# pipeline_ctrl

==> pipeline_ctrl/sizes.png <==
Bar = 20 um.
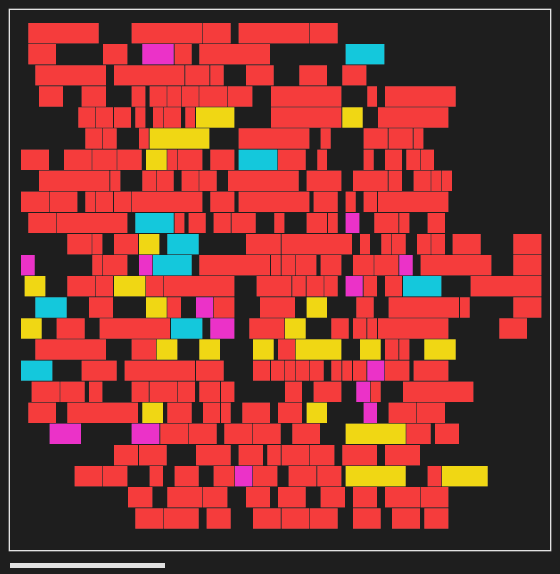

[config.mk]
export PLATFORM = sky130hd
export DESIGN_NAME = pipeline_ctrl
export DESIGN_NICKNAME = d
export VERILOG_FILES = /design/src/rtl/pipeline_ctrl.sv
export SDC_FILE = /design/constraint.sdc
export NUM_CORES = 1
export LEC_CHECK = 0
export CORE_UTILIZATION = 40
export CTS_CLUSTER_SIZE = 14
export DETAILED_ROUTE_END_ITERATION = 10
export GPL_TIMING_DRIVEN = 0
export PLACE_DENSITY = 0.79
export SYNTH_ARGS = -nofsm -noshare
export SYNTH_HDL_FRONTEND = slang
export SYNTH_SLANG_ARGS = --single-unit
export TNS_END_PERCENT = 100
[constraint.sdc]
create_clock -name clk -period 2.51 [get_ports clk]
set_input_delay 0.3765 -clock clk [delete_from_list [all_inputs] [get_ports clk]]
set_output_delay 0.3765 -clock clk [all_outputs]
set_load 0.03 [all_outputs]
[src/rtl/pipeline_ctrl.sv]
// rtl/pipeline_ctrl.sv - RV32I 5-stage hazard controller: stalls, flushes, forwarding, memory-wait timeout
module pipeline_ctrl #(
   parameter int MAX_MEM_WAIT = 255,
   parameter int CNT_W        = 16
) (
   input  logic             clk,
   input  logic             rst,
   input  logic [31:0]      inst_id,
   input  logic [31:0]      inst_ex,
   input  logic             branch_taken,
   input  logic             icache_stall,
   input  logic             dcache_stall,
   output logic             stall_if,
   output logic             stall_id,
   output logic             bubble_ex,
   output logic             flush_id,
   output logic [1:0]       pc_sel,
   output logic             fwd_rs1,
   output logic             fwd_rs2,
   output logic             fwd_from_mem,
   output logic             mem_timeout,
   output logic [CNT_W-1:0] stall_cycles
);

   localparam logic [6:0] OP_LUI    = 7'b0110111;
   localparam logic [6:0] OP_AUIPC  = 7'b0010111;
   localparam logic [6:0] OP_JAL    = 7'b1101111;
   localparam logic [6:0] OP_JALR   = 7'b1100111;
   localparam logic [6:0] OP_BRANCH = 7'b1100011;
   localparam logic [6:0] OP_LOAD   = 7'b0000011;
   localparam logic [6:0] OP_STORE  = 7'b0100011;
   localparam logic [6:0] OP_R      = 7'b0110011;

   localparam logic [1:0] PC_PLUS4  = 2'b00;
   localparam logic [1:0] PC_TARGET = 2'b01;
   localparam logic [1:0] PC_HOLD   = 2'b10;

   localparam logic [7:0] TO_CNT    = 8'(MAX_MEM_WAIT - 1);

   typedef enum logic [1:0] {S_RUN, S_LDSTALL, S_REDIRECT, S_MEMWAIT} state_t;

   state_t           r_state, w_next;
   logic             r_cap_rs1, r_cap_rs2;
   logic [7:0]       r_wait_cnt;
   logic             r_timeout;
   logic [CNT_W-1:0] r_stall_cycles;

   logic [6:0] w_op_id, w_op_ex;
   logic [4:0] w_rd_ex, w_rs1_id, w_rs2_id;
   logic       w_ex_writes, w_uses_rs1, w_uses_rs2;
   logic       w_match1, w_match2, w_redirect, w_load_use, w_mem_stall, w_run_rules;
   logic       w_capture, w_enter_mw;
   logic       w_stall_if, w_stall_id, w_bubble_ex, w_flush_id, w_fwd_rs1, w_fwd_rs2, w_fwd_mem;
   logic [1:0] w_pc_sel;

   assign w_op_id  = inst_id[6:0];
   assign w_op_ex  = inst_ex[6:0];
   assign w_rd_ex  = inst_ex[11:7];
   assign w_rs1_id = inst_id[19:15];
   assign w_rs2_id = inst_id[24:20];

   assign w_ex_writes = (w_op_ex != OP_STORE) && (w_op_ex != OP_BRANCH) && (w_rd_ex != 5'd0);
   assign w_uses_rs1  = (w_op_id != OP_LUI) && (w_op_id != OP_AUIPC) && (w_op_id != OP_JAL);
   assign w_uses_rs2  = (w_op_id == OP_R) || (w_op_id == OP_STORE) || (w_op_id == OP_BRANCH);
   assign w_match1    = w_ex_writes && w_uses_rs1 && (w_rd_ex == w_rs1_id);
   assign w_match2    = w_ex_writes && w_uses_rs2 && (w_rd_ex == w_rs2_id);
   assign w_redirect  = (w_op_ex == OP_JAL) || (w_op_ex == OP_JALR) ||
                        ((w_op_ex == OP_BRANCH) && branch_taken);
   assign w_load_use  = (w_op_ex == OP_LOAD) && (w_match1 || w_match2);
   assign w_mem_stall = icache_stall || dcache_stall;
   // MEMWAIT hands over to the RUN decision in the cycle both memories become ready
   assign w_run_rules = (r_state == S_RUN) || ((r_state == S_MEMWAIT) && !w_mem_stall);

   always_comb begin
      w_next      = r_state;
      w_capture   = 1'b0;
      w_enter_mw  = 1'b0;
      w_stall_if  = 1'b0;
      w_stall_id  = 1'b0;
      w_bubble_ex = 1'b0;
      w_flush_id  = 1'b0;
      w_pc_sel    = PC_PLUS4;
      w_fwd_rs1   = 1'b0;
      w_fwd_rs2   = 1'b0;
      w_fwd_mem   = 1'b0;
      if (rst) begin
         w_next = S_RUN;
      end else if (w_run_rules) begin
         if (w_mem_stall) begin
            w_stall_if = 1'b1;
            w_stall_id = 1'b1;
            w_pc_sel   = PC_HOLD;
            w_enter_mw = 1'b1;
            w_next     = S_MEMWAIT;
         end else if (w_redirect) begin
            w_pc_sel   = PC_TARGET;
            w_flush_id = 1'b1;
            w_next     = S_REDIRECT;
         end else if (w_load_use) begin
            w_stall_if  = 1'b1;
            w_stall_id  = 1'b1;
            w_bubble_ex = 1'b1;
            w_pc_sel    = PC_HOLD;
            w_capture   = 1'b1;
            w_next      = S_LDSTALL;
         end else begin
            w_fwd_rs1 = w_match1;
            w_fwd_rs2 = w_match2;
            w_next    = S_RUN;
         end
      end else begin
         case (r_state)
            S_REDIRECT: begin
               w_flush_id  = 1'b1;
               w_bubble_ex = 1'b1;
               w_next      = S_RUN;
            end
            S_LDSTALL: begin
               w_fwd_rs1 = r_cap_rs1;
               w_fwd_rs2 = r_cap_rs2;
               w_fwd_mem = 1'b1;
               w_next    = S_RUN;
            end
            default: begin
               w_stall_if = 1'b1;
               w_stall_id = 1'b1;
               w_pc_sel   = PC_HOLD;
               w_next     = S_MEMWAIT;
            end
         endcase
      end
   end

   always_ff @(posedge clk or posedge rst) begin
      if (rst) begin
         r_state        <= S_RUN;
         r_cap_rs1      <= 1'b0;
         r_cap_rs2      <= 1'b0;
         r_wait_cnt     <= 8'd0;
         r_timeout      <= 1'b0;
         r_stall_cycles <= '0;
      end else begin
         r_state <= w_next;
         if (w_capture) begin
            r_cap_rs1 <= w_match1;
            r_cap_rs2 <= w_match2;
         end
         if (w_enter_mw) begin
            r_wait_cnt <= 8'd0;
         end else if ((r_state == S_MEMWAIT) && w_mem_stall) begin
            if (r_wait_cnt != 8'hFF) r_wait_cnt <= r_wait_cnt + 8'd1;
            if (r_wait_cnt >= TO_CNT) r_timeout <= 1'b1;
         end
         if (w_stall_if && (r_stall_cycles != {CNT_W{1'b1}}))
            r_stall_cycles <= r_stall_cycles + 1'b1;
      end
   end

   assign stall_if     = w_stall_if;
   assign stall_id     = w_stall_id;
   assign bubble_ex    = w_bubble_ex;
   assign flush_id     = w_flush_id;
   assign pc_sel       = w_pc_sel;
   assign fwd_rs1      = w_fwd_rs1;
   assign fwd_rs2      = w_fwd_rs2;
   assign fwd_from_mem = w_fwd_mem;
   assign mem_timeout  = r_timeout;
   assign stall_cycles = r_stall_cycles;

endmodule

# vending_machine_gen_flat

`src/rtl/vending_pkg.sv`:
```
// Shared constants and helpers for the vending controller: coin code ranges and values,
// change-coin and FSM encodings, error codes and the 7-segment digit table.
package vending_pkg;

    localparam int unsigned CreditW = 7;

    localparam int unsigned PennyLo   = 745;
    localparam int unsigned PennyHi   = 754;
    localparam int unsigned NickelLo  = 830;
    localparam int unsigned NickelHi  = 839;
    localparam int unsigned DimeLo    = 700;
    localparam int unsigned DimeHi    = 709;
    localparam int unsigned QuarterLo = 950;
    localparam int unsigned QuarterHi = 959;

    localparam logic [CreditW-1:0] ValPenny   = 7'd1;
    localparam logic [CreditW-1:0] ValNickel  = 7'd5;
    localparam logic [CreditW-1:0] ValDime    = 7'd10;
    localparam logic [CreditW-1:0] ValQuarter = 7'd25;

    typedef enum logic [1:0] {
        CoinPenny   = 2'd0,
        CoinNickel  = 2'd1,
        CoinDime    = 2'd2,
        CoinQuarter = 2'd3
    } coin_e;

    typedef enum logic [2:0] {
        StIdle,
        StCheck,
        StVend,
        StChange,
        StError
    } state_e;

    typedef enum logic [1:0] {
        ErrNone  = 2'd0,
        ErrFunds = 2'd1,
        ErrEmpty = 2'd2
    } err_e;

    localparam logic [6:0] SegE = 7'h79;

    function automatic logic [6:0] seg7(input logic [3:0] d);
        case (d)
            4'd0:    return 7'h3F;
            4'd1:    return 7'h06;
            4'd2:    return 7'h5B;
            4'd3:    return 7'h4F;
            4'd4:    return 7'h66;
            4'd5:    return 7'h6D;
            4'd6:    return 7'h7D;
            4'd7:    return 7'h07;
            4'd8:    return 7'h7F;
            4'd9:    return 7'h6F;
            default: return 7'h00;
        endcase
    endfunction

    // Largest coin not exceeding the remaining credit.
    function automatic coin_e greedy_coin(input logic [CreditW-1:0] c);
        if (c >= ValQuarter)     return CoinQuarter;
        else if (c >= ValDime)   return CoinDime;
        else if (c >= ValNickel) return CoinNickel;
        else                     return CoinPenny;
    endfunction

    function automatic logic [CreditW-1:0] coin_val(input coin_e c);
        case (c)
            CoinQuarter: return ValQuarter;
            CoinDime:    return ValDime;
            CoinNickel:  return ValNickel;
            default:     return ValPenny;
        endcase
    endfunction

endpackage

```
`src/rtl/vending_machine_gen_if.sv`:
```
// Front-panel and coin-acceptor signals of the vending controller.
// master drives requests and coin bits; slave is the controller.
interface vending_machine_gen_if #(
    parameter int unsigned PROD_W = 2
) ();

    logic              serialIn;
    logic              enable;
    logic [PROD_W-1:0] product;
    logic              buy;
    logic              restock;
    logic [6:0]        digit1;
    logic [6:0]        digit0;
    logic              vend;
    logic [PROD_W-1:0] vend_product;
    logic              coin_reject;
    logic              change_valid;
    logic [1:0]        change_coin;

    modport master (
        output serialIn, enable, product, buy, restock,
        input  digit1, digit0, vend, vend_product, coin_reject, change_valid, change_coin
    );

    modport slave (
        input  serialIn, enable, product, buy, restock,
        output digit1, digit0, vend, vend_product, coin_reject, change_valid, change_coin
    );

endinterface

```
`src/rtl/coin_rx.sv`:
```
// Serial coin-code receiver: shifts MSB-first frames while enable is high and classifies
// each completed frame by code range into a coin value or an invalid-coin pulse.
module coin_rx
    import vending_pkg::*;
#(
    parameter int unsigned CODE_W = 10
) (
    input  logic               clk,
    input  logic               reset,
    input  logic               serial_in,
    input  logic               enable,
    output logic               coin_valid,
    output logic               coin_invalid,
    output logic [CreditW-1:0] coin_value
);

    localparam int unsigned CntW = $clog2(CODE_W);

    logic [CODE_W-2:0]  shift_q;
    logic [CntW-1:0]    cnt_q;
    logic [CODE_W-1:0]  code;
    logic               code_ok;
    logic [CreditW-1:0] code_val;

    assign code = {shift_q, serial_in};

    function automatic logic in_range(input logic [CODE_W-1:0] c, input int unsigned lo,
                                      input int unsigned hi);
        return (c >= CODE_W'(lo)) && (c <= CODE_W'(hi));
    endfunction

    always_comb begin
        code_ok  = 1'b1;
        code_val = '0;
        if (in_range(code, PennyLo, PennyHi))          code_val = ValPenny;
        else if (in_range(code, NickelLo, NickelHi))   code_val = ValNickel;
        else if (in_range(code, DimeLo, DimeHi))       code_val = ValDime;
        else if (in_range(code, QuarterLo, QuarterHi)) code_val = ValQuarter;
        else                                           code_ok  = 1'b0;
    end

    always_ff @(posedge clk or negedge reset) begin
        if (!reset) begin
            shift_q      <= '0;
            cnt_q        <= '0;
            coin_valid   <= 1'b0;
            coin_invalid <= 1'b0;
            coin_value   <= '0;
        end else begin
            coin_valid   <= 1'b0;
            coin_invalid <= 1'b0;
            if (enable) begin
                shift_q <= code[CODE_W-2:0];
                if (cnt_q == CntW'(CODE_W - 1)) begin
                    cnt_q        <= '0;
                    coin_valid   <= code_ok;
                    coin_invalid <= ~code_ok;
                    coin_value   <= code_val;
                end else begin
                    cnt_q <= cnt_q + CntW'(1);
                end
            end else begin
                // A dropped enable abandons any partial frame without a reject.
                cnt_q <= '0;
            end
        end
    end

endmodule

```
`src/rtl/vending_machine_gen.sv`:
```
// Parametrised vending controller: credits classified coins, checks stock and price on a
// buy edge, vends, pays greedy change one coin per cycle and drives two credit digits.
module vending_machine_gen
    import vending_pkg::*;
#(
    parameter int unsigned                 CODE_W       = 10,
    parameter int unsigned                 NUM_PRODUCTS = 4,
    parameter int unsigned                 PROD_W       = 2,
    parameter logic [7*NUM_PRODUCTS-1:0]   PRICES       = {7'd90, 7'd35, 7'd50, 7'd75},
    parameter int unsigned                 STOCK_W      = 4,
    parameter int unsigned                 INIT_STOCK   = 5,
    parameter int unsigned                 CREDIT_MAX   = 99,
    parameter int unsigned                 DISP_HOLD    = 8
) (
    input logic                  clk,
    input logic                  reset,
    vending_machine_gen_if.slave bus
);

    localparam int unsigned SumW  = CreditW + 1;
    localparam int unsigned HoldW = $clog2(DISP_HOLD + 1);

    logic               coin_valid;
    logic               coin_invalid;
    logic [CreditW-1:0] coin_value;

    state_e             state_q;
    logic [CreditW-1:0] credit_q;
    logic [PROD_W-1:0]  prod_q;
    err_e               err_q;
    logic [HoldW-1:0]   hold_q;
    logic               buy_q;
    logic [STOCK_W-1:0] stock_q [NUM_PRODUCTS];
    logic               vend_q;
    logic [PROD_W-1:0]  vend_prod_q;
    logic               reject_q;
    logic               chg_valid_q;
    coin_e              chg_coin_q;
    logic [6:0]         digit1_q;
    logic [6:0]         digit0_q;

    logic               buy_rise;
    logic [SumW-1:0]    sum;
    logic               coin_ok;
    logic [CreditW-1:0] price;
    coin_e              chg_coin;
    logic [CreditW-1:0] chg_left;

    coin_rx #(
        .CODE_W(CODE_W)
    ) u_coin_rx (
        .clk         (clk),
        .reset       (reset),
        .serial_in   (bus.serialIn),
        .enable      (bus.enable),
        .coin_valid  (coin_valid),
        .coin_invalid(coin_invalid),
        .coin_value  (coin_value)
    );

    assign buy_rise = bus.buy & ~buy_q;
    assign sum      = {1'b0, credit_q} + {1'b0, coin_value};
    assign coin_ok  = (state_q == StIdle) && coin_valid && (sum <= SumW'(CREDIT_MAX));
    assign price    = PRICES[int'(prod_q) * CreditW +: CreditW];
    assign chg_coin = greedy_coin(credit_q);
    assign chg_left = credit_q - coin_val(chg_coin);

    always_ff @(posedge clk or negedge reset) begin
        if (!reset) begin
            state_q     <= StIdle;
            credit_q    <= '0;
            prod_q      <= '0;
            err_q       <= ErrNone;
            hold_q      <= '0;
            buy_q       <= 1'b0;
            vend_q      <= 1'b0;
            vend_prod_q <= '0;
            reject_q    <= 1'b0;
            chg_valid_q <= 1'b0;
            chg_coin_q  <= CoinPenny;
            for (int i = 0; i < NUM_PRODUCTS; i++) begin
                stock_q[i] <= STOCK_W'(INIT_STOCK);
            end
        end else begin
            buy_q       <= bus.buy;
            vend_q      <= 1'b0;
            reject_q    <= 1'b0;
            chg_valid_q <= 1'b0;

            // Coin is credited before a same-cycle buy edge reaches CHECK.
            if (coin_ok) begin
                credit_q <= sum[CreditW-1:0];
            end else if (coin_valid || coin_invalid) begin
                reject_q <= 1'b1;
            end

            unique case (state_q)
                StIdle: begin
                    if (buy_rise) begin
                        prod_q  <= bus.product;
                        state_q <= StCheck;
                    end
                end
                StCheck: begin
                    if (stock_q[prod_q] == '0) begin
                        err_q   <= ErrEmpty;
                        hold_q  <= HoldW'(DISP_HOLD - 1);
                        state_q <= StError;
                    end else if (credit_q < price) begin
                        err_q   <= ErrFunds;
                        hold_q  <= HoldW'(DISP_HOLD - 1);
                        state_q <= StError;
                    end else begin
                        vend_q           <= 1'b1;
                        vend_prod_q      <= prod_q;
                        credit_q         <= credit_q - price;
                        stock_q[prod_q]  <= stock_q[prod_q] - STOCK_W'(1);
                        state_q          <= StVend;
                    end
                end
                StVend, StChange: begin
                    if (credit_q == '0) begin
                        state_q <= StIdle;
                    end else begin
                        chg_valid_q <= 1'b1;
                        chg_coin_q  <= chg_coin;
                        credit_q    <= chg_left;
                        state_q     <= (chg_left == '0) ? StIdle : StChange;
                    end
                end
                StError: begin
                    if (hold_q == '0) state_q <= StIdle;
                    else              hold_q  <= hold_q - HoldW'(1);
                end
                default: state_q <= StIdle;
            endcase

            // Placed last so a restock overrides a same-cycle vend decrement.
            if (bus.restock) stock_q[bus.product] <= STOCK_W'(INIT_STOCK);
        end
    end

    always_ff @(posedge clk or negedge reset) begin
        if (!reset) begin
            digit1_q <= seg7(4'd0);
            digit0_q <= seg7(4'd0);
        end else if (state_q == StError) begin
            digit1_q <= SegE;
            digit0_q <= seg7({2'b00, err_q});
        end else begin
            digit1_q <= seg7(4'(credit_q / 7'd10));
            digit0_q <= seg7(4'(credit_q % 7'd10));
        end
    end

    assign bus.digit1       = digit1_q;
    assign bus.digit0       = digit0_q;
    assign bus.vend         = vend_q;
    assign bus.vend_product = vend_prod_q;
    assign bus.coin_reject  = reject_q;
    assign bus.change_valid = chg_valid_q;
    assign bus.change_coin  = chg_coin_q;

endmodule

```
`src/flat_wrapper.sv`:
```
// flat-port wrapper written by rule: the top's interface ports become plain ports
module vending_machine_gen_flat import vending_pkg::*;
#(
    parameter int unsigned                 CODE_W       = 10,
    parameter int unsigned                 NUM_PRODUCTS = 4,
    parameter int unsigned                 PROD_W       = 2,
    parameter logic [7*NUM_PRODUCTS-1:0]   PRICES       = {7'd90, 7'd35, 7'd50, 7'd75},
    parameter int unsigned                 STOCK_W      = 4,
    parameter int unsigned                 INIT_STOCK   = 5,
    parameter int unsigned                 CREDIT_MAX   = 99,
    parameter int unsigned                 DISP_HOLD    = 8
)
  (clk, reset, bus_serialIn, bus_enable, bus_product, bus_buy, bus_restock, bus_digit1, bus_digit0, bus_vend, bus_vend_product, bus_coin_reject, bus_change_valid, bus_change_coin);
  vending_machine_gen_if #(.PROD_W(PROD_W)) bus_i ();
  input logic clk;
  input logic reset;
  input wire logic [$bits(bus_i.serialIn)-1:0] bus_serialIn;
  input wire logic [$bits(bus_i.enable)-1:0] bus_enable;
  input wire logic [$bits(bus_i.product)-1:0] bus_product;
  input wire logic [$bits(bus_i.buy)-1:0] bus_buy;
  input wire logic [$bits(bus_i.restock)-1:0] bus_restock;
  output wire logic [$bits(bus_i.digit1)-1:0] bus_digit1;
  output wire logic [$bits(bus_i.digit0)-1:0] bus_digit0;
  output wire logic [$bits(bus_i.vend)-1:0] bus_vend;
  output wire logic [$bits(bus_i.vend_product)-1:0] bus_vend_product;
  output wire logic [$bits(bus_i.coin_reject)-1:0] bus_coin_reject;
  output wire logic [$bits(bus_i.change_valid)-1:0] bus_change_valid;
  output wire logic [$bits(bus_i.change_coin)-1:0] bus_change_coin;
  assign bus_i.serialIn = bus_serialIn;
  assign bus_i.enable = bus_enable;
  assign bus_i.product = bus_product;
  assign bus_i.buy = bus_buy;
  assign bus_i.restock = bus_restock;
  assign bus_digit1 = bus_i.digit1;
  assign bus_digit0 = bus_i.digit0;
  assign bus_vend = bus_i.vend;
  assign bus_vend_product = bus_i.vend_product;
  assign bus_coin_reject = bus_i.coin_reject;
  assign bus_change_valid = bus_i.change_valid;
  assign bus_change_coin = bus_i.change_coin;
  vending_machine_gen #(.CODE_W(CODE_W), .NUM_PRODUCTS(NUM_PRODUCTS), .PROD_W(PROD_W), .PRICES(PRICES), .STOCK_W(STOCK_W), .INIT_STOCK(INIT_STOCK), .CREDIT_MAX(CREDIT_MAX), .DISP_HOLD(DISP_HOLD)) u_core (.clk(clk), .reset(reset), .bus(bus_i));
endmodule
```
`config.mk`:
```
export PLATFORM = sky130hd
export DESIGN_NAME = vending_machine_gen_flat
export DESIGN_NICKNAME = d
export VERILOG_FILES = /design/src/rtl/vending_pkg.sv /design/src/rtl/vending_machine_gen_if.sv /design/src/rtl/coin_rx.sv /design/src/rtl/vending_machine_gen.sv /design/src/flat_wrapper.sv
export SDC_FILE = /design/constraint.sdc
export NUM_CORES = 1
export LEC_CHECK = 0
export CAP_MARGIN = 40
export CORE_ASPECT_RATIO = 0.5
export CORE_UTILIZATION = 60
export DETAILED_ROUTE_END_ITERATION = 8
export HOLD_SLACK_MARGIN = 0.08
export PLACE_DENSITY = 0.8
export SETUP_SLACK_MARGIN = 0.2
export SLEW_MARGIN = 0
export SYNTH_ARGS = -nofsm -noshare
export SYNTH_HDL_FRONTEND = slang
export SYNTH_HIERARCHICAL = 1
export SYNTH_SLANG_ARGS = --single-unit
export TNS_END_PERCENT = 1
```
`constraint.sdc`:
```
create_clock -name clk -period 3.9 [get_ports clk]
set_input_delay 0.78 -clock clk [delete_from_list [all_inputs] [get_ports clk]]
set_output_delay 0.78 -clock clk [all_outputs]
set_load 0.005 [all_outputs]
```
==> pipeline_ctrl/detail.png <==
Bar = 10 um. Region (15, 1) to (55, 41) um. Cells in grey, sequential cells in the stronger grey; small squares are vias.
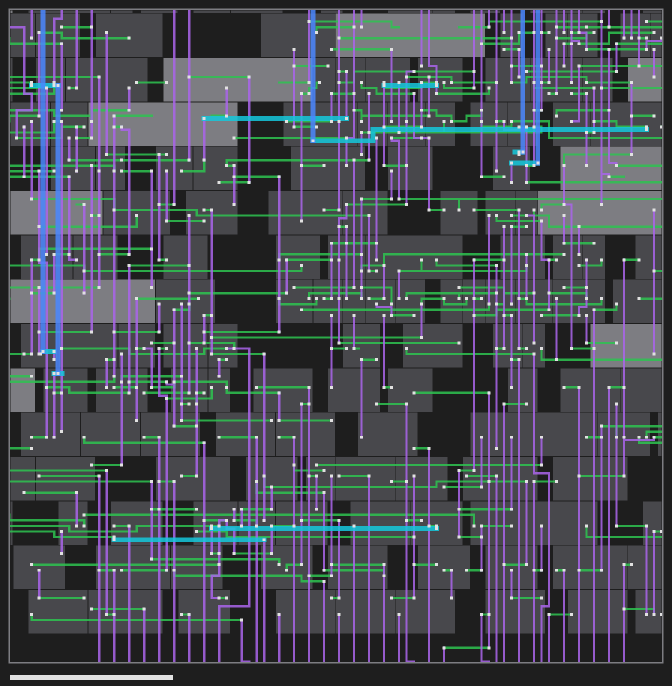
legend:
  metal 2:
    colour: purple
  metal 4:
    colour: blue
  metal 3:
    colour: cyan
  metal 1:
    colour: green
sequential cells in the window: 7
most frequent: clkdlybuf4s50_1 (20), buf_4 (9)
netlist names of flops here include: r_state (2), r_wait_cnt (2), stall_cycles (2)
cells with their middle in the window: 130

Notes on pipeline_ctrl/sizes.png above:
legend:
  _2 cells:
    colour: magenta
    cells: 14
    share: 5.2%
    most_used: buf_2
  _3 and _4 cells:
    colour: yellow
    cells: 22
    share: 8.1%
    most_used: buf_4
  _0 and _1 cells:
    colour: red
    cells: 226
    share: 83%
    most_used: clkdlybuf4s50_1
  _6 and larger:
    colour: cyan
    cells: 9
    share: 3.3%
    most_used: clkbuf_8

==> out/results.ini, pipeline_ctrl <==
[final_timing]
period_minus_slack_ns = 2.42
maxSlewHeadroom = 0.391
fin_worst_skew_ns = 0.0111
fin_hold_ws_ns = 0.482

[cells_and_area]
comb_cells = 152
drive_gt1_frac = 0.166

[run_status]
outcome = completed

[critical_path]
worstSetupStartpointType = input port
required_ns = 2.13

[synth]
ys_seq_share = 0.397
synth_area_leader_cell = dfrtp_1
top_cells_by_area = dfrtp_1, xor2_1, ha_1
adder_share = 0.0479
synthXorXnorAreaFrac = 0.134
ys_sh_simple = 0.282
synthArstFlopShare = 1.00
flop_cell = dfrtp_1

[floorplan]
core_area_um2 = 4380
tap_cells = 52

[clock_network]
post_cts_buffers = 3
cts_root_buf = clkbuf_8

[pwr]
p_seq_mw = 0.715
power.total_mw = 2.10

[flow_run]
warnings = 66

[drt]
route.met2.wl_um = 2410
wl_met3_um = 192

[placed_design]
gp_congestion = 0.833
port_buffers = 59

[grt]
grt_max_degree = 17

[worst_hold_path]
min_path_type = flop to flop

==> vending_machine_gen_flat/detail.png <==
Bar = 10 um. Region (47, 0) to (87, 40) um. Cells in grey, sequential cells in the stronger grey; small squares are vias.
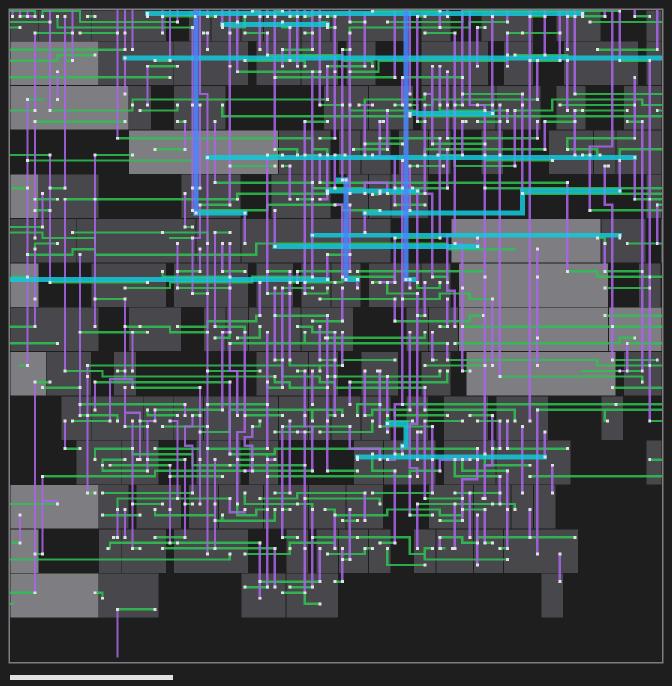
legend:
  metal 1:
    colour: green
  metal 3:
    colour: cyan
  metal 4:
    colour: blue
  metal 2:
    colour: purple
cells with their middle in the window: 127
sequential cells in the window: 9
netlist names of flops here include: u_core/credit_q (6)
most frequent: ha_1 (13), a21oi_1 (12), o21ai_0 (10)

==> out/results.ini, vending_machine_gen_flat <==
[cells_and_area]
regMostFlops = u_core/stock_q
final_core_util = 0.725
most-common-layout-cells = dfrtp_1, nand2_1, nor2_1
inverters = 34
bufAreaShareNonClock = 0.0620
final_cell_area_um2 = 5970

[placed_design]
post-place-cells = 692
hpwlAfterDp_um = 8190

[final_timing]
fmax_mhz = 274
fin_hold_ws_ns = 0.383
hold_viol_final = 0

[synth]
synthArstFlopShare = 1.00
topCombFamilyByArea = simple AND/OR/NAND/NOR gates
synth_cells = 566
adder_share = 0.103

[pwr]
p_leak_nw = 2.69
swShare = 0.281

[clock_network]
clkSinkCount = 76
clk_pin_slew_worst_paths_ns = 0.06
cts_root_buf = clkbuf_16

[drt]
m1WireLength_um = 5280
wl_um = 11700
wl_per_cell_um = 16.5

[grt]
use_met1 = 0.354
use_met2 = 0.473

[run_status]
outcome = completed

[critical_path]
critical_path_depth = 13
crit_type = flop to flop
cpPeakStageDelay_ns = 0.53
crit_path_end_kind = flop

[floorplan]
tap_cells = 112


==> notes/layouts.md <==
Pictures saved along the way, in no particular order.

The metal 2 layer.
picture 1
Bar = 50 um. Cells faint in the background.
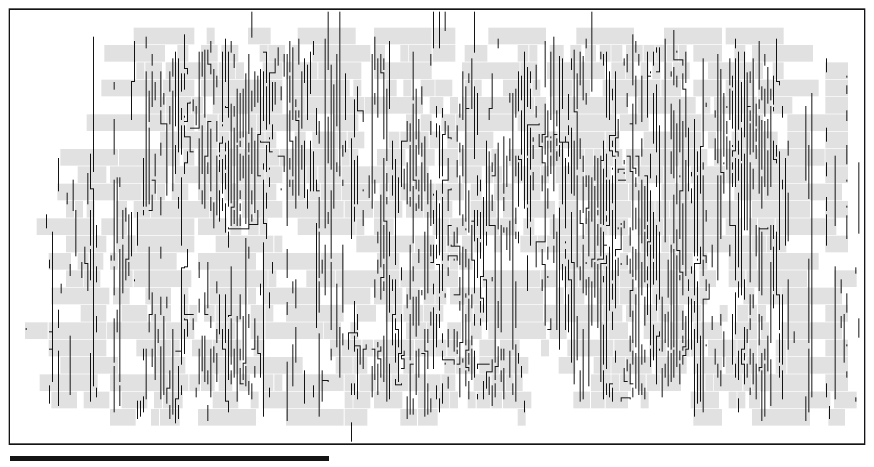
picture 2
Bar = 20 um. Cells faint in the background.
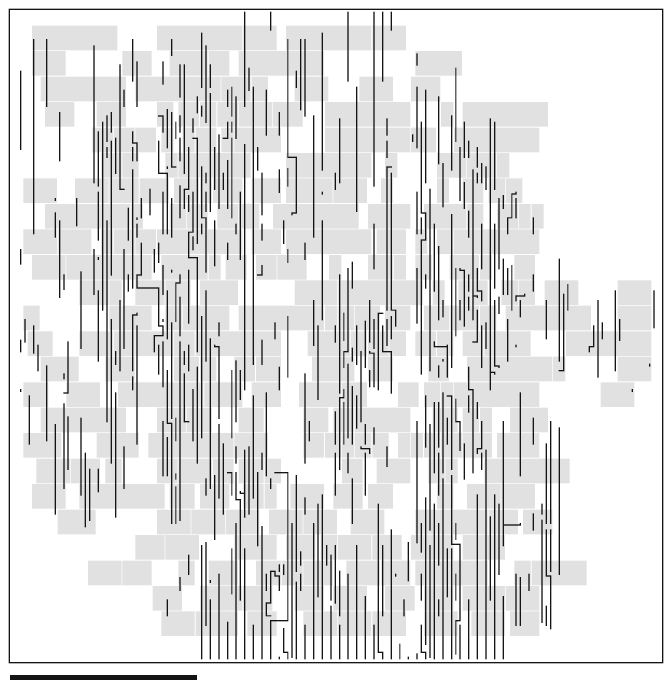
The one with the largest die is picture 1.
| from | picture |
|---|---|
| vending_machine_gen_flat | picture 1 |
| pipeline_ctrl | picture 2 |

Key to picture 1:
longest straight run: 47.6 um
share of all routed wire: 47%
wire length on this layer: 5470 um


# uart_rx_frame_engine_flat

==> uart_rx_frame_engine_flat/detail.png <==
Bar = 10 um. Region (15, 1) to (55, 41) um. Cells in grey, sequential cells in the stronger grey; small squares are vias.
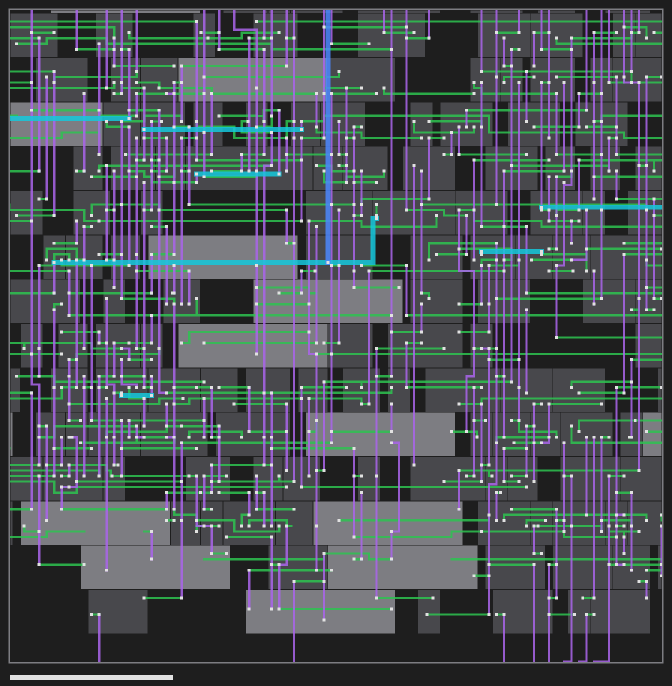

<file path="src/rtl/uart_pkg.sv">
// Shared definitions for the UART receive engine: state encoding, parity
// encodings, legal prescale values and the majority-vote helper.
package uart_pkg;

    typedef enum logic [2:0] {
        ST_IDLE   = 3'd0,
        ST_START  = 3'd1,
        ST_DATA   = 3'd2,
        ST_PARITY = 3'd3,
        ST_STOP   = 3'd4,
        ST_STOP2  = 3'd5,
        ST_BREAK  = 3'd6
    } rx_state_e;

    typedef enum logic {
        PARITY_EVEN = 1'b0,
        PARITY_ODD  = 1'b1
    } parity_type_e;

    localparam int unsigned PRESCALE_8       = 32'd8;
    localparam int unsigned PRESCALE_16      = 32'd16;
    localparam int unsigned PRESCALE_32      = 32'd32;
    localparam int unsigned PRESCALE_DEFAULT = PRESCALE_16;

    function automatic logic majority3(input logic [2:0] s);
        return (s[0] & s[1]) | (s[0] & s[2]) | (s[1] & s[2]);
    endfunction

endpackage

</file>
<file path="src/rtl/uart_rx_frame_engine_if.sv">
// Receive-side report bundle: the engine drives it (master), the FIFO /
// register-file side consumes it (slave).
interface uart_rx_frame_engine_if #(
    parameter int DATA_WIDTH = 8
);
    logic [DATA_WIDTH-1:0] parallel_data;
    logic                  data_valid;
    logic                  parity_error;
    logic                  framing_error;
    logic                  busy;

    modport master (
        output parallel_data, data_valid, parity_error, framing_error, busy
    );

    modport slave (
        input  parallel_data, data_valid, parity_error, framing_error, busy
    );
endinterface

</file>
<file path="src/rtl/uart_rx_sampler.sv">
// Captures the line at the three mid-bit edges (P/2-2, P/2-1, P/2) and
// presents their majority for the decision edge.
module uart_rx_sampler
    import uart_pkg::*;
#(
    parameter int PRESCALE_WIDTH = 6
) (
    input  logic                      clk,
    input  logic                      reset,
    input  logic [PRESCALE_WIDTH-1:0] edge_cnt_i,
    input  logic [PRESCALE_WIDTH-1:0] half_i,
    input  logic                      rx_i,
    output logic                      vote_o
);

    logic [2:0] samples_q;

    // Sample capture; each slot is overwritten once per bit period.
    always_ff @(posedge clk or negedge reset) begin
        if (!reset) begin
            samples_q <= 3'b000;
        end else begin
            if (edge_cnt_i == half_i - PRESCALE_WIDTH'(2)) samples_q[0] <= rx_i;
            if (edge_cnt_i == half_i - PRESCALE_WIDTH'(1)) samples_q[1] <= rx_i;
            if (edge_cnt_i == half_i)                      samples_q[2] <= rx_i;
        end
    end

    assign vote_o = majority3(samples_q);

endmodule

</file>
<file path="src/rtl/uart_rx_frame_engine.sv">
// UART receive frame engine: start detect, majority-voted bit decisions,
// LSB-first deserialisation, parity and stop checking with pulse reporting.
// Optional second stop bit is built only when UART_RX_TWO_STOP_EN is defined.
module uart_rx_frame_engine
    import uart_pkg::*;
#(
    parameter int DATA_WIDTH     = 8,
    parameter int PRESCALE_WIDTH = 6
) (
    input  logic                      clk,
    input  logic                      reset,
    input  logic                      serial_data_in,
    input  logic [PRESCALE_WIDTH-1:0] prescale,
    input  logic                      parity_enable,
    input  logic                      parity_type,
    input  logic                      stop_bits,
    uart_rx_frame_engine_if.master    rx_if
);

    localparam int BIT_W = (DATA_WIDTH > 1) ? $clog2(DATA_WIDTH) : 1;
    localparam logic [PRESCALE_WIDTH-1:0] P_8   = PRESCALE_WIDTH'(PRESCALE_8);
    localparam logic [PRESCALE_WIDTH-1:0] P_16  = PRESCALE_WIDTH'(PRESCALE_16);
    localparam logic [PRESCALE_WIDTH-1:0] P_32  = PRESCALE_WIDTH'(PRESCALE_32);
    localparam logic [PRESCALE_WIDTH-1:0] P_DEF = PRESCALE_WIDTH'(PRESCALE_DEFAULT);
    localparam logic [BIT_W-1:0]          LAST_BIT = BIT_W'(DATA_WIDTH - 1);

    rx_state_e                 state_q;
    logic [PRESCALE_WIDTH-1:0] cnt_q;
    logic [PRESCALE_WIDTH-1:0] p_q;
    logic [BIT_W-1:0]          bit_idx_q;
    logic [DATA_WIDTH-1:0]     shadow_q;
    logic [DATA_WIDTH-1:0]     data_q;
    logic                      par_en_q;
    parity_type_e              par_type_q;
    logic                      par_flag_q;
    logic                      dv_q;
    logic                      pe_q;
    logic                      fe_q;
    logic                      busy_q;

    logic [PRESCALE_WIDTH-1:0] p_legal_s;
    logic [PRESCALE_WIDTH-1:0] half_s;
    logic                      at_dec_s;
    logic                      at_last_s;
    logic                      vote_s;
    logic                      two_stop_s;
    logic                      par_exp_s;

    // Any prescale outside 8/16/32 runs at 16 so a bad setting cannot stall the counter.
    assign p_legal_s = ((prescale == P_8) || (prescale == P_16) || (prescale == P_32))
                       ? prescale : P_DEF;
    assign half_s    = p_q >> 1;
    assign at_dec_s  = (cnt_q == half_s + PRESCALE_WIDTH'(1));
    assign at_last_s = (cnt_q == p_q - PRESCALE_WIDTH'(1));
    assign par_exp_s = (^shadow_q) ^ (par_type_q == PARITY_ODD);

`ifdef UART_RX_TWO_STOP_EN
    logic stop_bits_q;

    // Stop-bit count is frozen at start detection like the other frame settings.
    always_ff @(posedge clk or negedge reset) begin
        if (!reset) begin
            stop_bits_q <= 1'b0;
        end else if ((state_q == ST_IDLE) && !serial_data_in) begin
            stop_bits_q <= stop_bits;
        end
    end

    assign two_stop_s = stop_bits_q;
`else
    logic unused_stop_bits_s;
    assign unused_stop_bits_s = stop_bits;
    assign two_stop_s         = 1'b0;
`endif

    uart_rx_sampler #(
        .PRESCALE_WIDTH (PRESCALE_WIDTH)
    ) u_sampler (
        .clk        (clk),
        .reset      (reset),
        .edge_cnt_i (cnt_q),
        .half_i     (half_s),
        .rx_i       (serial_data_in),
        .vote_o     (vote_s)
    );

    // Frame state machine; report pulses default low and rise only on decision edges.
    always_ff @(posedge clk or negedge reset) begin
        if (!reset) begin
            state_q    <= ST_IDLE;
            cnt_q      <= '0;
            p_q        <= P_DEF;
            bit_idx_q  <= '0;
            shadow_q   <= '0;
            data_q     <= '0;
            par_en_q   <= 1'b0;
            par_type_q <= PARITY_EVEN;
            par_flag_q <= 1'b0;
            dv_q       <= 1'b0;
            pe_q       <= 1'b0;
            fe_q       <= 1'b0;
            busy_q     <= 1'b0;
        end else begin
            dv_q  <= 1'b0;
            pe_q  <= 1'b0;
            fe_q  <= 1'b0;
            cnt_q <= at_last_s ? '0 : cnt_q + PRESCALE_WIDTH'(1);
            case (state_q)
                ST_IDLE: begin
                    cnt_q <= '0;
                    if (!serial_data_in) begin
                        state_q    <= ST_START;
                        busy_q     <= 1'b1;
                        p_q        <= p_legal_s;
                        par_en_q   <= parity_enable;
                        par_type_q <= parity_type_e'(parity_type);
                        par_flag_q <= 1'b0;
                        bit_idx_q  <= '0;
                    end
                end
                ST_START: begin
                    if (at_dec_s && vote_s) begin
                        state_q <= ST_IDLE;
                        busy_q  <= 1'b0;
                    end else if (at_last_s) begin
                        state_q <= ST_DATA;
                    end
                end
                ST_DATA: begin
                    if (at_dec_s) shadow_q[bit_idx_q] <= vote_s;
                    if (at_last_s) begin
                        if (bit_idx_q == LAST_BIT) begin
                            state_q <= par_en_q ? ST_PARITY : ST_STOP;
                        end else begin
                            bit_idx_q <= bit_idx_q + BIT_W'(1);
                        end
                    end
                end
                ST_PARITY: begin
                    if (at_dec_s && (vote_s != par_exp_s)) par_flag_q <= 1'b1;
                    if (at_last_s) state_q <= ST_STOP;
                end
                // Single stop bit finishes at the decision edge, half a bit early.
                ST_STOP: begin
                    if (at_dec_s) begin
                        if (!vote_s) begin
                            fe_q    <= 1'b1;
                            state_q <= ST_BREAK;
                        end else if (!two_stop_s) begin
                            if (par_flag_q) begin
                                pe_q <= 1'b1;
                            end else begin
                                dv_q   <= 1'b1;
                                data_q <= shadow_q;
                            end
                            state_q <= ST_IDLE;
                            busy_q  <= 1'b0;
                        end
                    end else if (at_last_s && two_stop_s) begin
                        state_q <= ST_STOP2;
                    end
                end
`ifdef UART_RX_TWO_STOP_EN
                ST_STOP2: begin
                    if (at_dec_s) begin
                        if (!vote_s) begin
                            fe_q    <= 1'b1;
                            state_q <= ST_BREAK;
                        end else begin
                            if (par_flag_q) begin
                                pe_q <= 1'b1;
                            end else begin
                                dv_q   <= 1'b1;
                                data_q <= shadow_q;
                            end
                            state_q <= ST_IDLE;
                            busy_q  <= 1'b0;
                        end
                    end
                end
`endif
                ST_BREAK: begin
                    cnt_q <= '0;
                    if (serial_data_in) begin
                        state_q <= ST_IDLE;
                        busy_q  <= 1'b0;
                    end
                end
                default: begin
                    state_q <= ST_IDLE;
                    cnt_q   <= '0;
                    busy_q  <= 1'b0;
                end
            endcase
        end
    end

    assign rx_if.parallel_data = data_q;
    assign rx_if.data_valid    = dv_q;
    assign rx_if.parity_error  = pe_q;
    assign rx_if.framing_error = fe_q;
    assign rx_if.busy          = busy_q;

endmodule

</file>
<file path="src/flat_wrapper.sv">
// flat-port wrapper written by rule: the top's interface ports become plain ports
module uart_rx_frame_engine_flat import uart_pkg::*;
#(
    parameter int DATA_WIDTH     = 8,
    parameter int PRESCALE_WIDTH = 6
)
  (clk, reset, serial_data_in, prescale, parity_enable, parity_type, stop_bits, rx_if_parallel_data, rx_if_data_valid, rx_if_parity_error, rx_if_framing_error, rx_if_busy);
  uart_rx_frame_engine_if #(.DATA_WIDTH(DATA_WIDTH)) rx_if_i ();
  input  logic clk;
  input  logic reset;
  input  logic serial_data_in;
  input  logic [PRESCALE_WIDTH-1:0] prescale;
  input  logic parity_enable;
  input  logic parity_type;
  input  logic stop_bits;
  output wire logic [$bits(rx_if_i.parallel_data)-1:0] rx_if_parallel_data;
  output wire logic [$bits(rx_if_i.data_valid)-1:0] rx_if_data_valid;
  output wire logic [$bits(rx_if_i.parity_error)-1:0] rx_if_parity_error;
  output wire logic [$bits(rx_if_i.framing_error)-1:0] rx_if_framing_error;
  output wire logic [$bits(rx_if_i.busy)-1:0] rx_if_busy;
  assign rx_if_parallel_data = rx_if_i.parallel_data;
  assign rx_if_data_valid = rx_if_i.data_valid;
  assign rx_if_parity_error = rx_if_i.parity_error;
  assign rx_if_framing_error = rx_if_i.framing_error;
  assign rx_if_busy = rx_if_i.busy;
  uart_rx_frame_engine #(.DATA_WIDTH(DATA_WIDTH), .PRESCALE_WIDTH(PRESCALE_WIDTH)) u_core (.clk(clk), .reset(reset), .serial_data_in(serial_data_in), .prescale(prescale), .parity_enable(parity_enable), .parity_type(parity_type), .stop_bits(stop_bits), .rx_if(rx_if_i));
endmodule
</file>
<file path="config.mk">
export PLATFORM = sky130hd
export DESIGN_NAME = uart_rx_frame_engine_flat
export DESIGN_NICKNAME = d
export VERILOG_FILES = /design/src/rtl/uart_pkg.sv /design/src/rtl/uart_rx_frame_engine_if.sv /design/src/rtl/uart_rx_sampler.sv /design/src/rtl/uart_rx_frame_engine.sv /design/src/flat_wrapper.sv
export SDC_FILE = /design/constraint.sdc
export NUM_CORES = 1
export LEC_CHECK = 0
export CORE_MARGIN = 1
export CORE_UTILIZATION = 58
export CTS_BUF_LIST = sky130_fd_sc_hd__clkbuf_8 sky130_fd_sc_hd__clkbuf_16
export CTS_CLUSTER_SIZE = 14
export DETAILED_ROUTE_END_ITERATION = 8
export GPL_ROUTABILITY_DRIVEN = 0
export HOLD_SLACK_MARGIN = 0.03
export PLACE_DENSITY = 0.8
export SYNTH_ARGS = -nofsm -noshare
export SYNTH_HDL_FRONTEND = slang
export SYNTH_SLANG_ARGS = --single-unit
</file>
<file path="constraint.sdc">
create_clock -name clk -period 3.7 [get_ports clk]
set_input_delay 0.74 -clock clk [delete_from_list [all_inputs] [get_ports clk]]
set_output_delay 0.74 -clock clk [all_outputs]
set_load 0.005 [all_outputs]
</file>
# md_run_sequencer_flat

### config.mk
export PLATFORM = sky130hd
export DESIGN_NAME = md_run_sequencer_flat
export DESIGN_NICKNAME = d
export VERILOG_FILES = /design/src/rtl/md_pkg.sv /design/src/rtl/md_run_sequencer_if.sv /design/src/rtl/md_phase_watchdog.sv /design/src/rtl/md_run_sequencer.sv /design/src/flat_wrapper.sv
export SDC_FILE = /design/constraint.sdc
export NUM_CORES = 1
export LEC_CHECK = 0
export CORE_ASPECT_RATIO = 0.6
export CORE_MARGIN = 1
export CORE_UTILIZATION = 50
export CTS_CLUSTER_SIZE = 16
export DETAILED_ROUTE_END_ITERATION = 8
export PLACE_DENSITY = 0.81
export SLEW_MARGIN = 0
export SYNTH_ARGS = -nofsm -noshare
export SYNTH_HDL_FRONTEND = slang
export SYNTH_SLANG_ARGS = --single-unit
export TNS_END_PERCENT = 20
### constraint.sdc
create_clock -name ap_clk -period 3.3 [get_ports ap_clk]
set_input_delay 0.33 -clock ap_clk [delete_from_list [all_inputs] [get_ports ap_clk]]
set_output_delay 0.33 -clock ap_clk [all_outputs]
set_load 0.03 [all_outputs]
### src/rtl/md_pkg.sv
// rtl/md_pkg.sv - shared state encoding and defaults for the MD run sequencer
package md_pkg;

  // Encoding is also read back through the register block status word
  typedef enum logic [2:0] {
    MD_IDLE   = 3'd0,
    MD_INIT   = 3'd1,
    MD_FORCE  = 3'd2,
    MD_MOTION = 3'd3,
    MD_DONE   = 3'd4,
    MD_ERROR  = 3'd5
  } md_state_e;

  localparam int MD_STEP_WIDTH     = 32;
  localparam int MD_TIMEOUT_CYCLES = 1048576;
  localparam int MD_TMO_WIDTH      = 21;

  function automatic logic md_is_idle(input md_state_e s);
    return (s == MD_IDLE) || (s == MD_DONE) || (s == MD_ERROR);
  endfunction

endpackage

### src/rtl/md_run_sequencer_if.sv
// rtl/md_run_sequencer_if.sv - phase handshakes between sequencer and MD datapath
interface md_run_sequencer_if;

  logic init_req;
  logic init_ack;
  logic frc_start;
  logic frc_done;
  logic mu_start;
  logic mu_done;

  modport master (
    output init_req, frc_start, mu_start,
    input  init_ack, frc_done, mu_done
  );

  modport slave (
    input  init_req, frc_start, mu_start,
    output init_ack, frc_done, mu_done
  );

endinterface

### src/rtl/md_phase_watchdog.sv
// rtl/md_phase_watchdog.sv - per-phase cycle counter with timeout compare
module md_phase_watchdog #(
  parameter int TIMEOUT_CYCLES = 1048576,
  parameter int TMO_WIDTH      = 21
) (
  input  logic                 clk,
  input  logic                 rst_n,
  input  logic                 clr,
  input  logic                 ld,
  input  logic [TMO_WIDTH-1:0] ld_val,
  input  logic                 en,
  output logic                 timeout
);

  logic [TMO_WIDTH-1:0] cnt;

  always_ff @(posedge clk or negedge rst_n) begin
    if (!rst_n) begin
      cnt <= '0;
    end else if (clr) begin
      cnt <= '0;
    end else if (ld) begin
      cnt <= ld_val;
    end else if (en) begin
      cnt <= cnt + TMO_WIDTH'(1);
    end
  end

  // Fires during the TIMEOUT_CYCLES-th enabled cycle; must not depend on clr
  assign timeout = en && (cnt == TMO_WIDTH'(TIMEOUT_CYCLES - 1));

endmodule

### src/rtl/md_run_sequencer.sv
// rtl/md_run_sequencer.sv - MD iteration scheduler with watchdog and debug arbitration
module md_run_sequencer
  import md_pkg::*;
#(
  parameter int STEP_WIDTH     = MD_STEP_WIDTH,
  parameter int TIMEOUT_CYCLES = MD_TIMEOUT_CYCLES,
  parameter int TMO_WIDTH      = MD_TMO_WIDTH
) (
  input  logic                  ap_clk,
  input  logic                  ap_rst_n,
  input  logic                  ap_start,
  input  logic [STEP_WIDTH-1:0] iter_target,
  input  logic [STEP_WIDTH-1:0] init_step,
  input  logic                  sw_abort,
  md_run_sequencer_if.master    dp,
  input  logic                  dbg_req,
  output logic                  dbg_grant,
  output logic                  ap_done,
  output logic                  ap_idle,
  output logic                  done,
  output logic                  err_timeout,
  output logic [STEP_WIDTH-1:0] step,
  output logic [2:0]            md_state
);

  md_state_e             state, state_d;
  logic                  ap_start_q, start_edge, start_pend, consume;
  logic                  phase_first, frc_ok, mu_ok, last_iter, in_phase, tmo;
  logic                  done_enter, err_enter;
  logic [STEP_WIDTH-1:0] iter_cnt;

  assign start_edge = ap_start && !ap_start_q;
  assign ap_idle    = md_is_idle(state);
  assign consume    = start_pend && (state == MD_IDLE || state == MD_DONE) &&
                      !dbg_grant && !sw_abort;

  // Completion on the start-pulse cycle belongs to a previous phase and is dropped
  assign frc_ok    = (state == MD_FORCE)  && !phase_first && dp.frc_done;
  assign mu_ok     = (state == MD_MOTION) && !phase_first && dp.mu_done;
  assign last_iter = (iter_cnt + STEP_WIDTH'(1)) == iter_target;
  assign in_phase  = (state == MD_INIT) || (state == MD_FORCE) || (state == MD_MOTION);

  assign dp.init_req  = (state == MD_INIT);
  assign dp.frc_start = (state == MD_FORCE)  && phase_first;
  assign dp.mu_start  = (state == MD_MOTION) && phase_first;
  assign md_state     = state;

  md_phase_watchdog #(
    .TIMEOUT_CYCLES (TIMEOUT_CYCLES),
    .TMO_WIDTH      (TMO_WIDTH)
  ) u_watchdog (
    .clk     (ap_clk),
    .rst_n   (ap_rst_n),
    .clr     (state_d != state),
    .ld      (1'b0),
    .ld_val  ('0),
    .en      (in_phase),
    .timeout (tmo)
  );

  always_comb begin
    state_d    = state;
    done_enter = 1'b0;
    err_enter  = 1'b0;
    case (state)
      MD_IDLE, MD_DONE: begin
        if (consume) begin
          if (iter_target == '0) begin
            state_d    = MD_DONE;
            done_enter = 1'b1;
          end else begin
            state_d = MD_INIT;
          end
        end
      end
      MD_INIT: begin
        if (dp.init_ack) begin
          state_d = MD_FORCE;
        end else if (tmo) begin
          state_d   = MD_ERROR;
          err_enter = 1'b1;
        end
      end
      MD_FORCE: begin
        if (frc_ok) begin
          state_d = MD_MOTION;
        end else if (tmo) begin
          state_d   = MD_ERROR;
          err_enter = 1'b1;
        end
      end
      MD_MOTION: begin
        if (mu_ok) begin
          state_d    = last_iter ? MD_DONE : MD_FORCE;
          done_enter = last_iter;
        end else if (tmo) begin
          state_d   = MD_ERROR;
          err_enter = 1'b1;
        end
      end
      MD_ERROR: state_d = MD_ERROR;
      default:  state_d = MD_IDLE;
    endcase
    if (sw_abort) begin
      state_d    = MD_IDLE;
      done_enter = 1'b0;
      err_enter  = 1'b0;
    end
  end

  always_ff @(posedge ap_clk or negedge ap_rst_n) begin
    if (!ap_rst_n) begin
      state       <= MD_IDLE;
      ap_start_q  <= 1'b0;
      start_pend  <= 1'b0;
      phase_first <= 1'b0;
      step        <= '0;
      iter_cnt    <= '0;
      done        <= 1'b0;
      err_timeout <= 1'b0;
      dbg_grant   <= 1'b0;
      ap_done     <= 1'b0;
    end else begin
      state       <= state_d;
      ap_start_q  <= ap_start;
      phase_first <= (state_d != state);
      ap_done     <= done_enter;

      // Edges arriving while a start is already pending are absorbed
      if (sw_abort || consume) begin
        start_pend <= 1'b0;
      end else if (start_edge) begin
        start_pend <= 1'b1;
      end

      if (consume) begin
        step     <= init_step;
        iter_cnt <= '0;
      end else if (mu_ok && !sw_abort) begin
        step     <= step + STEP_WIDTH'(1);
        iter_cnt <= iter_cnt + STEP_WIDTH'(1);
      end

      if (sw_abort) begin
        done <= 1'b0;
      end else if (done_enter) begin
        done <= 1'b1;
      end else if (consume) begin
        done <= 1'b0;
      end

      if (sw_abort) begin
        err_timeout <= 1'b0;
      end else if (err_enter) begin
        err_timeout <= 1'b1;
      end

      if (sw_abort) begin
        dbg_grant <= 1'b0;
      end else if (dbg_grant) begin
        dbg_grant <= dbg_req;
      end else begin
        dbg_grant <= dbg_req && ap_idle && !consume;
      end
    end
  end

endmodule

### src/flat_wrapper.sv
// flat-port wrapper written by rule: the top's interface ports become plain ports
module md_run_sequencer_flat import md_pkg::*;
#(
  parameter int STEP_WIDTH     = MD_STEP_WIDTH,
  parameter int TIMEOUT_CYCLES = MD_TIMEOUT_CYCLES,
  parameter int TMO_WIDTH      = MD_TMO_WIDTH
)
  (ap_clk, ap_rst_n, ap_start, iter_target, init_step, sw_abort, dbg_req, dbg_grant, ap_done, ap_idle, done, err_timeout, step, md_state, dp_init_req, dp_frc_start, dp_mu_start, dp_init_ack, dp_frc_done, dp_mu_done);
  md_run_sequencer_if dp_i ();
  input  logic ap_clk;
  input  logic ap_rst_n;
  input  logic ap_start;
  input  logic [STEP_WIDTH-1:0] iter_target;
  input  logic [STEP_WIDTH-1:0] init_step;
  input  logic sw_abort;
  input  logic dbg_req;
  output logic dbg_grant;
  output logic ap_done;
  output logic ap_idle;
  output logic done;
  output logic err_timeout;
  output logic [STEP_WIDTH-1:0] step;
  output logic [2:0] md_state;
  output wire logic [$bits(dp_i.init_req)-1:0] dp_init_req;
  output wire logic [$bits(dp_i.frc_start)-1:0] dp_frc_start;
  output wire logic [$bits(dp_i.mu_start)-1:0] dp_mu_start;
  input wire logic [$bits(dp_i.init_ack)-1:0] dp_init_ack;
  input wire logic [$bits(dp_i.frc_done)-1:0] dp_frc_done;
  input wire logic [$bits(dp_i.mu_done)-1:0] dp_mu_done;
  assign dp_init_req = dp_i.init_req;
  assign dp_frc_start = dp_i.frc_start;
  assign dp_mu_start = dp_i.mu_start;
  assign dp_i.init_ack = dp_init_ack;
  assign dp_i.frc_done = dp_frc_done;
  assign dp_i.mu_done = dp_mu_done;
  md_run_sequencer #(.STEP_WIDTH(STEP_WIDTH), .TIMEOUT_CYCLES(TIMEOUT_CYCLES), .TMO_WIDTH(TMO_WIDTH)) u_core (.ap_clk(ap_clk), .ap_rst_n(ap_rst_n), .ap_start(ap_start), .iter_target(iter_target), .init_step(init_step), .sw_abort(sw_abort), .dp(dp_i), .dbg_req(dbg_req), .dbg_grant(dbg_grant), .ap_done(ap_done), .ap_idle(ap_idle), .done(done), .err_timeout(err_timeout), .step(step), .md_state(md_state));
endmodule

## Gallery

Routing congestion map.
shot_01.png
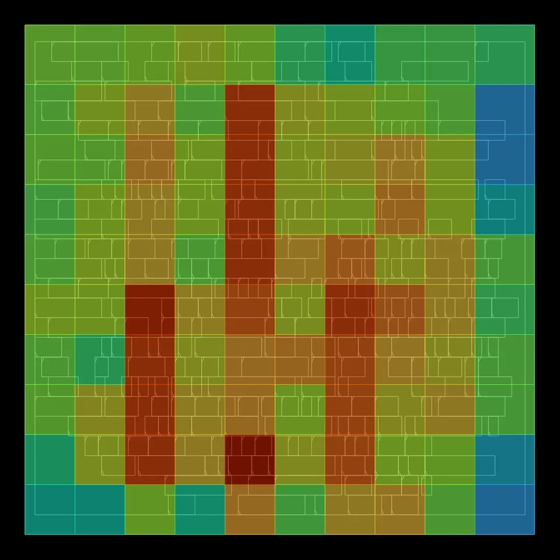
shot_02.png
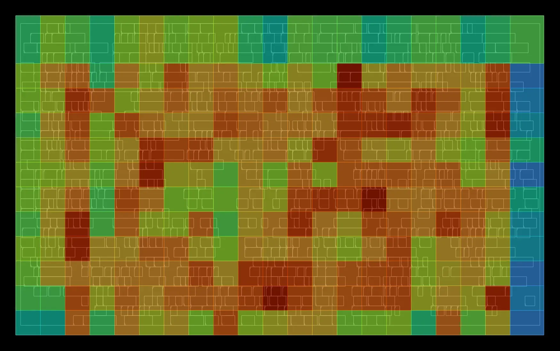
shot_02.png comes from md_run_sequencer_flat.
shot_01.png comes from uart_rx_frame_engine_flat.

==> md_run_sequencer_flat/sizes.png <==
Bar = 50 um.
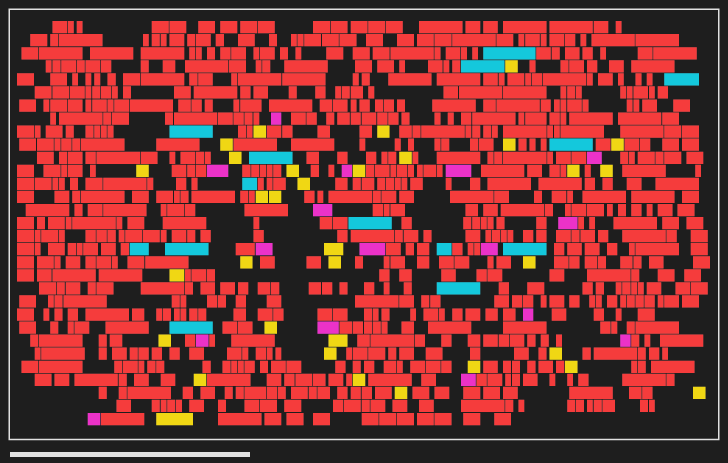
legend:
  _2 cells:
    colour: magenta
    cells: 16
    share: 1.8%
    most_used: or2_2
  _3 and _4 cells:
    colour: yellow
    cells: 33
    share: 3.8%
    most_used: buf_4
  _0 and _1 cells:
    colour: red
    cells: 816
    share: 93%
    most_used: clkdlybuf4s50_1
  _6 and larger:
    colour: cyan
    cells: 14
    share: 1.6%
    most_used: clkbuf_16

==> out/results.ini, md_run_sequencer_flat <==
[run_status]
outcome = complete, but fails checks
violations = hold timing

[pwr]
power.total_mw = 3.96
p_clk_mw = 1.10
p_per_area_nw_per_um2 = 493
p_seq_mw = 1.61
p_int_mw = 2.50

[placed_design]
hpwlAfterDp_um = 15500
port_buffers = 114

[drt]
initialDrtViolationCount = 689
wl_per_cell_um = 19.9
m1WireLength_um = 9550

[critical_path]
required_ns = 3.55
path_delay_family = simple AND/OR/NAND/NOR gates
crit_path_end_kind = flop
worstSetupStartpointType = flop
crit_fanout = 10
path_buffers = 0
critical-path-top-cell-by-count = nand4_1

[floorplan]
tap_cells = 165
row_count = 31

[clock_network]
clk_pin_slew_worst_paths_ns = 0.07

[grt]
use_met1 = 0.474
grt_pass1_vias = 6091
gr-total-overflow = 0

[cells_and_area]
final_cell_area_um2 = 8040
area_growth_pct = 26.7
non_clock_buffer_count = 142
lay_top_count = clkdlybuf4s50_1
seq_cells = 95
final_core_util = 0.658
nets = 949

[final_timing]
finalSetupTns_ns = 0
hold_viol_final = 6
worst_pin_slew_ns = 1.05
fin_worst_skew_ns = 0.0102
fin_hold_ws_ns = -0.00289

[synth]
fp_nets = 840
adder_share = 0.00592

==> uart_rx_frame_engine_flat/layer_met1.png <==
Bar = 20 um. Supply wires on this layer in grey. Cells faint in the background.
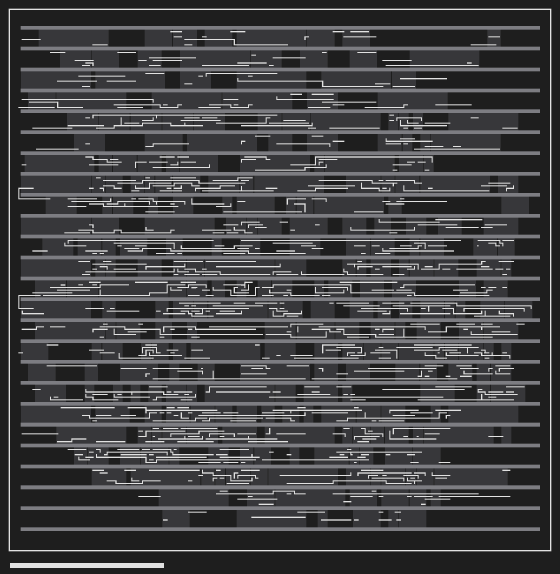
main direction: horizontal
nets with wire on the layer: 279
share of all routed wire: 45%
wire length on this layer: 2380 um

==> uart_rx_frame_engine_flat/sizes.png <==
Bar = 20 um.
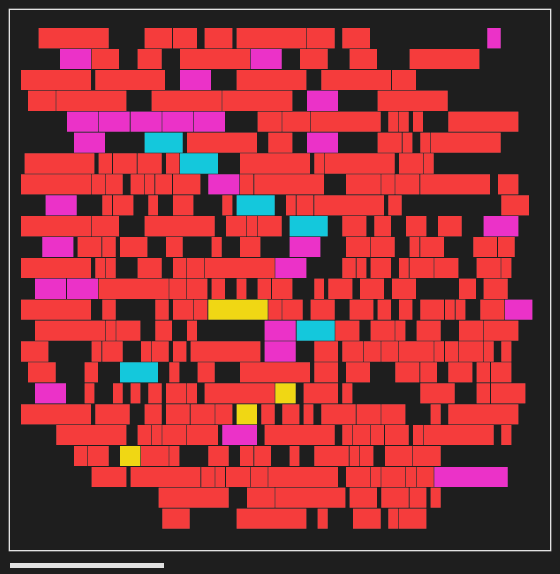
legend:
  _3 and _4 cells:
    colour: yellow
    cells: 4
    share: 1.4%
    most_used: clkinvlp_4
  _6 and larger:
    colour: cyan
    cells: 6
    share: 2.1%
    most_used: clkbuf_8
  _0 and _1 cells:
    colour: red
    cells: 252
    share: 88%
    most_used: dfrtp_1
  _2 cells:
    colour: magenta
    cells: 26
    share: 9.0%
    most_used: mux2_2

Notes on uart_rx_frame_engine_flat/detail.png above:
legend:
  metal 4:
    colour: blue
  metal 2:
    colour: purple
  metal 3:
    colour: cyan
  metal 1:
    colour: green
cells with their middle in the window: 133
most frequent: xnor2_1 (13), nand2_1 (12), dfrtp_1 (11)
netlist names of flops here include: u_core.p_q (3), u_core.state_q (3), u_core.u_sampler.samples_q (3)
sequential cells in the window: 11

==> out/results.ini, uart_rx_frame_engine_flat <==
[run_status]
outcome = completed

[drt]
wl_met3_um = 144
top_layer_used = met4
m1WireLength_um = 2380
via_per_inst = 5.93
vias = 2017
initialDrtViolationCount = 89
wl_um = 5320
first_pass_iters = 4

[grt]
gr-total-overflow = 0
grt.busiest_layer = met2
grt_max_degree = 45
grt_use_total = 0.235
use_met1 = 0.284

[cells_and_area]
largestClassByArea = combinational gates
area_growth_pct = 11.2
n_clock_buffer = 6
insertedDiodeCount = 0
drive_gt1_frac = 0.125
fillers = 354
mi_logic_area_um2 = 1490
nets = 309
lay_top_count = dfrtp_1
clkCellAreaFrac = 0.0324
final_core_util = 0.682

[clock_network]
cts_hold_buf = 0
cts_resized = 0
clkSinkCount = 44
cts_tree = done

[final_timing]
hold_viol_final = 0
setup_ws_ns = 0.692
setup_violations = 0

[synth]
top_cells_by_area = dfrtp_1, mux2_2, xnor2_1
flop_cell = dfrtp_1
synth.avg_cell_area_um2 = 9.84
compound_area_frac = 0.106
synthXorXnorAreaFrac = 0.123
adder_share = 0.0462
synth_chip_area_um2 = 2710
synth_cells = 275
mux_area_frac = 0.0911
yosysCellCount = 275

[pwr]
p_leak_nw = 1.27
p_seq_mw = 0.804
clkPwrFrac = 0.155
swShare = 0.427
p_int_mw = 1.18
power.total_mw = 2.05

[worst_hold_path]
hp-start = u_core.rx_if.parallel_data[6]$_DFFE_PN0P_
holdPathEnd = u_core.rx_if.parallel_data[6]$_DFFE_PN0P_
holdPathStages = 1

[floorplan]
tap_cells = 52
dieArea_um2 = 4940

[critical_path]
r2r-start = u_core.p_q[4]$_DFFE_PN1P_
arrival_ns = 3.19
worstPathCellList = or3b_1 > a211oi_2 > o32ai_1 > or2_1 > nor4_4 > mux2_2
cpPeakStageDelay_ns = 0.67
crit_start = u_core.p_q[4]$_DFFE_PN1P_
cpMaxStageDelayCell = dfstp_2

[flow_run]
drv_cap = 0

[placed_design]
dpl_cell_area_um2 = 2910
port_buffers = 22


# matmul_tile_sequencer

==> matmul_tile_sequencer/layer_met1.png <==
Bar = 50 um. Supply wires on this layer in grey. Cells faint in the background.
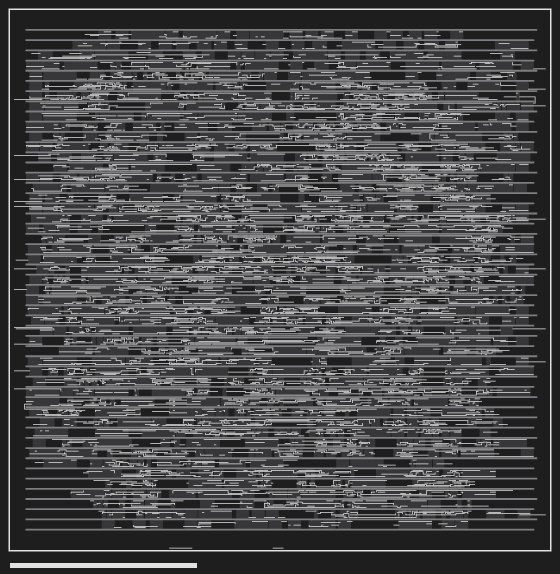

`src/rtl/matmul_tile_sequencer_pkg.sv`:
```
// Shared definitions for the matmul tile sequencer: FSM encoding, default sizes, tile byte size.
// The optional PERF_COUNTER_EN macro is consumed by matmul_tile_sequencer.sv.
package matmul_tile_sequencer_pkg;

    localparam int DEF_MAT_MUL_SIZE = 4;
    localparam int DEF_DWIDTH       = 8;
    localparam int DEF_ADDR_WIDTH   = 15;
    localparam int DEF_TILE_CNT_W   = 8;

    typedef enum logic [2:0] {
        ST_IDLE    = 3'd0,
        ST_LAUNCH  = 3'd1,
        ST_WAIT    = 3'd2,
        ST_RELEASE = 3'd3,
        ST_ADVANCE = 3'd4,
        ST_DONE    = 3'd5,
        ST_ERR     = 3'd6
    } seq_state_t;

    function automatic int tile_bytes(input int size, input int dwidth);
        return size * size * dwidth / 8;
    endfunction

    localparam int TILE_BYTES = tile_bytes(DEF_MAT_MUL_SIZE, DEF_DWIDTH);

endpackage

```
`src/rtl/matmul_tile_sequencer_tile_addr_gen.sv`:
```
// Tile index walker (k innermost, then n, then m) with incremental A/B/C base-address accumulators.
// Only adds and constant shifts are used; TILE_BYTES must be a power of two.
module matmul_tile_sequencer_tile_addr_gen #(
    parameter int ADDR_WIDTH = 15,
    parameter int TILE_CNT_W = 8,
    parameter int TILE_BYTES = 16
) (
    input  logic                  clk,
    input  logic                  resetn,
    input  logic                  init_i,
    input  logic                  step_i,
    input  logic [TILE_CNT_W-1:0] cnt_m_i,
    input  logic [TILE_CNT_W-1:0] cnt_n_i,
    input  logic [TILE_CNT_W-1:0] cnt_k_i,
    input  logic [ADDR_WIDTH-1:0] base_a_i,
    input  logic [ADDR_WIDTH-1:0] base_b_i,
    input  logic [ADDR_WIDTH-1:0] base_c_i,
    output logic [ADDR_WIDTH-1:0] a_addr_o,
    output logic [ADDR_WIDTH-1:0] b_addr_o,
    output logic [ADDR_WIDTH-1:0] c_addr_o,
    output logic                  k_zero_o,
    output logic                  last_o
);

    localparam int SH = $clog2(TILE_BYTES);
    localparam logic [ADDR_WIDTH-1:0] TB = ADDR_WIDTH'(TILE_BYTES);

    logic [TILE_CNT_W-1:0] m_q, m_d, n_q, n_d, k_q, k_d;
    logic [ADDR_WIDTH-1:0] a_row_q, a_row_d, a_q, a_d;
    logic [ADDR_WIDTH-1:0] b_col_q, b_col_d, b_q, b_d, base_b_q, base_b_d;
    logic [ADDR_WIDTH-1:0] c_q, c_d;
    logic [ADDR_WIDTH-1:0] stride_a, stride_b;
    logic                  k_last, n_last, m_last;

    // stride_a moves A one tile-row (NK tiles); stride_b moves B one k step (NN tiles)
    assign stride_a = ADDR_WIDTH'(cnt_k_i) << SH;
    assign stride_b = ADDR_WIDTH'(cnt_n_i) << SH;
    assign k_last   = (k_q == cnt_k_i - 1'b1);
    assign n_last   = (n_q == cnt_n_i - 1'b1);
    assign m_last   = (m_q == cnt_m_i - 1'b1);

    always_comb begin
        m_d      = m_q;
        n_d      = n_q;
        k_d      = k_q;
        a_row_d  = a_row_q;
        a_d      = a_q;
        b_col_d  = b_col_q;
        b_d      = b_q;
        base_b_d = base_b_q;
        c_d      = c_q;
        if (init_i) begin
            m_d      = '0;
            n_d      = '0;
            k_d      = '0;
            a_row_d  = base_a_i;
            a_d      = base_a_i;
            b_col_d  = base_b_i;
            b_d      = base_b_i;
            base_b_d = base_b_i;
            c_d      = base_c_i;
        end else if (step_i) begin
            if (!k_last) begin
                k_d = k_q + 1'b1;
                a_d = a_q + TB;
                b_d = b_q + stride_b;
            end else begin
                k_d = '0;
                c_d = c_q + TB;
                if (!n_last) begin
                    n_d     = n_q + 1'b1;
                    a_d     = a_row_q;
                    b_col_d = b_col_q + TB;
                    b_d     = b_col_q + TB;
                end else begin
                    n_d     = '0;
                    m_d     = m_q + 1'b1;
                    a_row_d = a_row_q + stride_a;
                    a_d     = a_row_q + stride_a;
                    b_col_d = base_b_q;
                    b_d     = base_b_q;
                end
            end
        end
    end

    always_ff @(posedge clk or negedge resetn) begin
        if (!resetn) begin
            m_q      <= '0;
            n_q      <= '0;
            k_q      <= '0;
            a_row_q  <= '0;
            a_q      <= '0;
            b_col_q  <= '0;
            b_q      <= '0;
            base_b_q <= '0;
            c_q      <= '0;
        end else begin
            m_q      <= m_d;
            n_q      <= n_d;
            k_q      <= k_d;
            a_row_q  <= a_row_d;
            a_q      <= a_d;
            b_col_q  <= b_col_d;
            b_q      <= b_d;
            base_b_q <= base_b_d;
            c_q      <= c_d;
        end
    end

    assign a_addr_o = a_q;
    assign b_addr_o = b_q;
    assign c_addr_o = c_q;
    assign k_zero_o = (k_q == '0);
    assign last_o   = k_last && n_last && m_last;

endmodule

```
`src/rtl/matmul_tile_sequencer.sv`:
```
// Tiled matmul sequencer: launches the 4x4 engine once per (m,n,k) tile with registered tile addresses.
// Optional PERF_COUNTER_EN adds perf_cycles/perf_launches outputs.
module matmul_tile_sequencer
    import matmul_tile_sequencer_pkg::*;
#(
    parameter int MAT_MUL_SIZE = DEF_MAT_MUL_SIZE,
    parameter int DWIDTH       = DEF_DWIDTH,
    parameter int ADDR_WIDTH   = DEF_ADDR_WIDTH,
    parameter int TILE_CNT_W   = DEF_TILE_CNT_W
) (
    input  logic                  clk,
    input  logic                  resetn,
    input  logic                  start_reg,
    input  logic                  clear_done_reg,
    input  logic [TILE_CNT_W-1:0] num_tiles_m,
    input  logic [TILE_CNT_W-1:0] num_tiles_n,
    input  logic [TILE_CNT_W-1:0] num_tiles_k,
    input  logic [ADDR_WIDTH-1:0] base_addr_a,
    input  logic [ADDR_WIDTH-1:0] base_addr_b,
    input  logic [ADDR_WIDTH-1:0] base_addr_c,
    output logic                  start_mat_mul,
    input  logic                  done_mat_mul,
    output logic                  accumulate,
    output logic [ADDR_WIDTH-1:0] a_tile_addr,
    output logic [ADDR_WIDTH-1:0] b_tile_addr,
    output logic [ADDR_WIDTH-1:0] c_tile_addr,
    output logic                  busy,
    output logic                  done,
    output logic                  error,
`ifdef PERF_COUNTER_EN
    output logic [31:0]           perf_cycles,
    output logic [23:0]           perf_launches,
`endif
    output seq_state_t            dbg_state
);

    // Engine handshake: start_mat_mul is held high until done_mat_mul is seen; the next launch
    // is only issued after done_mat_mul has returned low, so every launch gets one done pulse.

    localparam int TB_BYTES = tile_bytes(MAT_MUL_SIZE, DWIDTH);

    seq_state_t            state_q, state_d;
    logic                  start_q, start_d, acc_q, acc_d;
    logic [ADDR_WIDTH-1:0] a_q, a_d, b_q, b_d, c_q, c_d;
    logic [TILE_CNT_W-1:0] cnt_m_q, cnt_m_d, cnt_n_q, cnt_n_d, cnt_k_q, cnt_k_d;
    logic                  gen_init, gen_step, gen_k_zero, gen_last;
    logic [ADDR_WIDTH-1:0] gen_a, gen_b, gen_c;
    logic                  busy_w;

    matmul_tile_sequencer_tile_addr_gen #(
        .ADDR_WIDTH (ADDR_WIDTH),
        .TILE_CNT_W (TILE_CNT_W),
        .TILE_BYTES (TB_BYTES)
    ) u_tile_addr_gen (
        .clk      (clk),
        .resetn   (resetn),
        .init_i   (gen_init),
        .step_i   (gen_step),
        .cnt_m_i  (cnt_m_q),
        .cnt_n_i  (cnt_n_q),
        .cnt_k_i  (cnt_k_q),
        .base_a_i (base_addr_a),
        .base_b_i (base_addr_b),
        .base_c_i (base_addr_c),
        .a_addr_o (gen_a),
        .b_addr_o (gen_b),
        .c_addr_o (gen_c),
        .k_zero_o (gen_k_zero),
        .last_o   (gen_last)
    );

    always_comb begin
        state_d  = state_q;
        start_d  = start_q;
        acc_d    = acc_q;
        a_d      = a_q;
        b_d      = b_q;
        c_d      = c_q;
        cnt_m_d  = cnt_m_q;
        cnt_n_d  = cnt_n_q;
        cnt_k_d  = cnt_k_q;
        gen_init = 1'b0;
        gen_step = 1'b0;
        case (state_q)
            ST_IDLE: begin
                if (start_reg) begin
                    cnt_m_d  = num_tiles_m;
                    cnt_n_d  = num_tiles_n;
                    cnt_k_d  = num_tiles_k;
                    gen_init = 1'b1;
                    if (num_tiles_m == '0 || num_tiles_n == '0 || num_tiles_k == '0)
                        state_d = ST_ERR;
                    else
                        state_d = ST_LAUNCH;
                end
            end
            ST_LAUNCH: begin
                a_d     = gen_a;
                b_d     = gen_b;
                c_d     = gen_c;
                acc_d   = !gen_k_zero;
                start_d = 1'b1;
                state_d = ST_WAIT;
            end
            ST_WAIT: begin
                if (done_mat_mul) begin
                    start_d = 1'b0;
                    state_d = ST_RELEASE;
                end
            end
            ST_RELEASE: begin
                if (!done_mat_mul)
                    state_d = ST_ADVANCE;
            end
            ST_ADVANCE: begin
                if (gen_last) begin
                    state_d = ST_DONE;
                end else begin
                    gen_step = 1'b1;
                    state_d  = ST_LAUNCH;
                end
            end
            ST_DONE, ST_ERR: begin
                if (clear_done_reg)
                    state_d = ST_IDLE;
            end
            default: state_d = ST_IDLE;
        endcase
    end

    always_ff @(posedge clk or negedge resetn) begin
        if (!resetn) begin
            state_q <= ST_IDLE;
            start_q <= 1'b0;
            acc_q   <= 1'b0;
            a_q     <= '0;
            b_q     <= '0;
            c_q     <= '0;
            cnt_m_q <= '0;
            cnt_n_q <= '0;
            cnt_k_q <= '0;
        end else begin
            state_q <= state_d;
            start_q <= start_d;
            acc_q   <= acc_d;
            a_q     <= a_d;
            b_q     <= b_d;
            c_q     <= c_d;
            cnt_m_q <= cnt_m_d;
            cnt_n_q <= cnt_n_d;
            cnt_k_q <= cnt_k_d;
        end
    end

    assign busy_w        = (state_q == ST_LAUNCH) || (state_q == ST_WAIT) ||
                           (state_q == ST_RELEASE) || (state_q == ST_ADVANCE);
    assign busy          = busy_w;
    assign done          = (state_q == ST_DONE);
    assign error         = (state_q == ST_ERR);
    assign start_mat_mul = start_q;
    assign accumulate    = acc_q;
    assign a_tile_addr   = a_q;
    assign b_tile_addr   = b_q;
    assign c_tile_addr   = c_q;
    assign dbg_state     = state_q;

`ifdef PERF_COUNTER_EN
    logic [31:0] perf_cycles_q, perf_cycles_d;
    logic [23:0] perf_launches_q, perf_launches_d;

    // Both counters restart on the start that leaves IDLE and saturate instead of wrapping
    always_comb begin
        perf_cycles_d   = perf_cycles_q;
        perf_launches_d = perf_launches_q;
        if (state_q == ST_IDLE && start_reg) begin
            perf_cycles_d   = '0;
            perf_launches_d = '0;
        end else if (busy_w) begin
            if (perf_cycles_q != '1)
                perf_cycles_d = perf_cycles_q + 1'b1;
            if (state_q == ST_LAUNCH && perf_launches_q != '1)
                perf_launches_d = perf_launches_q + 1'b1;
        end
    end

    always_ff @(posedge clk or negedge resetn) begin
        if (!resetn) begin
            perf_cycles_q   <= '0;
            perf_launches_q <= '0;
        end else begin
            perf_cycles_q   <= perf_cycles_d;
            perf_launches_q <= perf_launches_d;
        end
    end

    assign perf_cycles   = perf_cycles_q;
    assign perf_launches = perf_launches_q;
`endif

endmodule

```
`config.mk`:
```
export PLATFORM = sky130hd
export DESIGN_NAME = matmul_tile_sequencer
export DESIGN_NICKNAME = d
export VERILOG_FILES = /design/src/rtl/matmul_tile_sequencer_pkg.sv /design/src/rtl/matmul_tile_sequencer_tile_addr_gen.sv /design/src/rtl/matmul_tile_sequencer.sv
export SDC_FILE = /design/constraint.sdc
export NUM_CORES = 1
export LEC_CHECK = 0
export ABC_CLOCK_PERIOD_IN_PS = 3700
export CAP_MARGIN = 15
export CORE_MARGIN = 4
export CORE_UTILIZATION = 57
export CTS_CLUSTER_SIZE = 25
export DETAILED_ROUTE_END_ITERATION = 10
export GPL_ROUTABILITY_DRIVEN = 0
export PLACE_DENSITY_LB_ADDON = 0.1
export SYNTH_ARGS = -nofsm -noshare
export SYNTH_HDL_FRONTEND = slang
export SYNTH_SLANG_ARGS = --single-unit
```
`constraint.sdc`:
```
create_clock -name clk -period 3.7 [get_ports clk]
set_clock_uncertainty 0.15 [all_clocks]
set_input_delay 0.37 -clock clk [delete_from_list [all_inputs] [get_ports clk]]
set_output_delay 0.37 -clock clk [all_outputs]
set_load 0.01 [all_outputs]
```
# pak_cfg_loader

### config.mk
export PLATFORM = sky130hd
export DESIGN_NAME = pak_cfg_loader
export DESIGN_NICKNAME = d
export VERILOG_FILES = /design/src/rtl/pak_cfg_loader.sv
export SDC_FILE = /design/constraint.sdc
export NUM_CORES = 1
export LEC_CHECK = 0
export CAP_MARGIN = 20
export CORE_MARGIN = 2
export CORE_UTILIZATION = 60
export DETAILED_ROUTE_END_ITERATION = 8
export HOLD_SLACK_MARGIN = 0.05
export PLACE_DENSITY = 0.9
export SLEW_MARGIN = 20
export SYNTH_ARGS = -nofsm -noshare
export SYNTH_HDL_FRONTEND = slang
export SYNTH_SLANG_ARGS = --single-unit
### constraint.sdc
create_clock -name clk -period 4.3 [get_ports clk]
set_input_delay 0.86 -clock clk [delete_from_list [all_inputs] [get_ports clk]]
set_output_delay 0.86 -clock clk [all_outputs]
set_load 0.05 [all_outputs]
### src/rtl/pak_cfg_loader.sv
// pak_cfg_loader: streams config words into the pak-dsp register file, GPR last, with optional read-back verify
module pak_cfg_loader #(
  parameter int DATA_WIDTH = 16,
  parameter int NUM_REGS   = 31,
  parameter int ADDR_WIDTH = $clog2(NUM_REGS),
  parameter int RD_LATENCY = 1
) (
  input  logic                  clk,
  input  logic                  arst,
  input  logic                  start,
  input  logic                  verify_en,
  input  logic [DATA_WIDTH-1:0] src_data_in,
  input  logic                  src_valid_in,
  output logic                  src_ready_out,
  output logic [ADDR_WIDTH-1:0] addr,
  output logic                  write_en,
  output logic [DATA_WIDTH-1:0] wdata,
  input  logic [DATA_WIDTH-1:0] rdata,
  output logic                  busy,
  output logic                  done,
  output logic                  error,
  output logic [ADDR_WIDTH-1:0] err_addr
);
  typedef enum logic [2:0] {IDLE, LOAD, WR_GPR, RD_ISSUE, RD_DRAIN, DONE} state_t;
  localparam logic [ADDR_WIDTH-1:0] LAST       = ADDR_WIDTH'(NUM_REGS - 1);
  localparam logic [ADDR_WIDTH-1:0] DRAIN_LAST = ADDR_WIDTH'(RD_LATENCY > 0 ? RD_LATENCY - 1 : 0);
  state_t                  state, state_n;
  logic [ADDR_WIDTH-1:0]   cnt;
  logic                    verify_q, rd_vld, hs, em_v;
  logic [ADDR_WIDTH-1:0]   em_a;
  logic [DATA_WIDTH-1:0]   shadow [NUM_REGS];
  // next-state decode; cnt doubles as word, read-address and drain counter
  always_comb begin
    hs = src_ready_out & src_valid_in;
    state_n = state;
    case (state)
      IDLE:     if (start) state_n = LOAD;
      LOAD:     if (hs && cnt == LAST) state_n = WR_GPR;
      WR_GPR:   state_n = verify_q ? RD_ISSUE : DONE;
      RD_ISSUE: if (cnt == LAST) state_n = RD_LATENCY == 0 ? DONE : RD_DRAIN;
      RD_DRAIN: if (cnt == DRAIN_LAST) state_n = DONE;
      default:  state_n = IDLE;
    endcase
  end
  // state register
  always_ff @(posedge clk or posedge arst) begin
    if (arst) state <= IDLE;
    else state <= state_n;
  end
  // shadow copy of every accepted word, needed for the GPR write and read-back compare
  always_ff @(posedge clk) begin
    if (hs) shadow[cnt] <= src_data_in;
  end
  // registered bus outputs, status flags and counter
  always_ff @(posedge clk or posedge arst) begin
    if (arst) begin
      src_ready_out <= 1'b0;
      addr          <= '0;
      write_en      <= 1'b0;
      wdata         <= '0;
      busy          <= 1'b0;
      done          <= 1'b0;
      error         <= 1'b0;
      err_addr      <= '0;
      cnt           <= '0;
      verify_q      <= 1'b0;
      rd_vld        <= 1'b0;
    end else begin
      src_ready_out <= state_n == LOAD;
      busy          <= state_n != IDLE;
      done          <= state == DONE;
      write_en      <= 1'b0;
      rd_vld        <= 1'b0;
      if (state == IDLE && start) begin
        verify_q <= verify_en;
        error    <= 1'b0;
        err_addr <= '0;
        cnt      <= '0;
      end
      if (hs) begin
        cnt <= cnt + 1'b1;
        if (cnt != '0) begin
          addr     <= cnt;
          wdata    <= src_data_in;
          write_en <= 1'b1;
        end
      end
      if (state == WR_GPR) begin
        addr     <= '0;
        wdata    <= shadow[0];
        write_en <= 1'b1;
        cnt      <= '0;
      end
      if (state == RD_ISSUE) begin
        addr   <= cnt;
        rd_vld <= 1'b1;
        cnt    <= cnt == LAST ? '0 : cnt + 1'b1;
      end
      if (state == RD_DRAIN) cnt <= cnt + 1'b1;
      if (em_v && !error && rdata != shadow[em_a]) begin
        error    <= 1'b1;
        err_addr <= em_a;
      end
    end
  end
  // read address delay line: the addr register is stage 0, RD_LATENCY more stages follow
  if (RD_LATENCY == 0) begin : g_nolat
    assign em_v = rd_vld;
    assign em_a = addr;
  end else begin : g_lat
    logic [RD_LATENCY-1:0] dv;
    logic [ADDR_WIDTH-1:0] da [RD_LATENCY];
    // shift issued read addresses until their data returns
    always_ff @(posedge clk or posedge arst) begin
      if (arst) begin
        dv <= '0;
        for (int i = 0; i < RD_LATENCY; i++) da[i] <= '0;
      end else begin
        dv[0] <= rd_vld;
        da[0] <= addr;
        for (int i = 1; i < RD_LATENCY; i++) begin
          dv[i] <= dv[i-1];
          da[i] <= da[i-1];
        end
      end
    end
    assign em_v = dv[RD_LATENCY-1];
    assign em_a = da[RD_LATENCY-1];
  end
endmodule

# sprite_fetcher

`config.mk`:
```
export PLATFORM = sky130hd
export DESIGN_NAME = sprite_fetcher
export DESIGN_NICKNAME = d
export VERILOG_FILES = /design/src/rtl/sprite_fetcher.sv
export SDC_FILE = /design/constraint.sdc
export NUM_CORES = 1
export LEC_CHECK = 0
export ABC_CLOCK_PERIOD_IN_PS = 3200
export CAP_MARGIN = 10
export CORE_ASPECT_RATIO = 1.25
export CORE_UTILIZATION = 31
export CTS_CLUSTER_DIAMETER = 40
export DETAILED_ROUTE_END_ITERATION = 8
export SETUP_SLACK_MARGIN = 0.2
export SYNTH_ARGS = -nofsm -noshare
export SYNTH_HDL_FRONTEND = slang
export SYNTH_SLANG_ARGS = --single-unit
```
`constraint.sdc`:
```
create_clock -name clk -period 3.2 [get_ports clk]
set_input_delay 0.96 -clock clk [delete_from_list [all_inputs] [get_ports clk]]
set_output_delay 0.96 -clock clk [all_outputs]
set_load 0.02 [all_outputs]
```
`src/rtl/sprite_fetcher.sv`:
```
// Sprite tile-row fetcher: pulls matching sprites off the sprite chain, reads both
// bitplanes from VRAM and overlays the decoded row onto an 8-entry pixel FIFO.
module sprite_fetcher (
   input  logic        clk,
   input  logic        rst,
   input  logic        drawing,
   input  logic        line_start,
   input  logic        cfg_tall_sprites,
   input  logic        shift_en,
   input  logic [3:0]  sp_dy,
   input  logic [7:0]  sp_tile,
   input  logic [3:0]  sp_attrs,
   input  logic        sp_valid,
   output logic        query,
   output logic        stall,
   output logic [12:0] vram_addr,
   output logic        vram_rd,
   input  logic [7:0]  vram_d_in,
   output logic [1:0]  px_color,
   output logic        px_palette,
   output logic        px_priority
);

   typedef enum logic [1:0] {IDLE, FETCH_LO, FETCH_HI, MERGE} state_t;

   state_t            state;
   logic [7:0]        lo_p1;
   logic              xflip_p0;
   logic              pal_p0;
   logic              pri_p0;
   logic [7:0][1:0]   fifo_col;
   logic [7:0]        fifo_pal;
   logic [7:0]        fifo_pri;
   logic [7:0][1:0]   new_col;
   logic              take;

   // Row within the sprite after yflip; tall sprites pick the odd tile for the lower half.
   function automatic logic [12:0] lo_addr(input logic [3:0] dy, input logic [7:0] tile,
                                           input logic yflip, input logic tall);
      logic [3:0] row;
      logic [7:0] t;
      row = yflip ? ((tall ? 4'd15 : 4'd7) - dy) : dy;
      t   = tall ? {tile[7:1], row[3]} : tile;
      return {1'b0, t, row[2:0], 1'b0};
   endfunction

   function automatic logic [1:0] pix_color(input logic [7:0] lo, input logic [7:0] hi,
                                            input logic xflip, input logic [2:0] i);
      logic [2:0] b;
      b = xflip ? i : (3'd7 - i);
      return {hi[b], lo[b]};
   endfunction

   assign query       = rst & (state == IDLE) & drawing & ~line_start;
   assign take        = sp_valid & query;
   assign stall       = rst & ((state != IDLE) | take);
   assign px_color    = fifo_col[0];
   assign px_palette  = fifo_pal[0];
   assign px_priority = fifo_pri[0];

   always_comb begin
      new_col = '0;
      for (int i = 0; i < 8; i++)
         new_col[i] = pix_color(lo_p1, vram_d_in, xflip_p0, 3'(i));
   end

   always_ff @(posedge clk) begin
      if (!rst) begin
         state     <= IDLE;
         vram_rd   <= 1'b0;
         vram_addr <= '0;
         fifo_col  <= '0;
         fifo_pal  <= '0;
         fifo_pri  <= '0;
      end else if (line_start) begin
         state     <= IDLE;
         vram_rd   <= 1'b0;
         vram_addr <= '0;
         fifo_col  <= '0;
         fifo_pal  <= '0;
         fifo_pri  <= '0;
      end else begin
         case (state)
            // p0: latch the chain's sprite and issue the low-plane read
            IDLE: begin
               vram_rd   <= 1'b0;
               vram_addr <= '0;
               if (take) begin
                  xflip_p0  <= sp_attrs[1];
                  pal_p0    <= sp_attrs[0];
                  pri_p0    <= sp_attrs[3];
                  vram_rd   <= 1'b1;
                  vram_addr <= lo_addr(sp_dy, sp_tile, sp_attrs[2], cfg_tall_sprites);
                  state     <= FETCH_LO;
               end else if (shift_en) begin
                  for (int i = 0; i < 7; i++) begin
                     fifo_col[i] <= fifo_col[i+1];
                     fifo_pal[i] <= fifo_pal[i+1];
                     fifo_pri[i] <= fifo_pri[i+1];
                  end
                  fifo_col[7] <= 2'd0;
                  fifo_pal[7] <= 1'b0;
                  fifo_pri[7] <= 1'b0;
               end
            end
            FETCH_LO: begin
               vram_rd   <= 1'b1;
               vram_addr <= {vram_addr[12:1], 1'b1};
               state     <= FETCH_HI;
            end
            // p1: low plane arrives
            FETCH_HI: begin
               lo_p1     <= vram_d_in;
               vram_rd   <= 1'b0;
               vram_addr <= '0;
               state     <= MERGE;
            end
            // p2: high plane arrives; only transparent slots take a new opaque pixel
            MERGE: begin
               for (int i = 0; i < 8; i++) begin
                  if (fifo_col[i] == 2'd0 && new_col[i] != 2'd0) begin
                     fifo_col[i] <= new_col[i];
                     fifo_pal[i] <= pal_p0;
                     fifo_pri[i] <= pri_p0;
                  end
               end
               state <= IDLE;
            end
            default: state <= IDLE;
         endcase
      end
   end

endmodule

```

## Gallery

The metal 2 layer.
panel A
Bar = 50 um. Cells faint in the background.
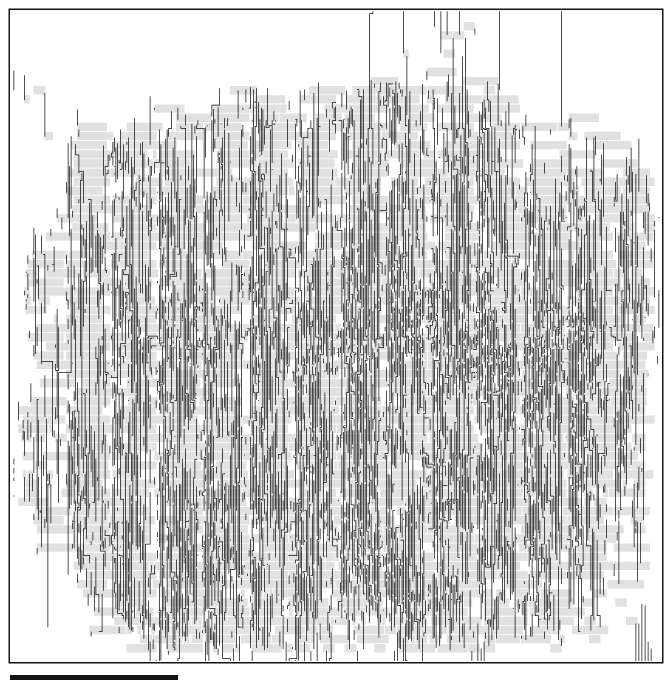
panel B
Bar = 50 um. Cells faint in the background.
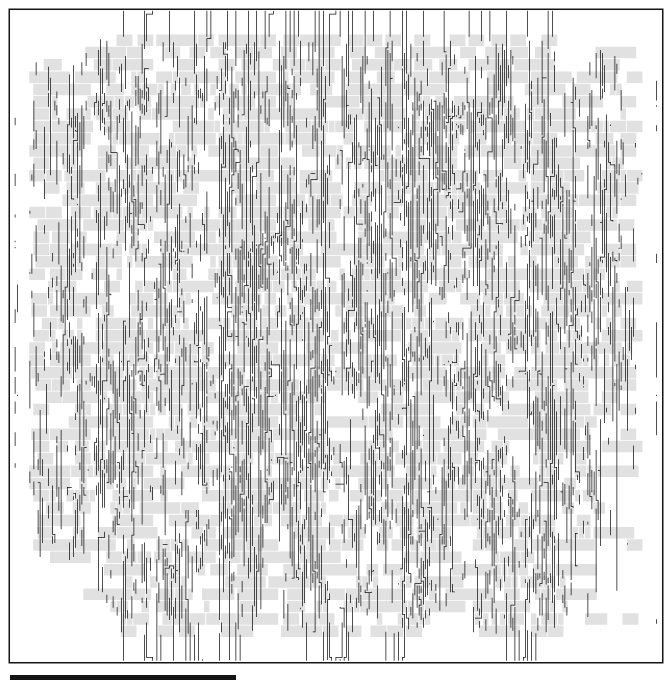
panel C
Bar = 20 um. Cells faint in the background.
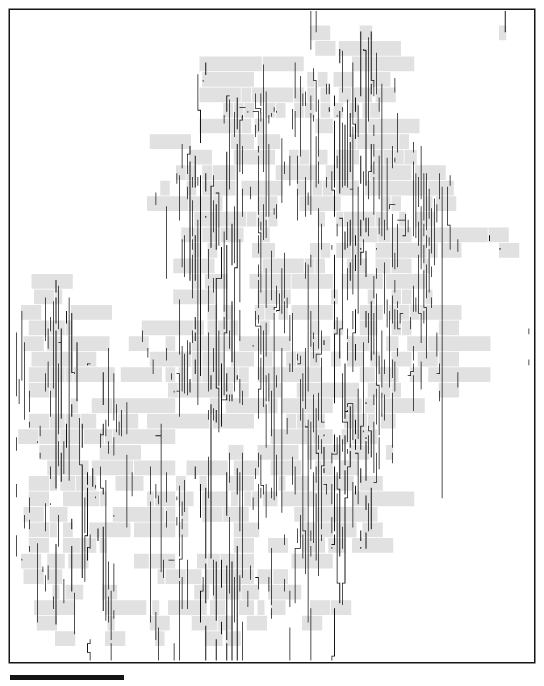
- pak_cfg_loader = panel A
- sprite_fetcher = panel C
- matmul_tile_sequencer = panel B
Of these, largest die: panel A

Key to panel A:
wire length on this layer: 27.4 mm
main direction: vertical
nets with wire on the layer: 1211
share of all routed wire: 50%

==> matmul_tile_sequencer/detail.png <==
Bar = 10 um. Region (52, 23) to (92, 63) um. Cells in grey, sequential cells in the stronger grey; small squares are vias.
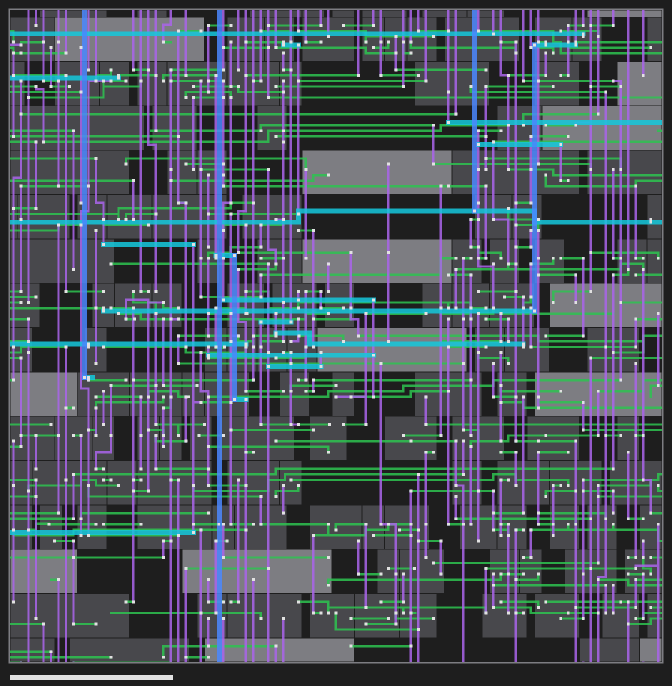
legend:
  metal 1:
    colour: green
  metal 2:
    colour: purple
  metal 3:
    colour: cyan
  metal 4:
    colour: blue
most frequent: a21oi_1 (12), nor2_1 (11)
cells with their middle in the window: 129
sequential cells in the window: 9
netlist names of flops here include: u_tile_addr_gen.n_q (7), cnt_n_q (2)

About matmul_tile_sequencer/layer_met1.png:
wire length on this layer: 11900 um
longest straight run: 35.4 um
share of all routed wire: 44%
main direction: horizontal
nets with wire on the layer: 1239

==> out/results.ini, matmul_tile_sequencer <==
[synth]
top_area_frac = 0.446
synth.avg_cell_area_um2 = 9.37
topCombFamilyByArea = simple AND/OR/NAND/NOR gates
ys_sh_simple = 0.198
mux_area_frac = 0.0936
fp_nets = 1228

[grt]
gr-total-overflow = 0

[pwr]
pwr-share-comb = 0.486
p_leak_nw = 5.50
ir_worst_vdd_v = 0.000399
power_frac_seq = 0.350

[drt]
wl_um = 26800
via_per_inst = 5.91
wl_met3_um = 1670
vias = 8809

[critical_path]
path_buffers = 1
crit_start = cnt_k_q[4]$_DFFE_PN0P_
r2r-start = cnt_k_q[4]$_DFFE_PN0P_
arrival_ns = 3.58
worstSetupStartpointType = flop
reg2reg_to = u_tile_addr_gen.a_row_q[9]$_DFFE_PN0P_
cpPeakStageDelay_ns = 0.54

[flow_run]
warnings = 27

[clock_network]
cts_resized = 0
clk_latency_ns = 0.43
post_cts_buffers = 0

[worst_hold_path]
min_path_type = input port to flop
hp-start = base_addr_c[7]

[final_timing]
fmax_mhz = 294
maxSlewHeadroom = 0.541
fin_hold_ws_ns = 0.312

[run_status]
outcome = completed

[cells_and_area]
fin_cells = 1490
final_cell_area_um2 = 12700

[floorplan]
io_pins = 127
dieArea_um2 = 20700

==> pak_cfg_loader/sizes.png <==
Bar = 50 um.
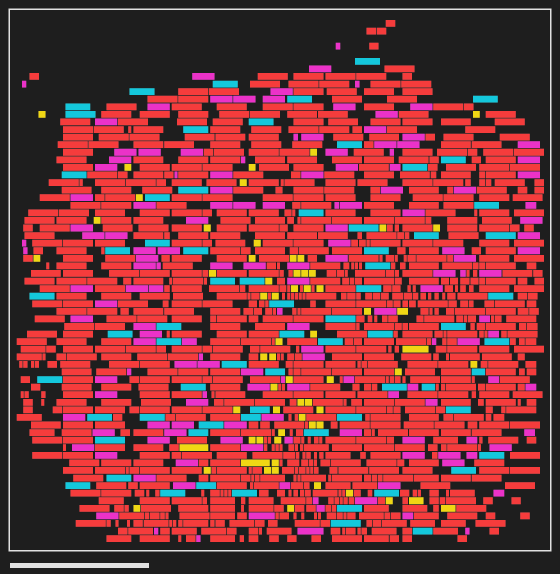
legend:
  _0 and _1 cells:
    colour: red
    cells: 1008
    share: 78%
    most_used: edfxtp_1
  _3 and _4 cells:
    colour: yellow
    cells: 63
    share: 4.9%
    most_used: buf_4
  _6 and larger:
    colour: cyan
    cells: 68
    share: 5.3%
    most_used: clkbuf_16
  _2 cells:
    colour: magenta
    cells: 149
    share: 12%
    most_used: mux4_2

==> out/results.ini, pak_cfg_loader <==
[run_status]
outcome = completed

[drt]
via_per_inst = 6.95
wl_per_cell_um = 31.5
drt.antenna.violating_nets = 0
wl_met3_um = 6150
route.met2.wl_um = 27400
drcViolationCount = 0

[final_timing]
rsz0062_at_grt = no
fin_hold_ws_ns = 0.352
setup_violations = 0
finalSetupTns_ns = 0

[critical_path]
path_delay_family = multiplexers
r2r-start = em_a[1]$_DFF_PP0_
endpoint = err_addr[0]$_DFFE_PP0P_
rr_worst_depth = 9

[cells_and_area]
largestClassByArea = registers

[floorplan]
tap_cells = 461
row_count = 69

[placed_design]
gp_congestion = 0.965

[clock_network]
cts_root_buf = clkbuf_16
clk_latency_ns = 0.57
cts_buffers = 50

[worst_hold_path]
hp-start = rd_vld$_DFF_PP0_
min_path_type = flop to flop
holdPathStages = 0

[synth]
most_common_cell = edfxtp_1
yosysWarnings = 0
fp_nets = 1166

[pwr]
p_per_area_nw_per_um2 = 621

[grt]
use_met1 = 0.383

==> sprite_fetcher/congestion.png <==
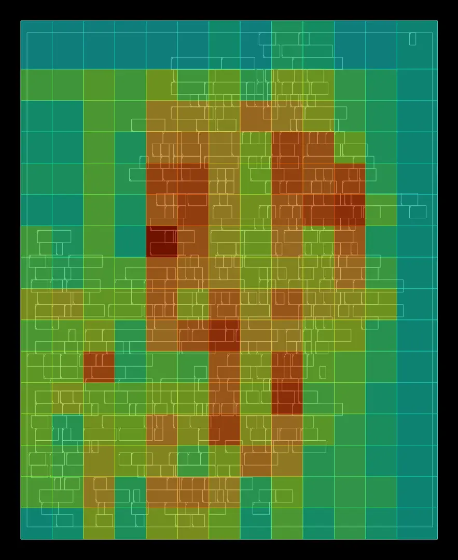
met2 global-route usage: 0.260
busiest grt layer: met2
gr usage total: 0.152
drt wl/cell: 14.4 um

==> out/results.ini, sprite_fetcher <==
[synth]
synth.avg_cell_area_um2 = 9.31
synthArstFlopShare = 0
synth-seq-cells = 58
most_common_cell = dfxtp_1

[final_timing]
setup_ws_ns = 0.341
fin_crit_sh = 0.893
fin_hold_ws_ns = 0.492
setup_violations = 0
maxSlewHeadroom = 0.573
fin_worst_skew_ns = 0.00529

[drt]
route.met2.wl_um = 3530
drcViolationCount = 0

[pwr]
ir_worst_vdd_v = 0.000262
p_per_area_nw_per_um2 = 484
p_int_mw = 1.53
pwr-share-comb = 0.079

[grt]
grt_pass1_vias = 2676
met3_usage = 0.0452
use_met1 = 0.177

[critical_path]
crit_path_end_kind = output port
critical_path_depth = 5
crit_fanout = 2
reg2reg_to = fifo_col[5]$_SDFFE_PP0P_
r2r-start = state[0]$_SDFFE_PP0P_
required_ns = 2.24

[floorplan]
initial_core_util = 0.321
die_h_um = 114

[flow_run]
drv_cap = 0
warnings = 31

[worst_hold_path]
holdPathStages = 2

[cells_and_area]
top_regs = fifo_col (14), vram_addr (12)
comb_cells = 246
n_clock_buffer = 10
fillers = 985

[clock_network]
post_cts_buffers = 0
cts_hold_buf = 0
clkSinkCount = 58

[run_status]
outcome = completed


# adpll_phase_detect

==> adpll_phase_detect/detail.png <==
Bar = 10 um. Region (29, 0) to (69, 40) um. Cells in grey, sequential cells in the stronger grey; small squares are vias.
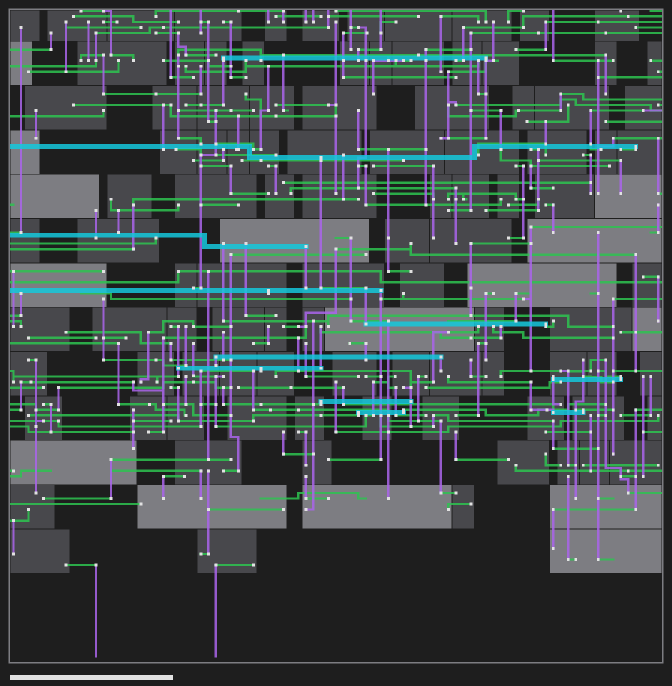

<file path="config.mk">
export PLATFORM = sky130hd
export DESIGN_NAME = adpll_phase_detect
export DESIGN_NICKNAME = d
export VERILOG_FILES = /design/src/rtl/adpll_pkg.sv /design/src/rtl/adpll_edge_sync.sv /design/src/rtl/adpll_phase_detect.sv
export SDC_FILE = /design/constraint.sdc
export NUM_CORES = 1
export LEC_CHECK = 0
export ABC_CLOCK_PERIOD_IN_PS = 2400
export CAP_MARGIN = 20
export CORE_ASPECT_RATIO = 0.6
export CORE_MARGIN = 5
export CORE_UTILIZATION = 52
export DETAILED_ROUTE_END_ITERATION = 10
export GPL_TIMING_DRIVEN = 0
export MAX_ROUTING_LAYER = met4
export PLACE_DENSITY_LB_ADDON = 0.2
export SETUP_SLACK_MARGIN = 0.15
export SYNTH_ARGS = -nofsm -noshare
export SYNTH_HDL_FRONTEND = slang
export SYNTH_HIERARCHICAL = 1
export SYNTH_SLANG_ARGS = --single-unit
</file>
<file path="constraint.sdc">
create_clock -name clk -period 2.4 [get_ports clk]
set_input_delay 0.36 -clock clk [delete_from_list [all_inputs] [get_ports clk]]
set_output_delay 0.36 -clock clk [all_outputs]
set_load 0.03 [all_outputs]
</file>
<file path="src/rtl/adpll_pkg.sv">
// Shared types and widths for the ADPLL phase detector.
package adpll_pkg;

  localparam int PERIOD_W = 10;
  localparam int ERR_W    = 10;

  typedef enum logic [1:0] {
    IDLE,
    REF_FIRST,
    FB_FIRST
  } phase_state_t;

  // Counters stop at all-ones instead of wrapping.
  function automatic logic [ERR_W-1:0] sat_inc(input logic [ERR_W-1:0] v);
    return (&v) ? v : v + 1'b1;
  endfunction

endpackage

</file>
<file path="src/rtl/adpll_edge_sync.sv">
// Two-flop synchronizer plus history flop; rise is combinational on the synced level.
// Input change shows up on rise two clk cycles later; no backpressure.
module adpll_edge_sync (
  input  logic clk,
  input  logic rst,
  input  logic sig,
  output logic rise
);

  logic meta;
  logic synced;
  logic hist;

  always_ff @(posedge clk or posedge rst) begin
    if (rst) begin
      meta   <= 1'b0;
      synced <= 1'b0;
      hist   <= 1'b0;
    end else begin
      meta   <= sig;
      synced <= meta;
      hist   <= synced;
    end
  end

  assign rise = synced & ~hist;

endmodule

</file>
<file path="src/rtl/adpll_phase_detect.sv">
// Reference period measurement and ref/fb phase comparison driving DCO add/sub requests.
// All outputs registered one cycle after the internal edge event; no backpressure.
module adpll_phase_detect
  import adpll_pkg::*;
#(
  parameter int DEADBAND = 2,
  parameter int LOCK_CNT = 8
) (
  input  logic                clk,
  input  logic                rst,
  input  logic                ref_in,
  input  logic                fb_in,
  output logic                ref_rise,
  output logic [PERIOD_W-1:0] ref_period,
  output logic                period_valid,
  output logic                add_pulse,
  output logic                sub_pulse,
  output logic                locked
);

  localparam int LW = $clog2(LOCK_CNT + 1);

  logic ref_ev;
  logic fb_ev;

  adpll_edge_sync u_ref_sync (
    .clk  (clk),
    .rst  (rst),
    .sig  (ref_in),
    .rise (ref_ev)
  );

  adpll_edge_sync u_fb_sync (
    .clk  (clk),
    .rst  (rst),
    .sig  (fb_in),
    .rise (fb_ev)
  );

  // Period measurement: the first edge after reset only arms the counter.
  logic [PERIOD_W-1:0] per_cnt;
  logic                seen_ref;

  always_ff @(posedge clk or posedge rst) begin
    if (rst) begin
      per_cnt      <= '0;
      seen_ref     <= 1'b0;
      ref_rise     <= 1'b0;
      ref_period   <= '0;
      period_valid <= 1'b0;
    end else begin
      ref_rise <= ref_ev;
      if (ref_ev) begin
        per_cnt    <= PERIOD_W'(1);
        ref_period <= per_cnt;
        seen_ref   <= 1'b1;
        if (seen_ref) period_valid <= 1'b1;
      end else begin
        per_cnt <= sat_inc(per_cnt);
      end
    end
  end

  phase_state_t     state;
  logic [ERR_W-1:0] err_cnt;

  logic             eval;
  logic             lag;
  logic             force_out;
  logic [ERR_W-1:0] err;
  logic             out_band;
  logic             in_band;

  always_comb begin
    eval      = 1'b0;
    lag       = 1'b0;
    force_out = 1'b0;
    err       = '0;
    case (state)
      IDLE: begin
        if (ref_ev && fb_ev) eval = 1'b1;
      end
      REF_FIRST: begin
        if (fb_ev) begin
          eval = 1'b1;
          lag  = 1'b1;
          err  = err_cnt;
        end else if (ref_ev) begin
          // Feedback missed a whole reference period: treat as a large lag.
          eval      = 1'b1;
          lag       = 1'b1;
          force_out = 1'b1;
        end
      end
      FB_FIRST: begin
        if (ref_ev) begin
          eval = 1'b1;
          err  = err_cnt;
        end else if (fb_ev) begin
          eval      = 1'b1;
          force_out = 1'b1;
        end
      end
      default: ;
    endcase
  end

  assign out_band = eval && (force_out || (err > ERR_W'(DEADBAND)));
  assign in_band  = eval && !out_band;

  // A same-cycle opposite edge closes the comparison; a coincident new lead edge opens the next one.
  always_ff @(posedge clk or posedge rst) begin
    if (rst) begin
      state   <= IDLE;
      err_cnt <= '0;
    end else begin
      case (state)
        IDLE: begin
          if (ref_ev && !fb_ev) begin
            state   <= REF_FIRST;
            err_cnt <= ERR_W'(1);
          end else if (fb_ev && !ref_ev) begin
            state   <= FB_FIRST;
            err_cnt <= ERR_W'(1);
          end
        end
        REF_FIRST: begin
          if (fb_ev) begin
            if (ref_ev) err_cnt <= ERR_W'(1);
            else        state   <= IDLE;
          end else if (ref_ev) begin
            err_cnt <= ERR_W'(1);
          end else begin
            err_cnt <= sat_inc(err_cnt);
          end
        end
        FB_FIRST: begin
          if (ref_ev) begin
            if (fb_ev) err_cnt <= ERR_W'(1);
            else       state   <= IDLE;
          end else if (fb_ev) begin
            err_cnt <= ERR_W'(1);
          end else begin
            err_cnt <= sat_inc(err_cnt);
          end
        end
        default: state <= IDLE;
      endcase
    end
  end

  logic [LW-1:0] lock_cnt;

  always_ff @(posedge clk or posedge rst) begin
    if (rst) begin
      add_pulse <= 1'b0;
      sub_pulse <= 1'b0;
      lock_cnt  <= '0;
      locked    <= 1'b0;
    end else begin
      add_pulse <= out_band && !lag && period_valid;
      sub_pulse <= out_band &&  lag && period_valid;
      if (out_band) begin
        lock_cnt <= '0;
        locked   <= 1'b0;
      end else begin
        if (in_band && (lock_cnt != LW'(LOCK_CNT))) lock_cnt <= lock_cnt + 1'b1;
        locked <= (lock_cnt == LW'(LOCK_CNT));
      end
    end
  end

endmodule

</file>
# mux_rr_arbiter_flat

===== src/rtl/mux_rr_arbiter_pkg.sv =====
// rtl/mux_rr_arbiter_pkg.sv - shared state encoding and mux select constants for the round-robin arbiter
package mux_arb_pkg;

  typedef enum logic [1:0] {
    IDLE  = 2'd0,
    GNT_A = 2'd1,
    GNT_B = 2'd2
  } arb_state_e;

  localparam logic SEL_A = 1'b0;
  localparam logic SEL_B = 1'b1;

endpackage


===== src/rtl/mux_rr_arbiter_if.sv =====
// rtl/mux_rr_arbiter_if.sv - requester/consumer bundle for the arbiter (lock signal only with MUX_ARB_LOCK_EN)
interface mux_rr_arbiter_if #(
  parameter int WIDTH = 8
);

  logic             req_a;
  logic             req_b;
  logic [WIDTH-1:0] data_a;
  logic [WIDTH-1:0] data_b;
  logic             gnt_a;
  logic             gnt_b;
  logic             sel;
  logic             out_valid;
  logic [WIDTH-1:0] out_data;
`ifdef MUX_ARB_LOCK_EN
  logic             lock;

  modport master (
    output req_a, req_b, data_a, data_b, lock,
    input  gnt_a, gnt_b, sel, out_valid, out_data
  );

  modport slave (
    input  req_a, req_b, data_a, data_b, lock,
    output gnt_a, gnt_b, sel, out_valid, out_data
  );
`else
  modport master (
    output req_a, req_b, data_a, data_b,
    input  gnt_a, gnt_b, sel, out_valid, out_data
  );

  modport slave (
    input  req_a, req_b, data_a, data_b,
    output gnt_a, gnt_b, sel, out_valid, out_data
  );
`endif

endinterface


===== src/rtl/mux_rr_arbiter_mux_word.sv =====
// rtl/mux_rr_arbiter_mux_word.sv - word-wide 2:1 mux assembled from single-bit mux cells
module mux_bit (
  input  logic a,
  input  logic b,
  input  logic sel,
  output logic out
);

  assign out = sel ? b : a;

endmodule

module mux_word #(
  parameter int WIDTH = 8
) (
  input  logic [WIDTH-1:0] a,
  input  logic [WIDTH-1:0] b,
  input  logic             sel,
  output logic [WIDTH-1:0] out
);

  for (genvar i = 0; i < WIDTH; i++) begin : g_bit
    mux_bit u_bit (
      .a   (a[i]),
      .b   (b[i]),
      .sel (sel),
      .out (out[i])
    );
  end

endmodule


===== src/rtl/mux_rr_arbiter.sv =====
// rtl/mux_rr_arbiter.sv - round-robin grant FSM with bounded hold driving a 2:1 data mux (optional lock: MUX_ARB_LOCK_EN)
module mux_rr_arbiter
  import mux_arb_pkg::*;
#(
  parameter int WIDTH    = 8,
  parameter int MAX_HOLD = 4
) (
  input  logic            clk,
  input  logic            rst_n,
  mux_rr_arbiter_if.slave bus
);

  localparam int HW = (MAX_HOLD > 1) ? $clog2(MAX_HOLD) : 1;
  localparam logic [HW-1:0] HOLD_LAST = HW'(MAX_HOLD - 1);

  arb_state_e    state_q, state_d;
  logic [HW-1:0] hold_q, hold_d;
  logic [HW-1:0] hold_stay;
  logic          last_q, last_d;
  logic          lock_hold;
  logic          sel;

`ifdef MUX_ARB_LOCK_EN
  assign lock_hold = bus.lock;
`else
  assign lock_hold = 1'b0;
`endif

  // Count used when the owner keeps the channel: wraps at the limit, or pins there while locked
  assign hold_stay = (hold_q == HOLD_LAST) ? (lock_hold ? HOLD_LAST : '0) : hold_q + HW'(1);

  // Next-state selection: tie-break on last owner, release on drop, rotate when the hold limit is hit
  always_comb begin
    state_d = state_q;
    hold_d  = hold_q;
    last_d  = last_q;
    unique case (state_q)
      IDLE: begin
        if (bus.req_a && bus.req_b) state_d = (last_q == SEL_B) ? GNT_A : GNT_B;
        else if (bus.req_a)         state_d = GNT_A;
        else if (bus.req_b)         state_d = GNT_B;
      end
      GNT_A: begin
        if (!bus.req_a)                                          state_d = bus.req_b ? GNT_B : IDLE;
        else if (bus.req_b && hold_q == HOLD_LAST && !lock_hold) state_d = GNT_B;
        else                                                     hold_d  = hold_stay;
      end
      GNT_B: begin
        if (!bus.req_b)                                          state_d = bus.req_a ? GNT_A : IDLE;
        else if (bus.req_a && hold_q == HOLD_LAST && !lock_hold) state_d = GNT_A;
        else                                                     hold_d  = hold_stay;
      end
      default: state_d = IDLE;
    endcase
    if (state_d != state_q) begin
      hold_d = '0;
      if (state_d == GNT_A)      last_d = SEL_A;
      else if (state_d == GNT_B) last_d = SEL_B;
    end
  end

  // State, hold count and last-owner registers; B is treated as last owner out of reset
  always_ff @(posedge clk) begin
    if (!rst_n) begin
      state_q <= IDLE;
      hold_q  <= '0;
      last_q  <= SEL_B;
    end else begin
      state_q <= state_d;
      hold_q  <= hold_d;
      last_q  <= last_d;
    end
  end

  assign sel           = (state_q == GNT_B) ? SEL_B : SEL_A;
  assign bus.sel       = sel;
  assign bus.gnt_a     = (state_q == GNT_A);
  assign bus.gnt_b     = (state_q == GNT_B);
  assign bus.out_valid = (state_q == GNT_A) || (state_q == GNT_B);

  mux_word #(
    .WIDTH (WIDTH)
  ) u_mux (
    .a   (bus.data_a),
    .b   (bus.data_b),
    .sel (sel),
    .out (bus.out_data)
  );

endmodule

===== src/flat_wrapper.sv =====
// flat-port wrapper written by rule: the top's interface ports become plain ports
module mux_rr_arbiter_flat import mux_arb_pkg::*;
#(
  parameter int WIDTH    = 8,
  parameter int MAX_HOLD = 4
)
  (clk, rst_n, bus_req_a, bus_req_b, bus_data_a, bus_data_b, bus_gnt_a, bus_gnt_b, bus_sel, bus_out_valid, bus_out_data);
  mux_rr_arbiter_if #(.WIDTH(WIDTH)) bus_i ();
  input  logic clk;
  input  logic rst_n;
  input wire logic [$bits(bus_i.req_a)-1:0] bus_req_a;
  input wire logic [$bits(bus_i.req_b)-1:0] bus_req_b;
  input wire logic [$bits(bus_i.data_a)-1:0] bus_data_a;
  input wire logic [$bits(bus_i.data_b)-1:0] bus_data_b;
  output wire logic [$bits(bus_i.gnt_a)-1:0] bus_gnt_a;
  output wire logic [$bits(bus_i.gnt_b)-1:0] bus_gnt_b;
  output wire logic [$bits(bus_i.sel)-1:0] bus_sel;
  output wire logic [$bits(bus_i.out_valid)-1:0] bus_out_valid;
  output wire logic [$bits(bus_i.out_data)-1:0] bus_out_data;
  assign bus_i.req_a = bus_req_a;
  assign bus_i.req_b = bus_req_b;
  assign bus_i.data_a = bus_data_a;
  assign bus_i.data_b = bus_data_b;
  assign bus_gnt_a = bus_i.gnt_a;
  assign bus_gnt_b = bus_i.gnt_b;
  assign bus_sel = bus_i.sel;
  assign bus_out_valid = bus_i.out_valid;
  assign bus_out_data = bus_i.out_data;
  mux_rr_arbiter #(.WIDTH(WIDTH), .MAX_HOLD(MAX_HOLD)) u_core (.clk(clk), .rst_n(rst_n), .bus(bus_i));
endmodule

===== config.mk =====
export PLATFORM = sky130hd
export DESIGN_NAME = mux_rr_arbiter_flat
export DESIGN_NICKNAME = d
export VERILOG_FILES = /design/src/rtl/mux_rr_arbiter_pkg.sv /design/src/rtl/mux_rr_arbiter_if.sv /design/src/rtl/mux_rr_arbiter_mux_word.sv /design/src/rtl/mux_rr_arbiter.sv /design/src/flat_wrapper.sv
export SDC_FILE = /design/constraint.sdc
export NUM_CORES = 1
export LEC_CHECK = 0
export CELL_PAD_IN_SITES_DETAIL_PLACEMENT = 0
export CELL_PAD_IN_SITES_GLOBAL_PLACEMENT = 1
export CORE_AREA = 2 2 41 43
export CTS_CLUSTER_SIZE = 30
export DETAILED_ROUTE_END_ITERATION = 10
export DIE_AREA = 0 0 43 45
export DONT_BUFFER_PORTS = 1
export PLACE_DENSITY_LB_ADDON = 0.1
export RECOVER_POWER = 100
export SYNTH_ARGS = -nofsm -noshare
export SYNTH_HDL_FRONTEND = slang
export SYNTH_SLANG_ARGS = --single-unit

===== constraint.sdc =====
create_clock -name clk -period 4.1 [get_ports clk]
set_input_delay 0.615 -clock clk [delete_from_list [all_inputs] [get_ports clk]]
set_output_delay 0.615 -clock clk [all_outputs]
set_load 0.02 [all_outputs]


==> layout pictures side by side <==
The metal 2 layer.
image #1
Bar = 20 um. Cells faint in the background.
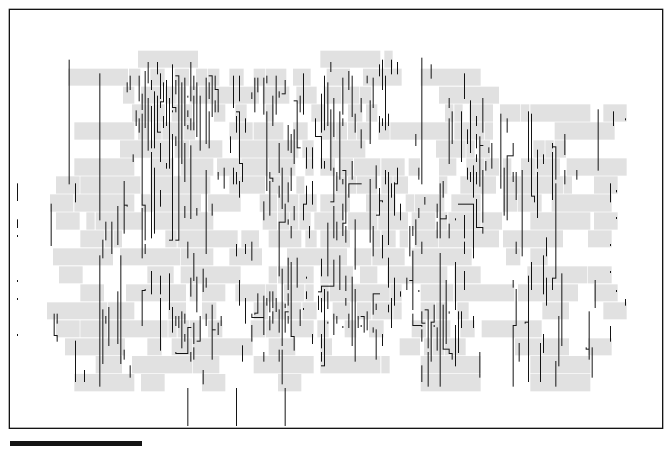
image #2
Bar = 10 um. Cells faint in the background.
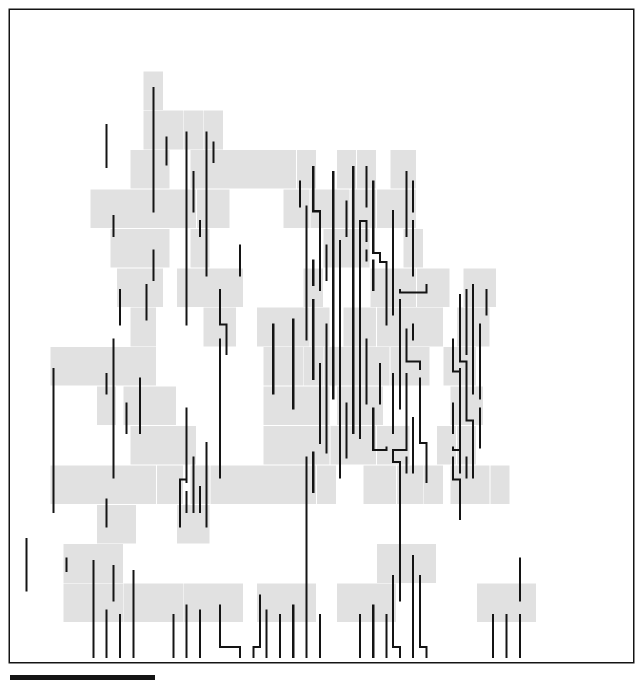
image #1: adpll_phase_detect
image #2: mux_rr_arbiter_flat
- largest die: image #1

==> mux_rr_arbiter_flat/layer_met1.png <==
Bar = 10 um. Supply wires on this layer in grey. Cells faint in the background.
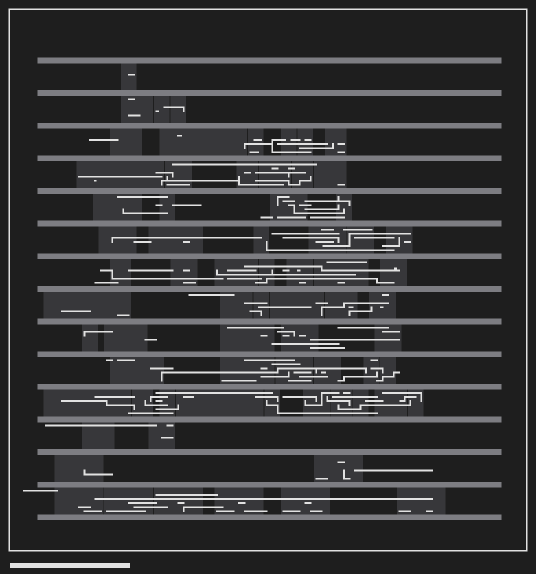
nets with wire on the layer: 86
wire length on this layer: 482 um
main direction: horizontal
share of all routed wire: 45%

==> mux_rr_arbiter_flat/wires.png <==
Only two layers are drawn.
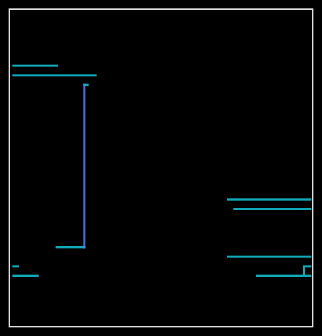
legend:
  metal 3:
    colour: cyan
    wire_length: 70.4 um
  metal 4:
    colour: blue
    wire_length: 23.1 um

==> out/results.ini, mux_rr_arbiter_flat <==
[pwr]
p_int_mw = 0.136
powerComb_mw = 0.112
p_per_area_nw_per_um2 = 398
swShare = 0.416
power_frac_seq = 0.274
pwr-share-comb = 0.480
power.total_mw = 0.234

[final_timing]
finalMaxSlewViolations = 0
fin_hold_ws_ns = 0.475
fin_crit_sh = 0.689
setup_ws_ns = 1.28
setup_violations = 0

[clock_network]
cts_buffers = 3
cts_hold_buf = 0
cts_tree = done
htreeDepth = 1
clk_pin_slew_worst_paths_ns = 0.04

[worst_hold_path]
holdPathEnd = u_core.hold_q[0]$_SDFFE_PP0P_
hp-start = u_core.hold_q[0]$_SDFFE_PP0P_

[critical_path]
crit_start = u_core.state_q[0]$_SDFF_PN0_
r2r-start = u_core.state_q[0]$_SDFF_PN0_
reg2reg_to = u_core.last_q$_SDFFE_PN1P_
critical_path_depth = 8
required_ns = 4.23

[drt]
drt.antenna.violating_nets = 0
initialDrtViolationCount = 7
drcViolationCount = 0
via_per_inst = 5.52

[flow_run]
warnings = 29
drv_cap = 0

[grt]
grt_pass1_vias = 414
grt_max_degree = 16
met3_usage = 0.0400
gr-total-overflow = 0
grt_use_total = 0.125
grt_pass1_wl_um = 1790

[run_status]
outcome = completed

[cells_and_area]
comb_share = 0.725
mi_logic_area_um2 = 425
fillers = 171
seq_area_um2 = 100
lay_top_count = mux2_1

[synth]
yosysWarnings = 0
netlist_area_um2 = 639
top_area_frac = 0.157
ys_seq_share = 0.157
most_common_cell = buf_4
fp_nets = 103

[placed_design]
dpl_cell_area_um2 = 576
gp_congestion = 0.673

==> adpll_phase_detect/sizes.png <==
Bar = 20 um.
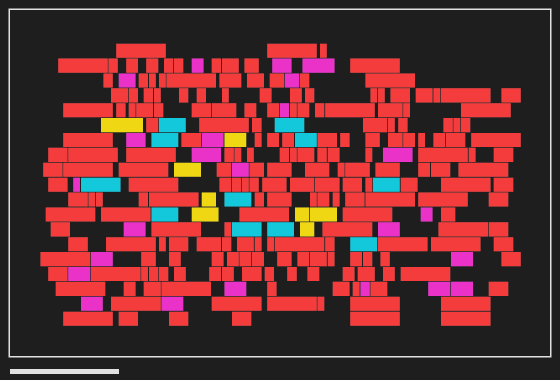
legend:
  _3 and _4 cells:
    colour: yellow
    cells: 8
    share: 3.1%
  _6 and larger:
    colour: cyan
    cells: 11
    share: 4.3%
    most_used: clkbuf_8
  _0 and _1 cells:
    colour: red
    cells: 212
    share: 83%
    most_used: dfrtp_1
  _2 cells:
    colour: magenta
    cells: 24
    share: 9.4%
    most_used: mux2_2

==> adpll_phase_detect/layer_met1.png <==
Bar = 20 um. Supply wires on this layer in grey. Cells faint in the background.
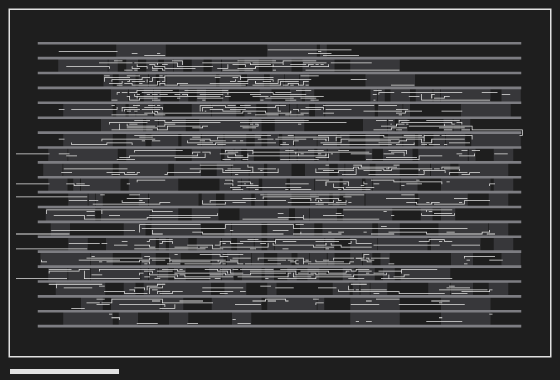
longest straight run: 31.7 um
main direction: horizontal
share of all routed wire: 57%
wire length on this layer: 2650 um
nets with wire on the layer: 244

## Picture notes: adpll_phase_detect/detail.png
legend:
  metal 1:
    colour: green
  metal 2:
    colour: purple
  metal 3:
    colour: cyan
sequential cells in the window: 11
most frequent: dfrtp_1 (11), ha_1 (8), nand2_1 (6)
cells with their middle in the window: 103
netlist names of flops here include: per_cnt (8)

==> out/results.ini, adpll_phase_detect <==
[cells_and_area]
clkCellAreaFrac = 0.0311
mi_logic_area_um2 = 1190
seq_area_um2 = 1200
fin_cells = 318
n_clock_buffer = 8
non_clock_buffer_count = 29
seq_area_frac = 0.415

[final_timing]
hold_viol_final = 0
worst_pin_slew_ns = 0.597
finalMaxSlewViolations = 0
fin_crit_sh = 0.895
setup_violations = 0
fin_hold_ws_ns = 0.299
fin_worst_skew_ns = 0.00653

[synth]
synthXorXnorAreaFrac = 0.0179
mux_area_frac = 0.0709
ys_seq_share = 0.490
topCombFamilyByArea = simple AND/OR/NAND/NOR gates
ys_sh_simple = 0.182
compound_area_frac = 0.145
synth.distinct_cells = 53
synthTopCellsByCount = dfrtp_1, a21oi_1, nor2_1
yosysCellCount = 226
flop_cell = dfrtp_1
fp_nets = 242
adder_share = 0.0612
synth.avg_cell_area_um2 = 10.9

[pwr]
ir_worst_vdd_v = 0.000483
power.total_mw = 2.66
p_clk_mw = 0.488
p_leak_nw = 1.29
p_seq_mw = 1.10
top_power_group = sequential cells
pwr-share-comb = 0.402
powerComb_mw = 1.07
p_switching_mw = 0.989

[run_status]
outcome = completed

[critical_path]
cpMaxStageDelayCell = dfrtp_1
endpoint = err_cnt[0]$_DFFE_PP0P_
ff2ff_setup_slack_ns = 0.25
rr_worst_depth = 10
crit_type = flop to flop
crit_start = u_ref_sync/hist$_DFF_PP0_
crit_path_end_kind = flop
path_delay_family = buffers and inverters
worstSetupStartpointType = flop

[clock_network]
cts_hold_buf = 0
post_cts_buffers = 1
cts_resized = 8
clk_pin_slew_worst_paths_ns = 0.08

[drt]
via_per_inst = 5.60
drt.antenna.violating_nets = 0
first_pass_iters = 4
initialDrtViolationCount = 151

[flow_run]
drv_cap = 0

[worst_hold_path]
min_path_type = input port to asynchronous set/reset pin

[placed_design]
hpwlAfterDp_um = 3430
post-place-cells = 308
dp_worst_setup_slack_ns = -0.275
dpl_cell_area_um2 = 2730
gp_congestion = 0.842

[floorplan]
tap_cells = 63
initial_core_util = 0.537

[grt]
antenna_found_initial = 0
use_met2 = 0.180



==> gallery <==
Cell sizes after repair.
(a)
Bar = 10 um.
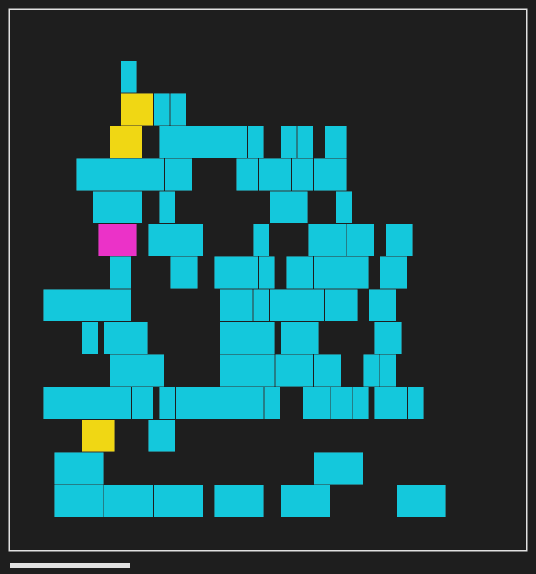
(b)
Bar = 50 um.
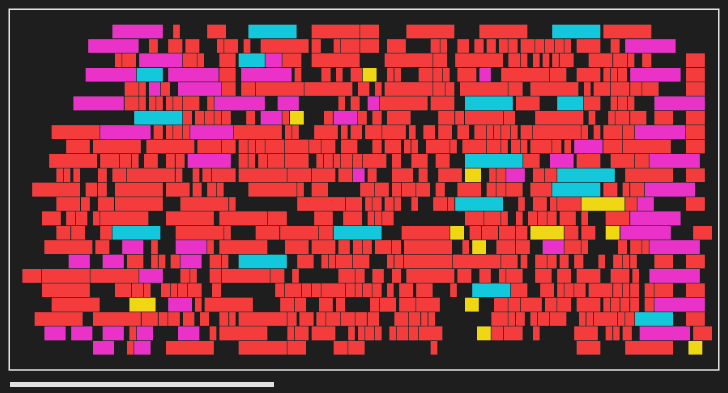
(c)
Bar = 20 um.
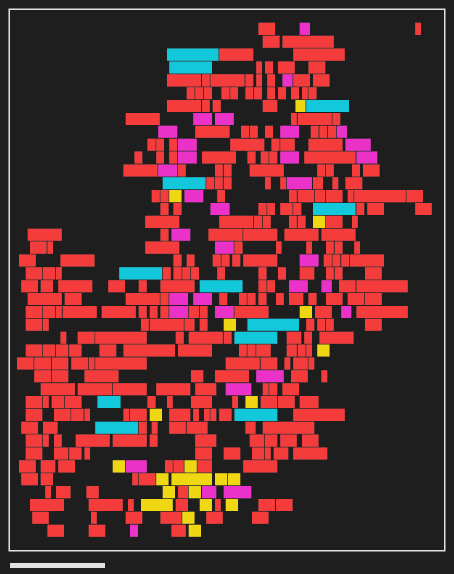
(d)
Bar = 50 um.
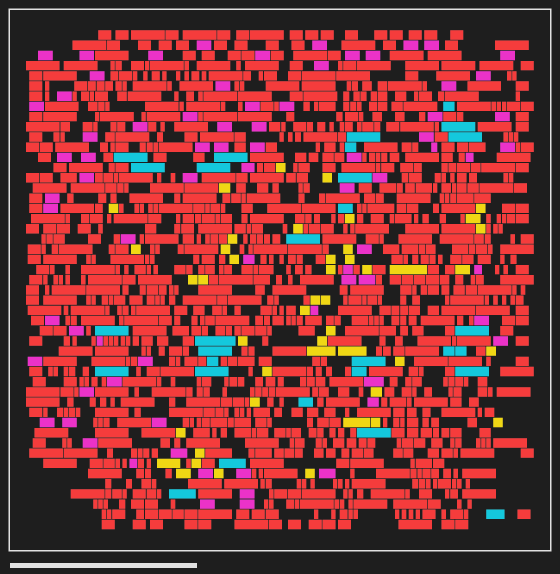
- fewest cells: (a)
(b) comes from vending_machine_gen_flat.
(a) comes from mux_rr_arbiter_flat.
(d) comes from matmul_tile_sequencer.
(c) comes from sprite_fetcher.


==> layout pictures side by side <==
M1 wires.
Plate I
Bar = 20 um. Supply wires on this layer in grey. Cells faint in the background.
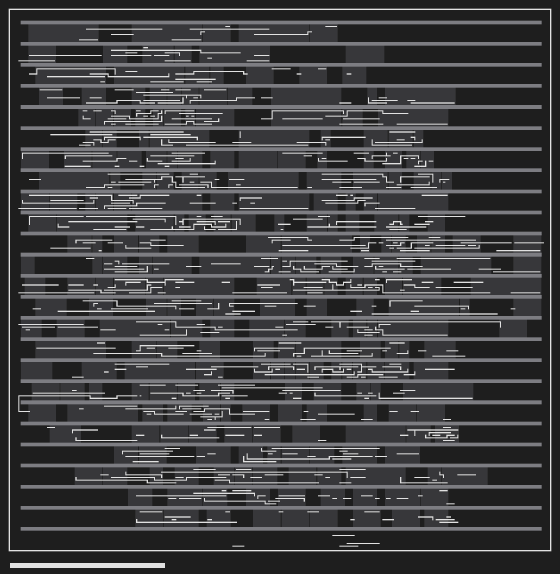
Plate II
Bar = 20 um. Supply wires on this layer in grey. Cells faint in the background.
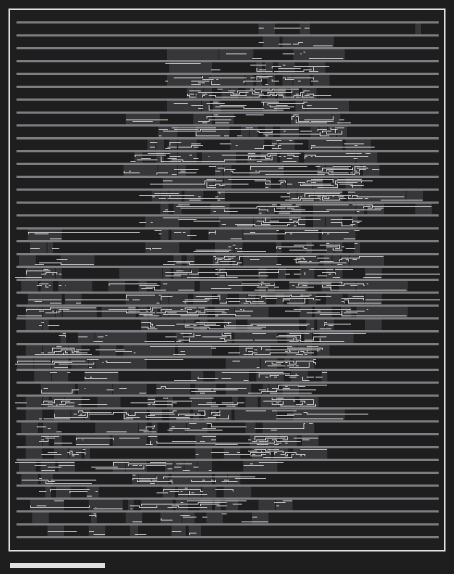
Plate III
Bar = 50 um. Supply wires on this layer in grey. Cells faint in the background.
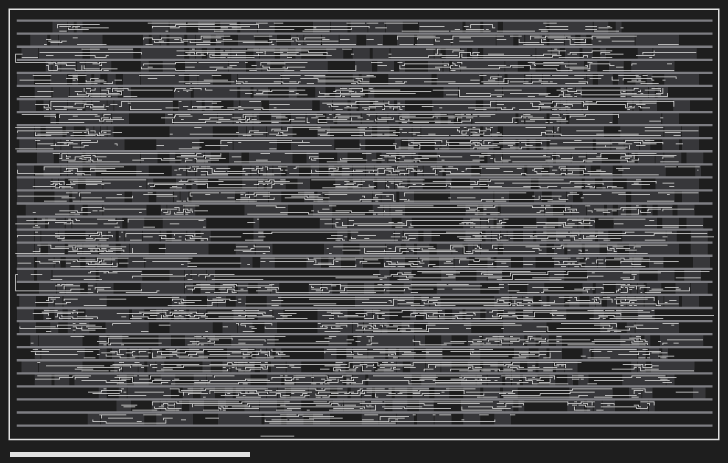
Plate IV
Bar = 50 um. Supply wires on this layer in grey. Cells faint in the background.
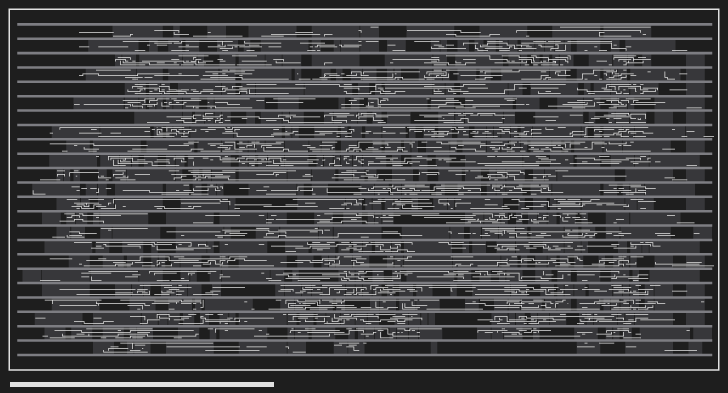
Plate V
Bar = 50 um. Supply wires on this layer in grey. Cells faint in the background.
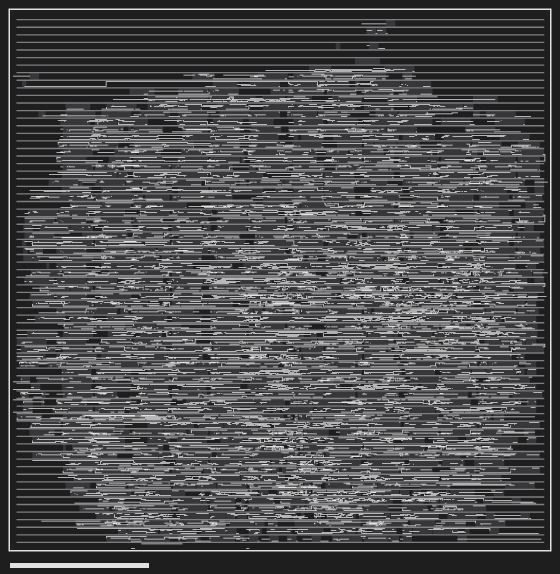
- vending_machine_gen_flat = Plate IV
- md_run_sequencer_flat = Plate III
- pipeline_ctrl = Plate I
- pak_cfg_loader = Plate V
- sprite_fetcher = Plate II
The one with the largest die is Plate V.
The one with the smallest die is Plate I.

Key to Plate I:
nets with wire on the layer: 278
share of all routed wire: 43%
main direction: horizontal
wire length on this layer: 2080 um

No activity file was given, so power comes from the tool's default toggle rates.
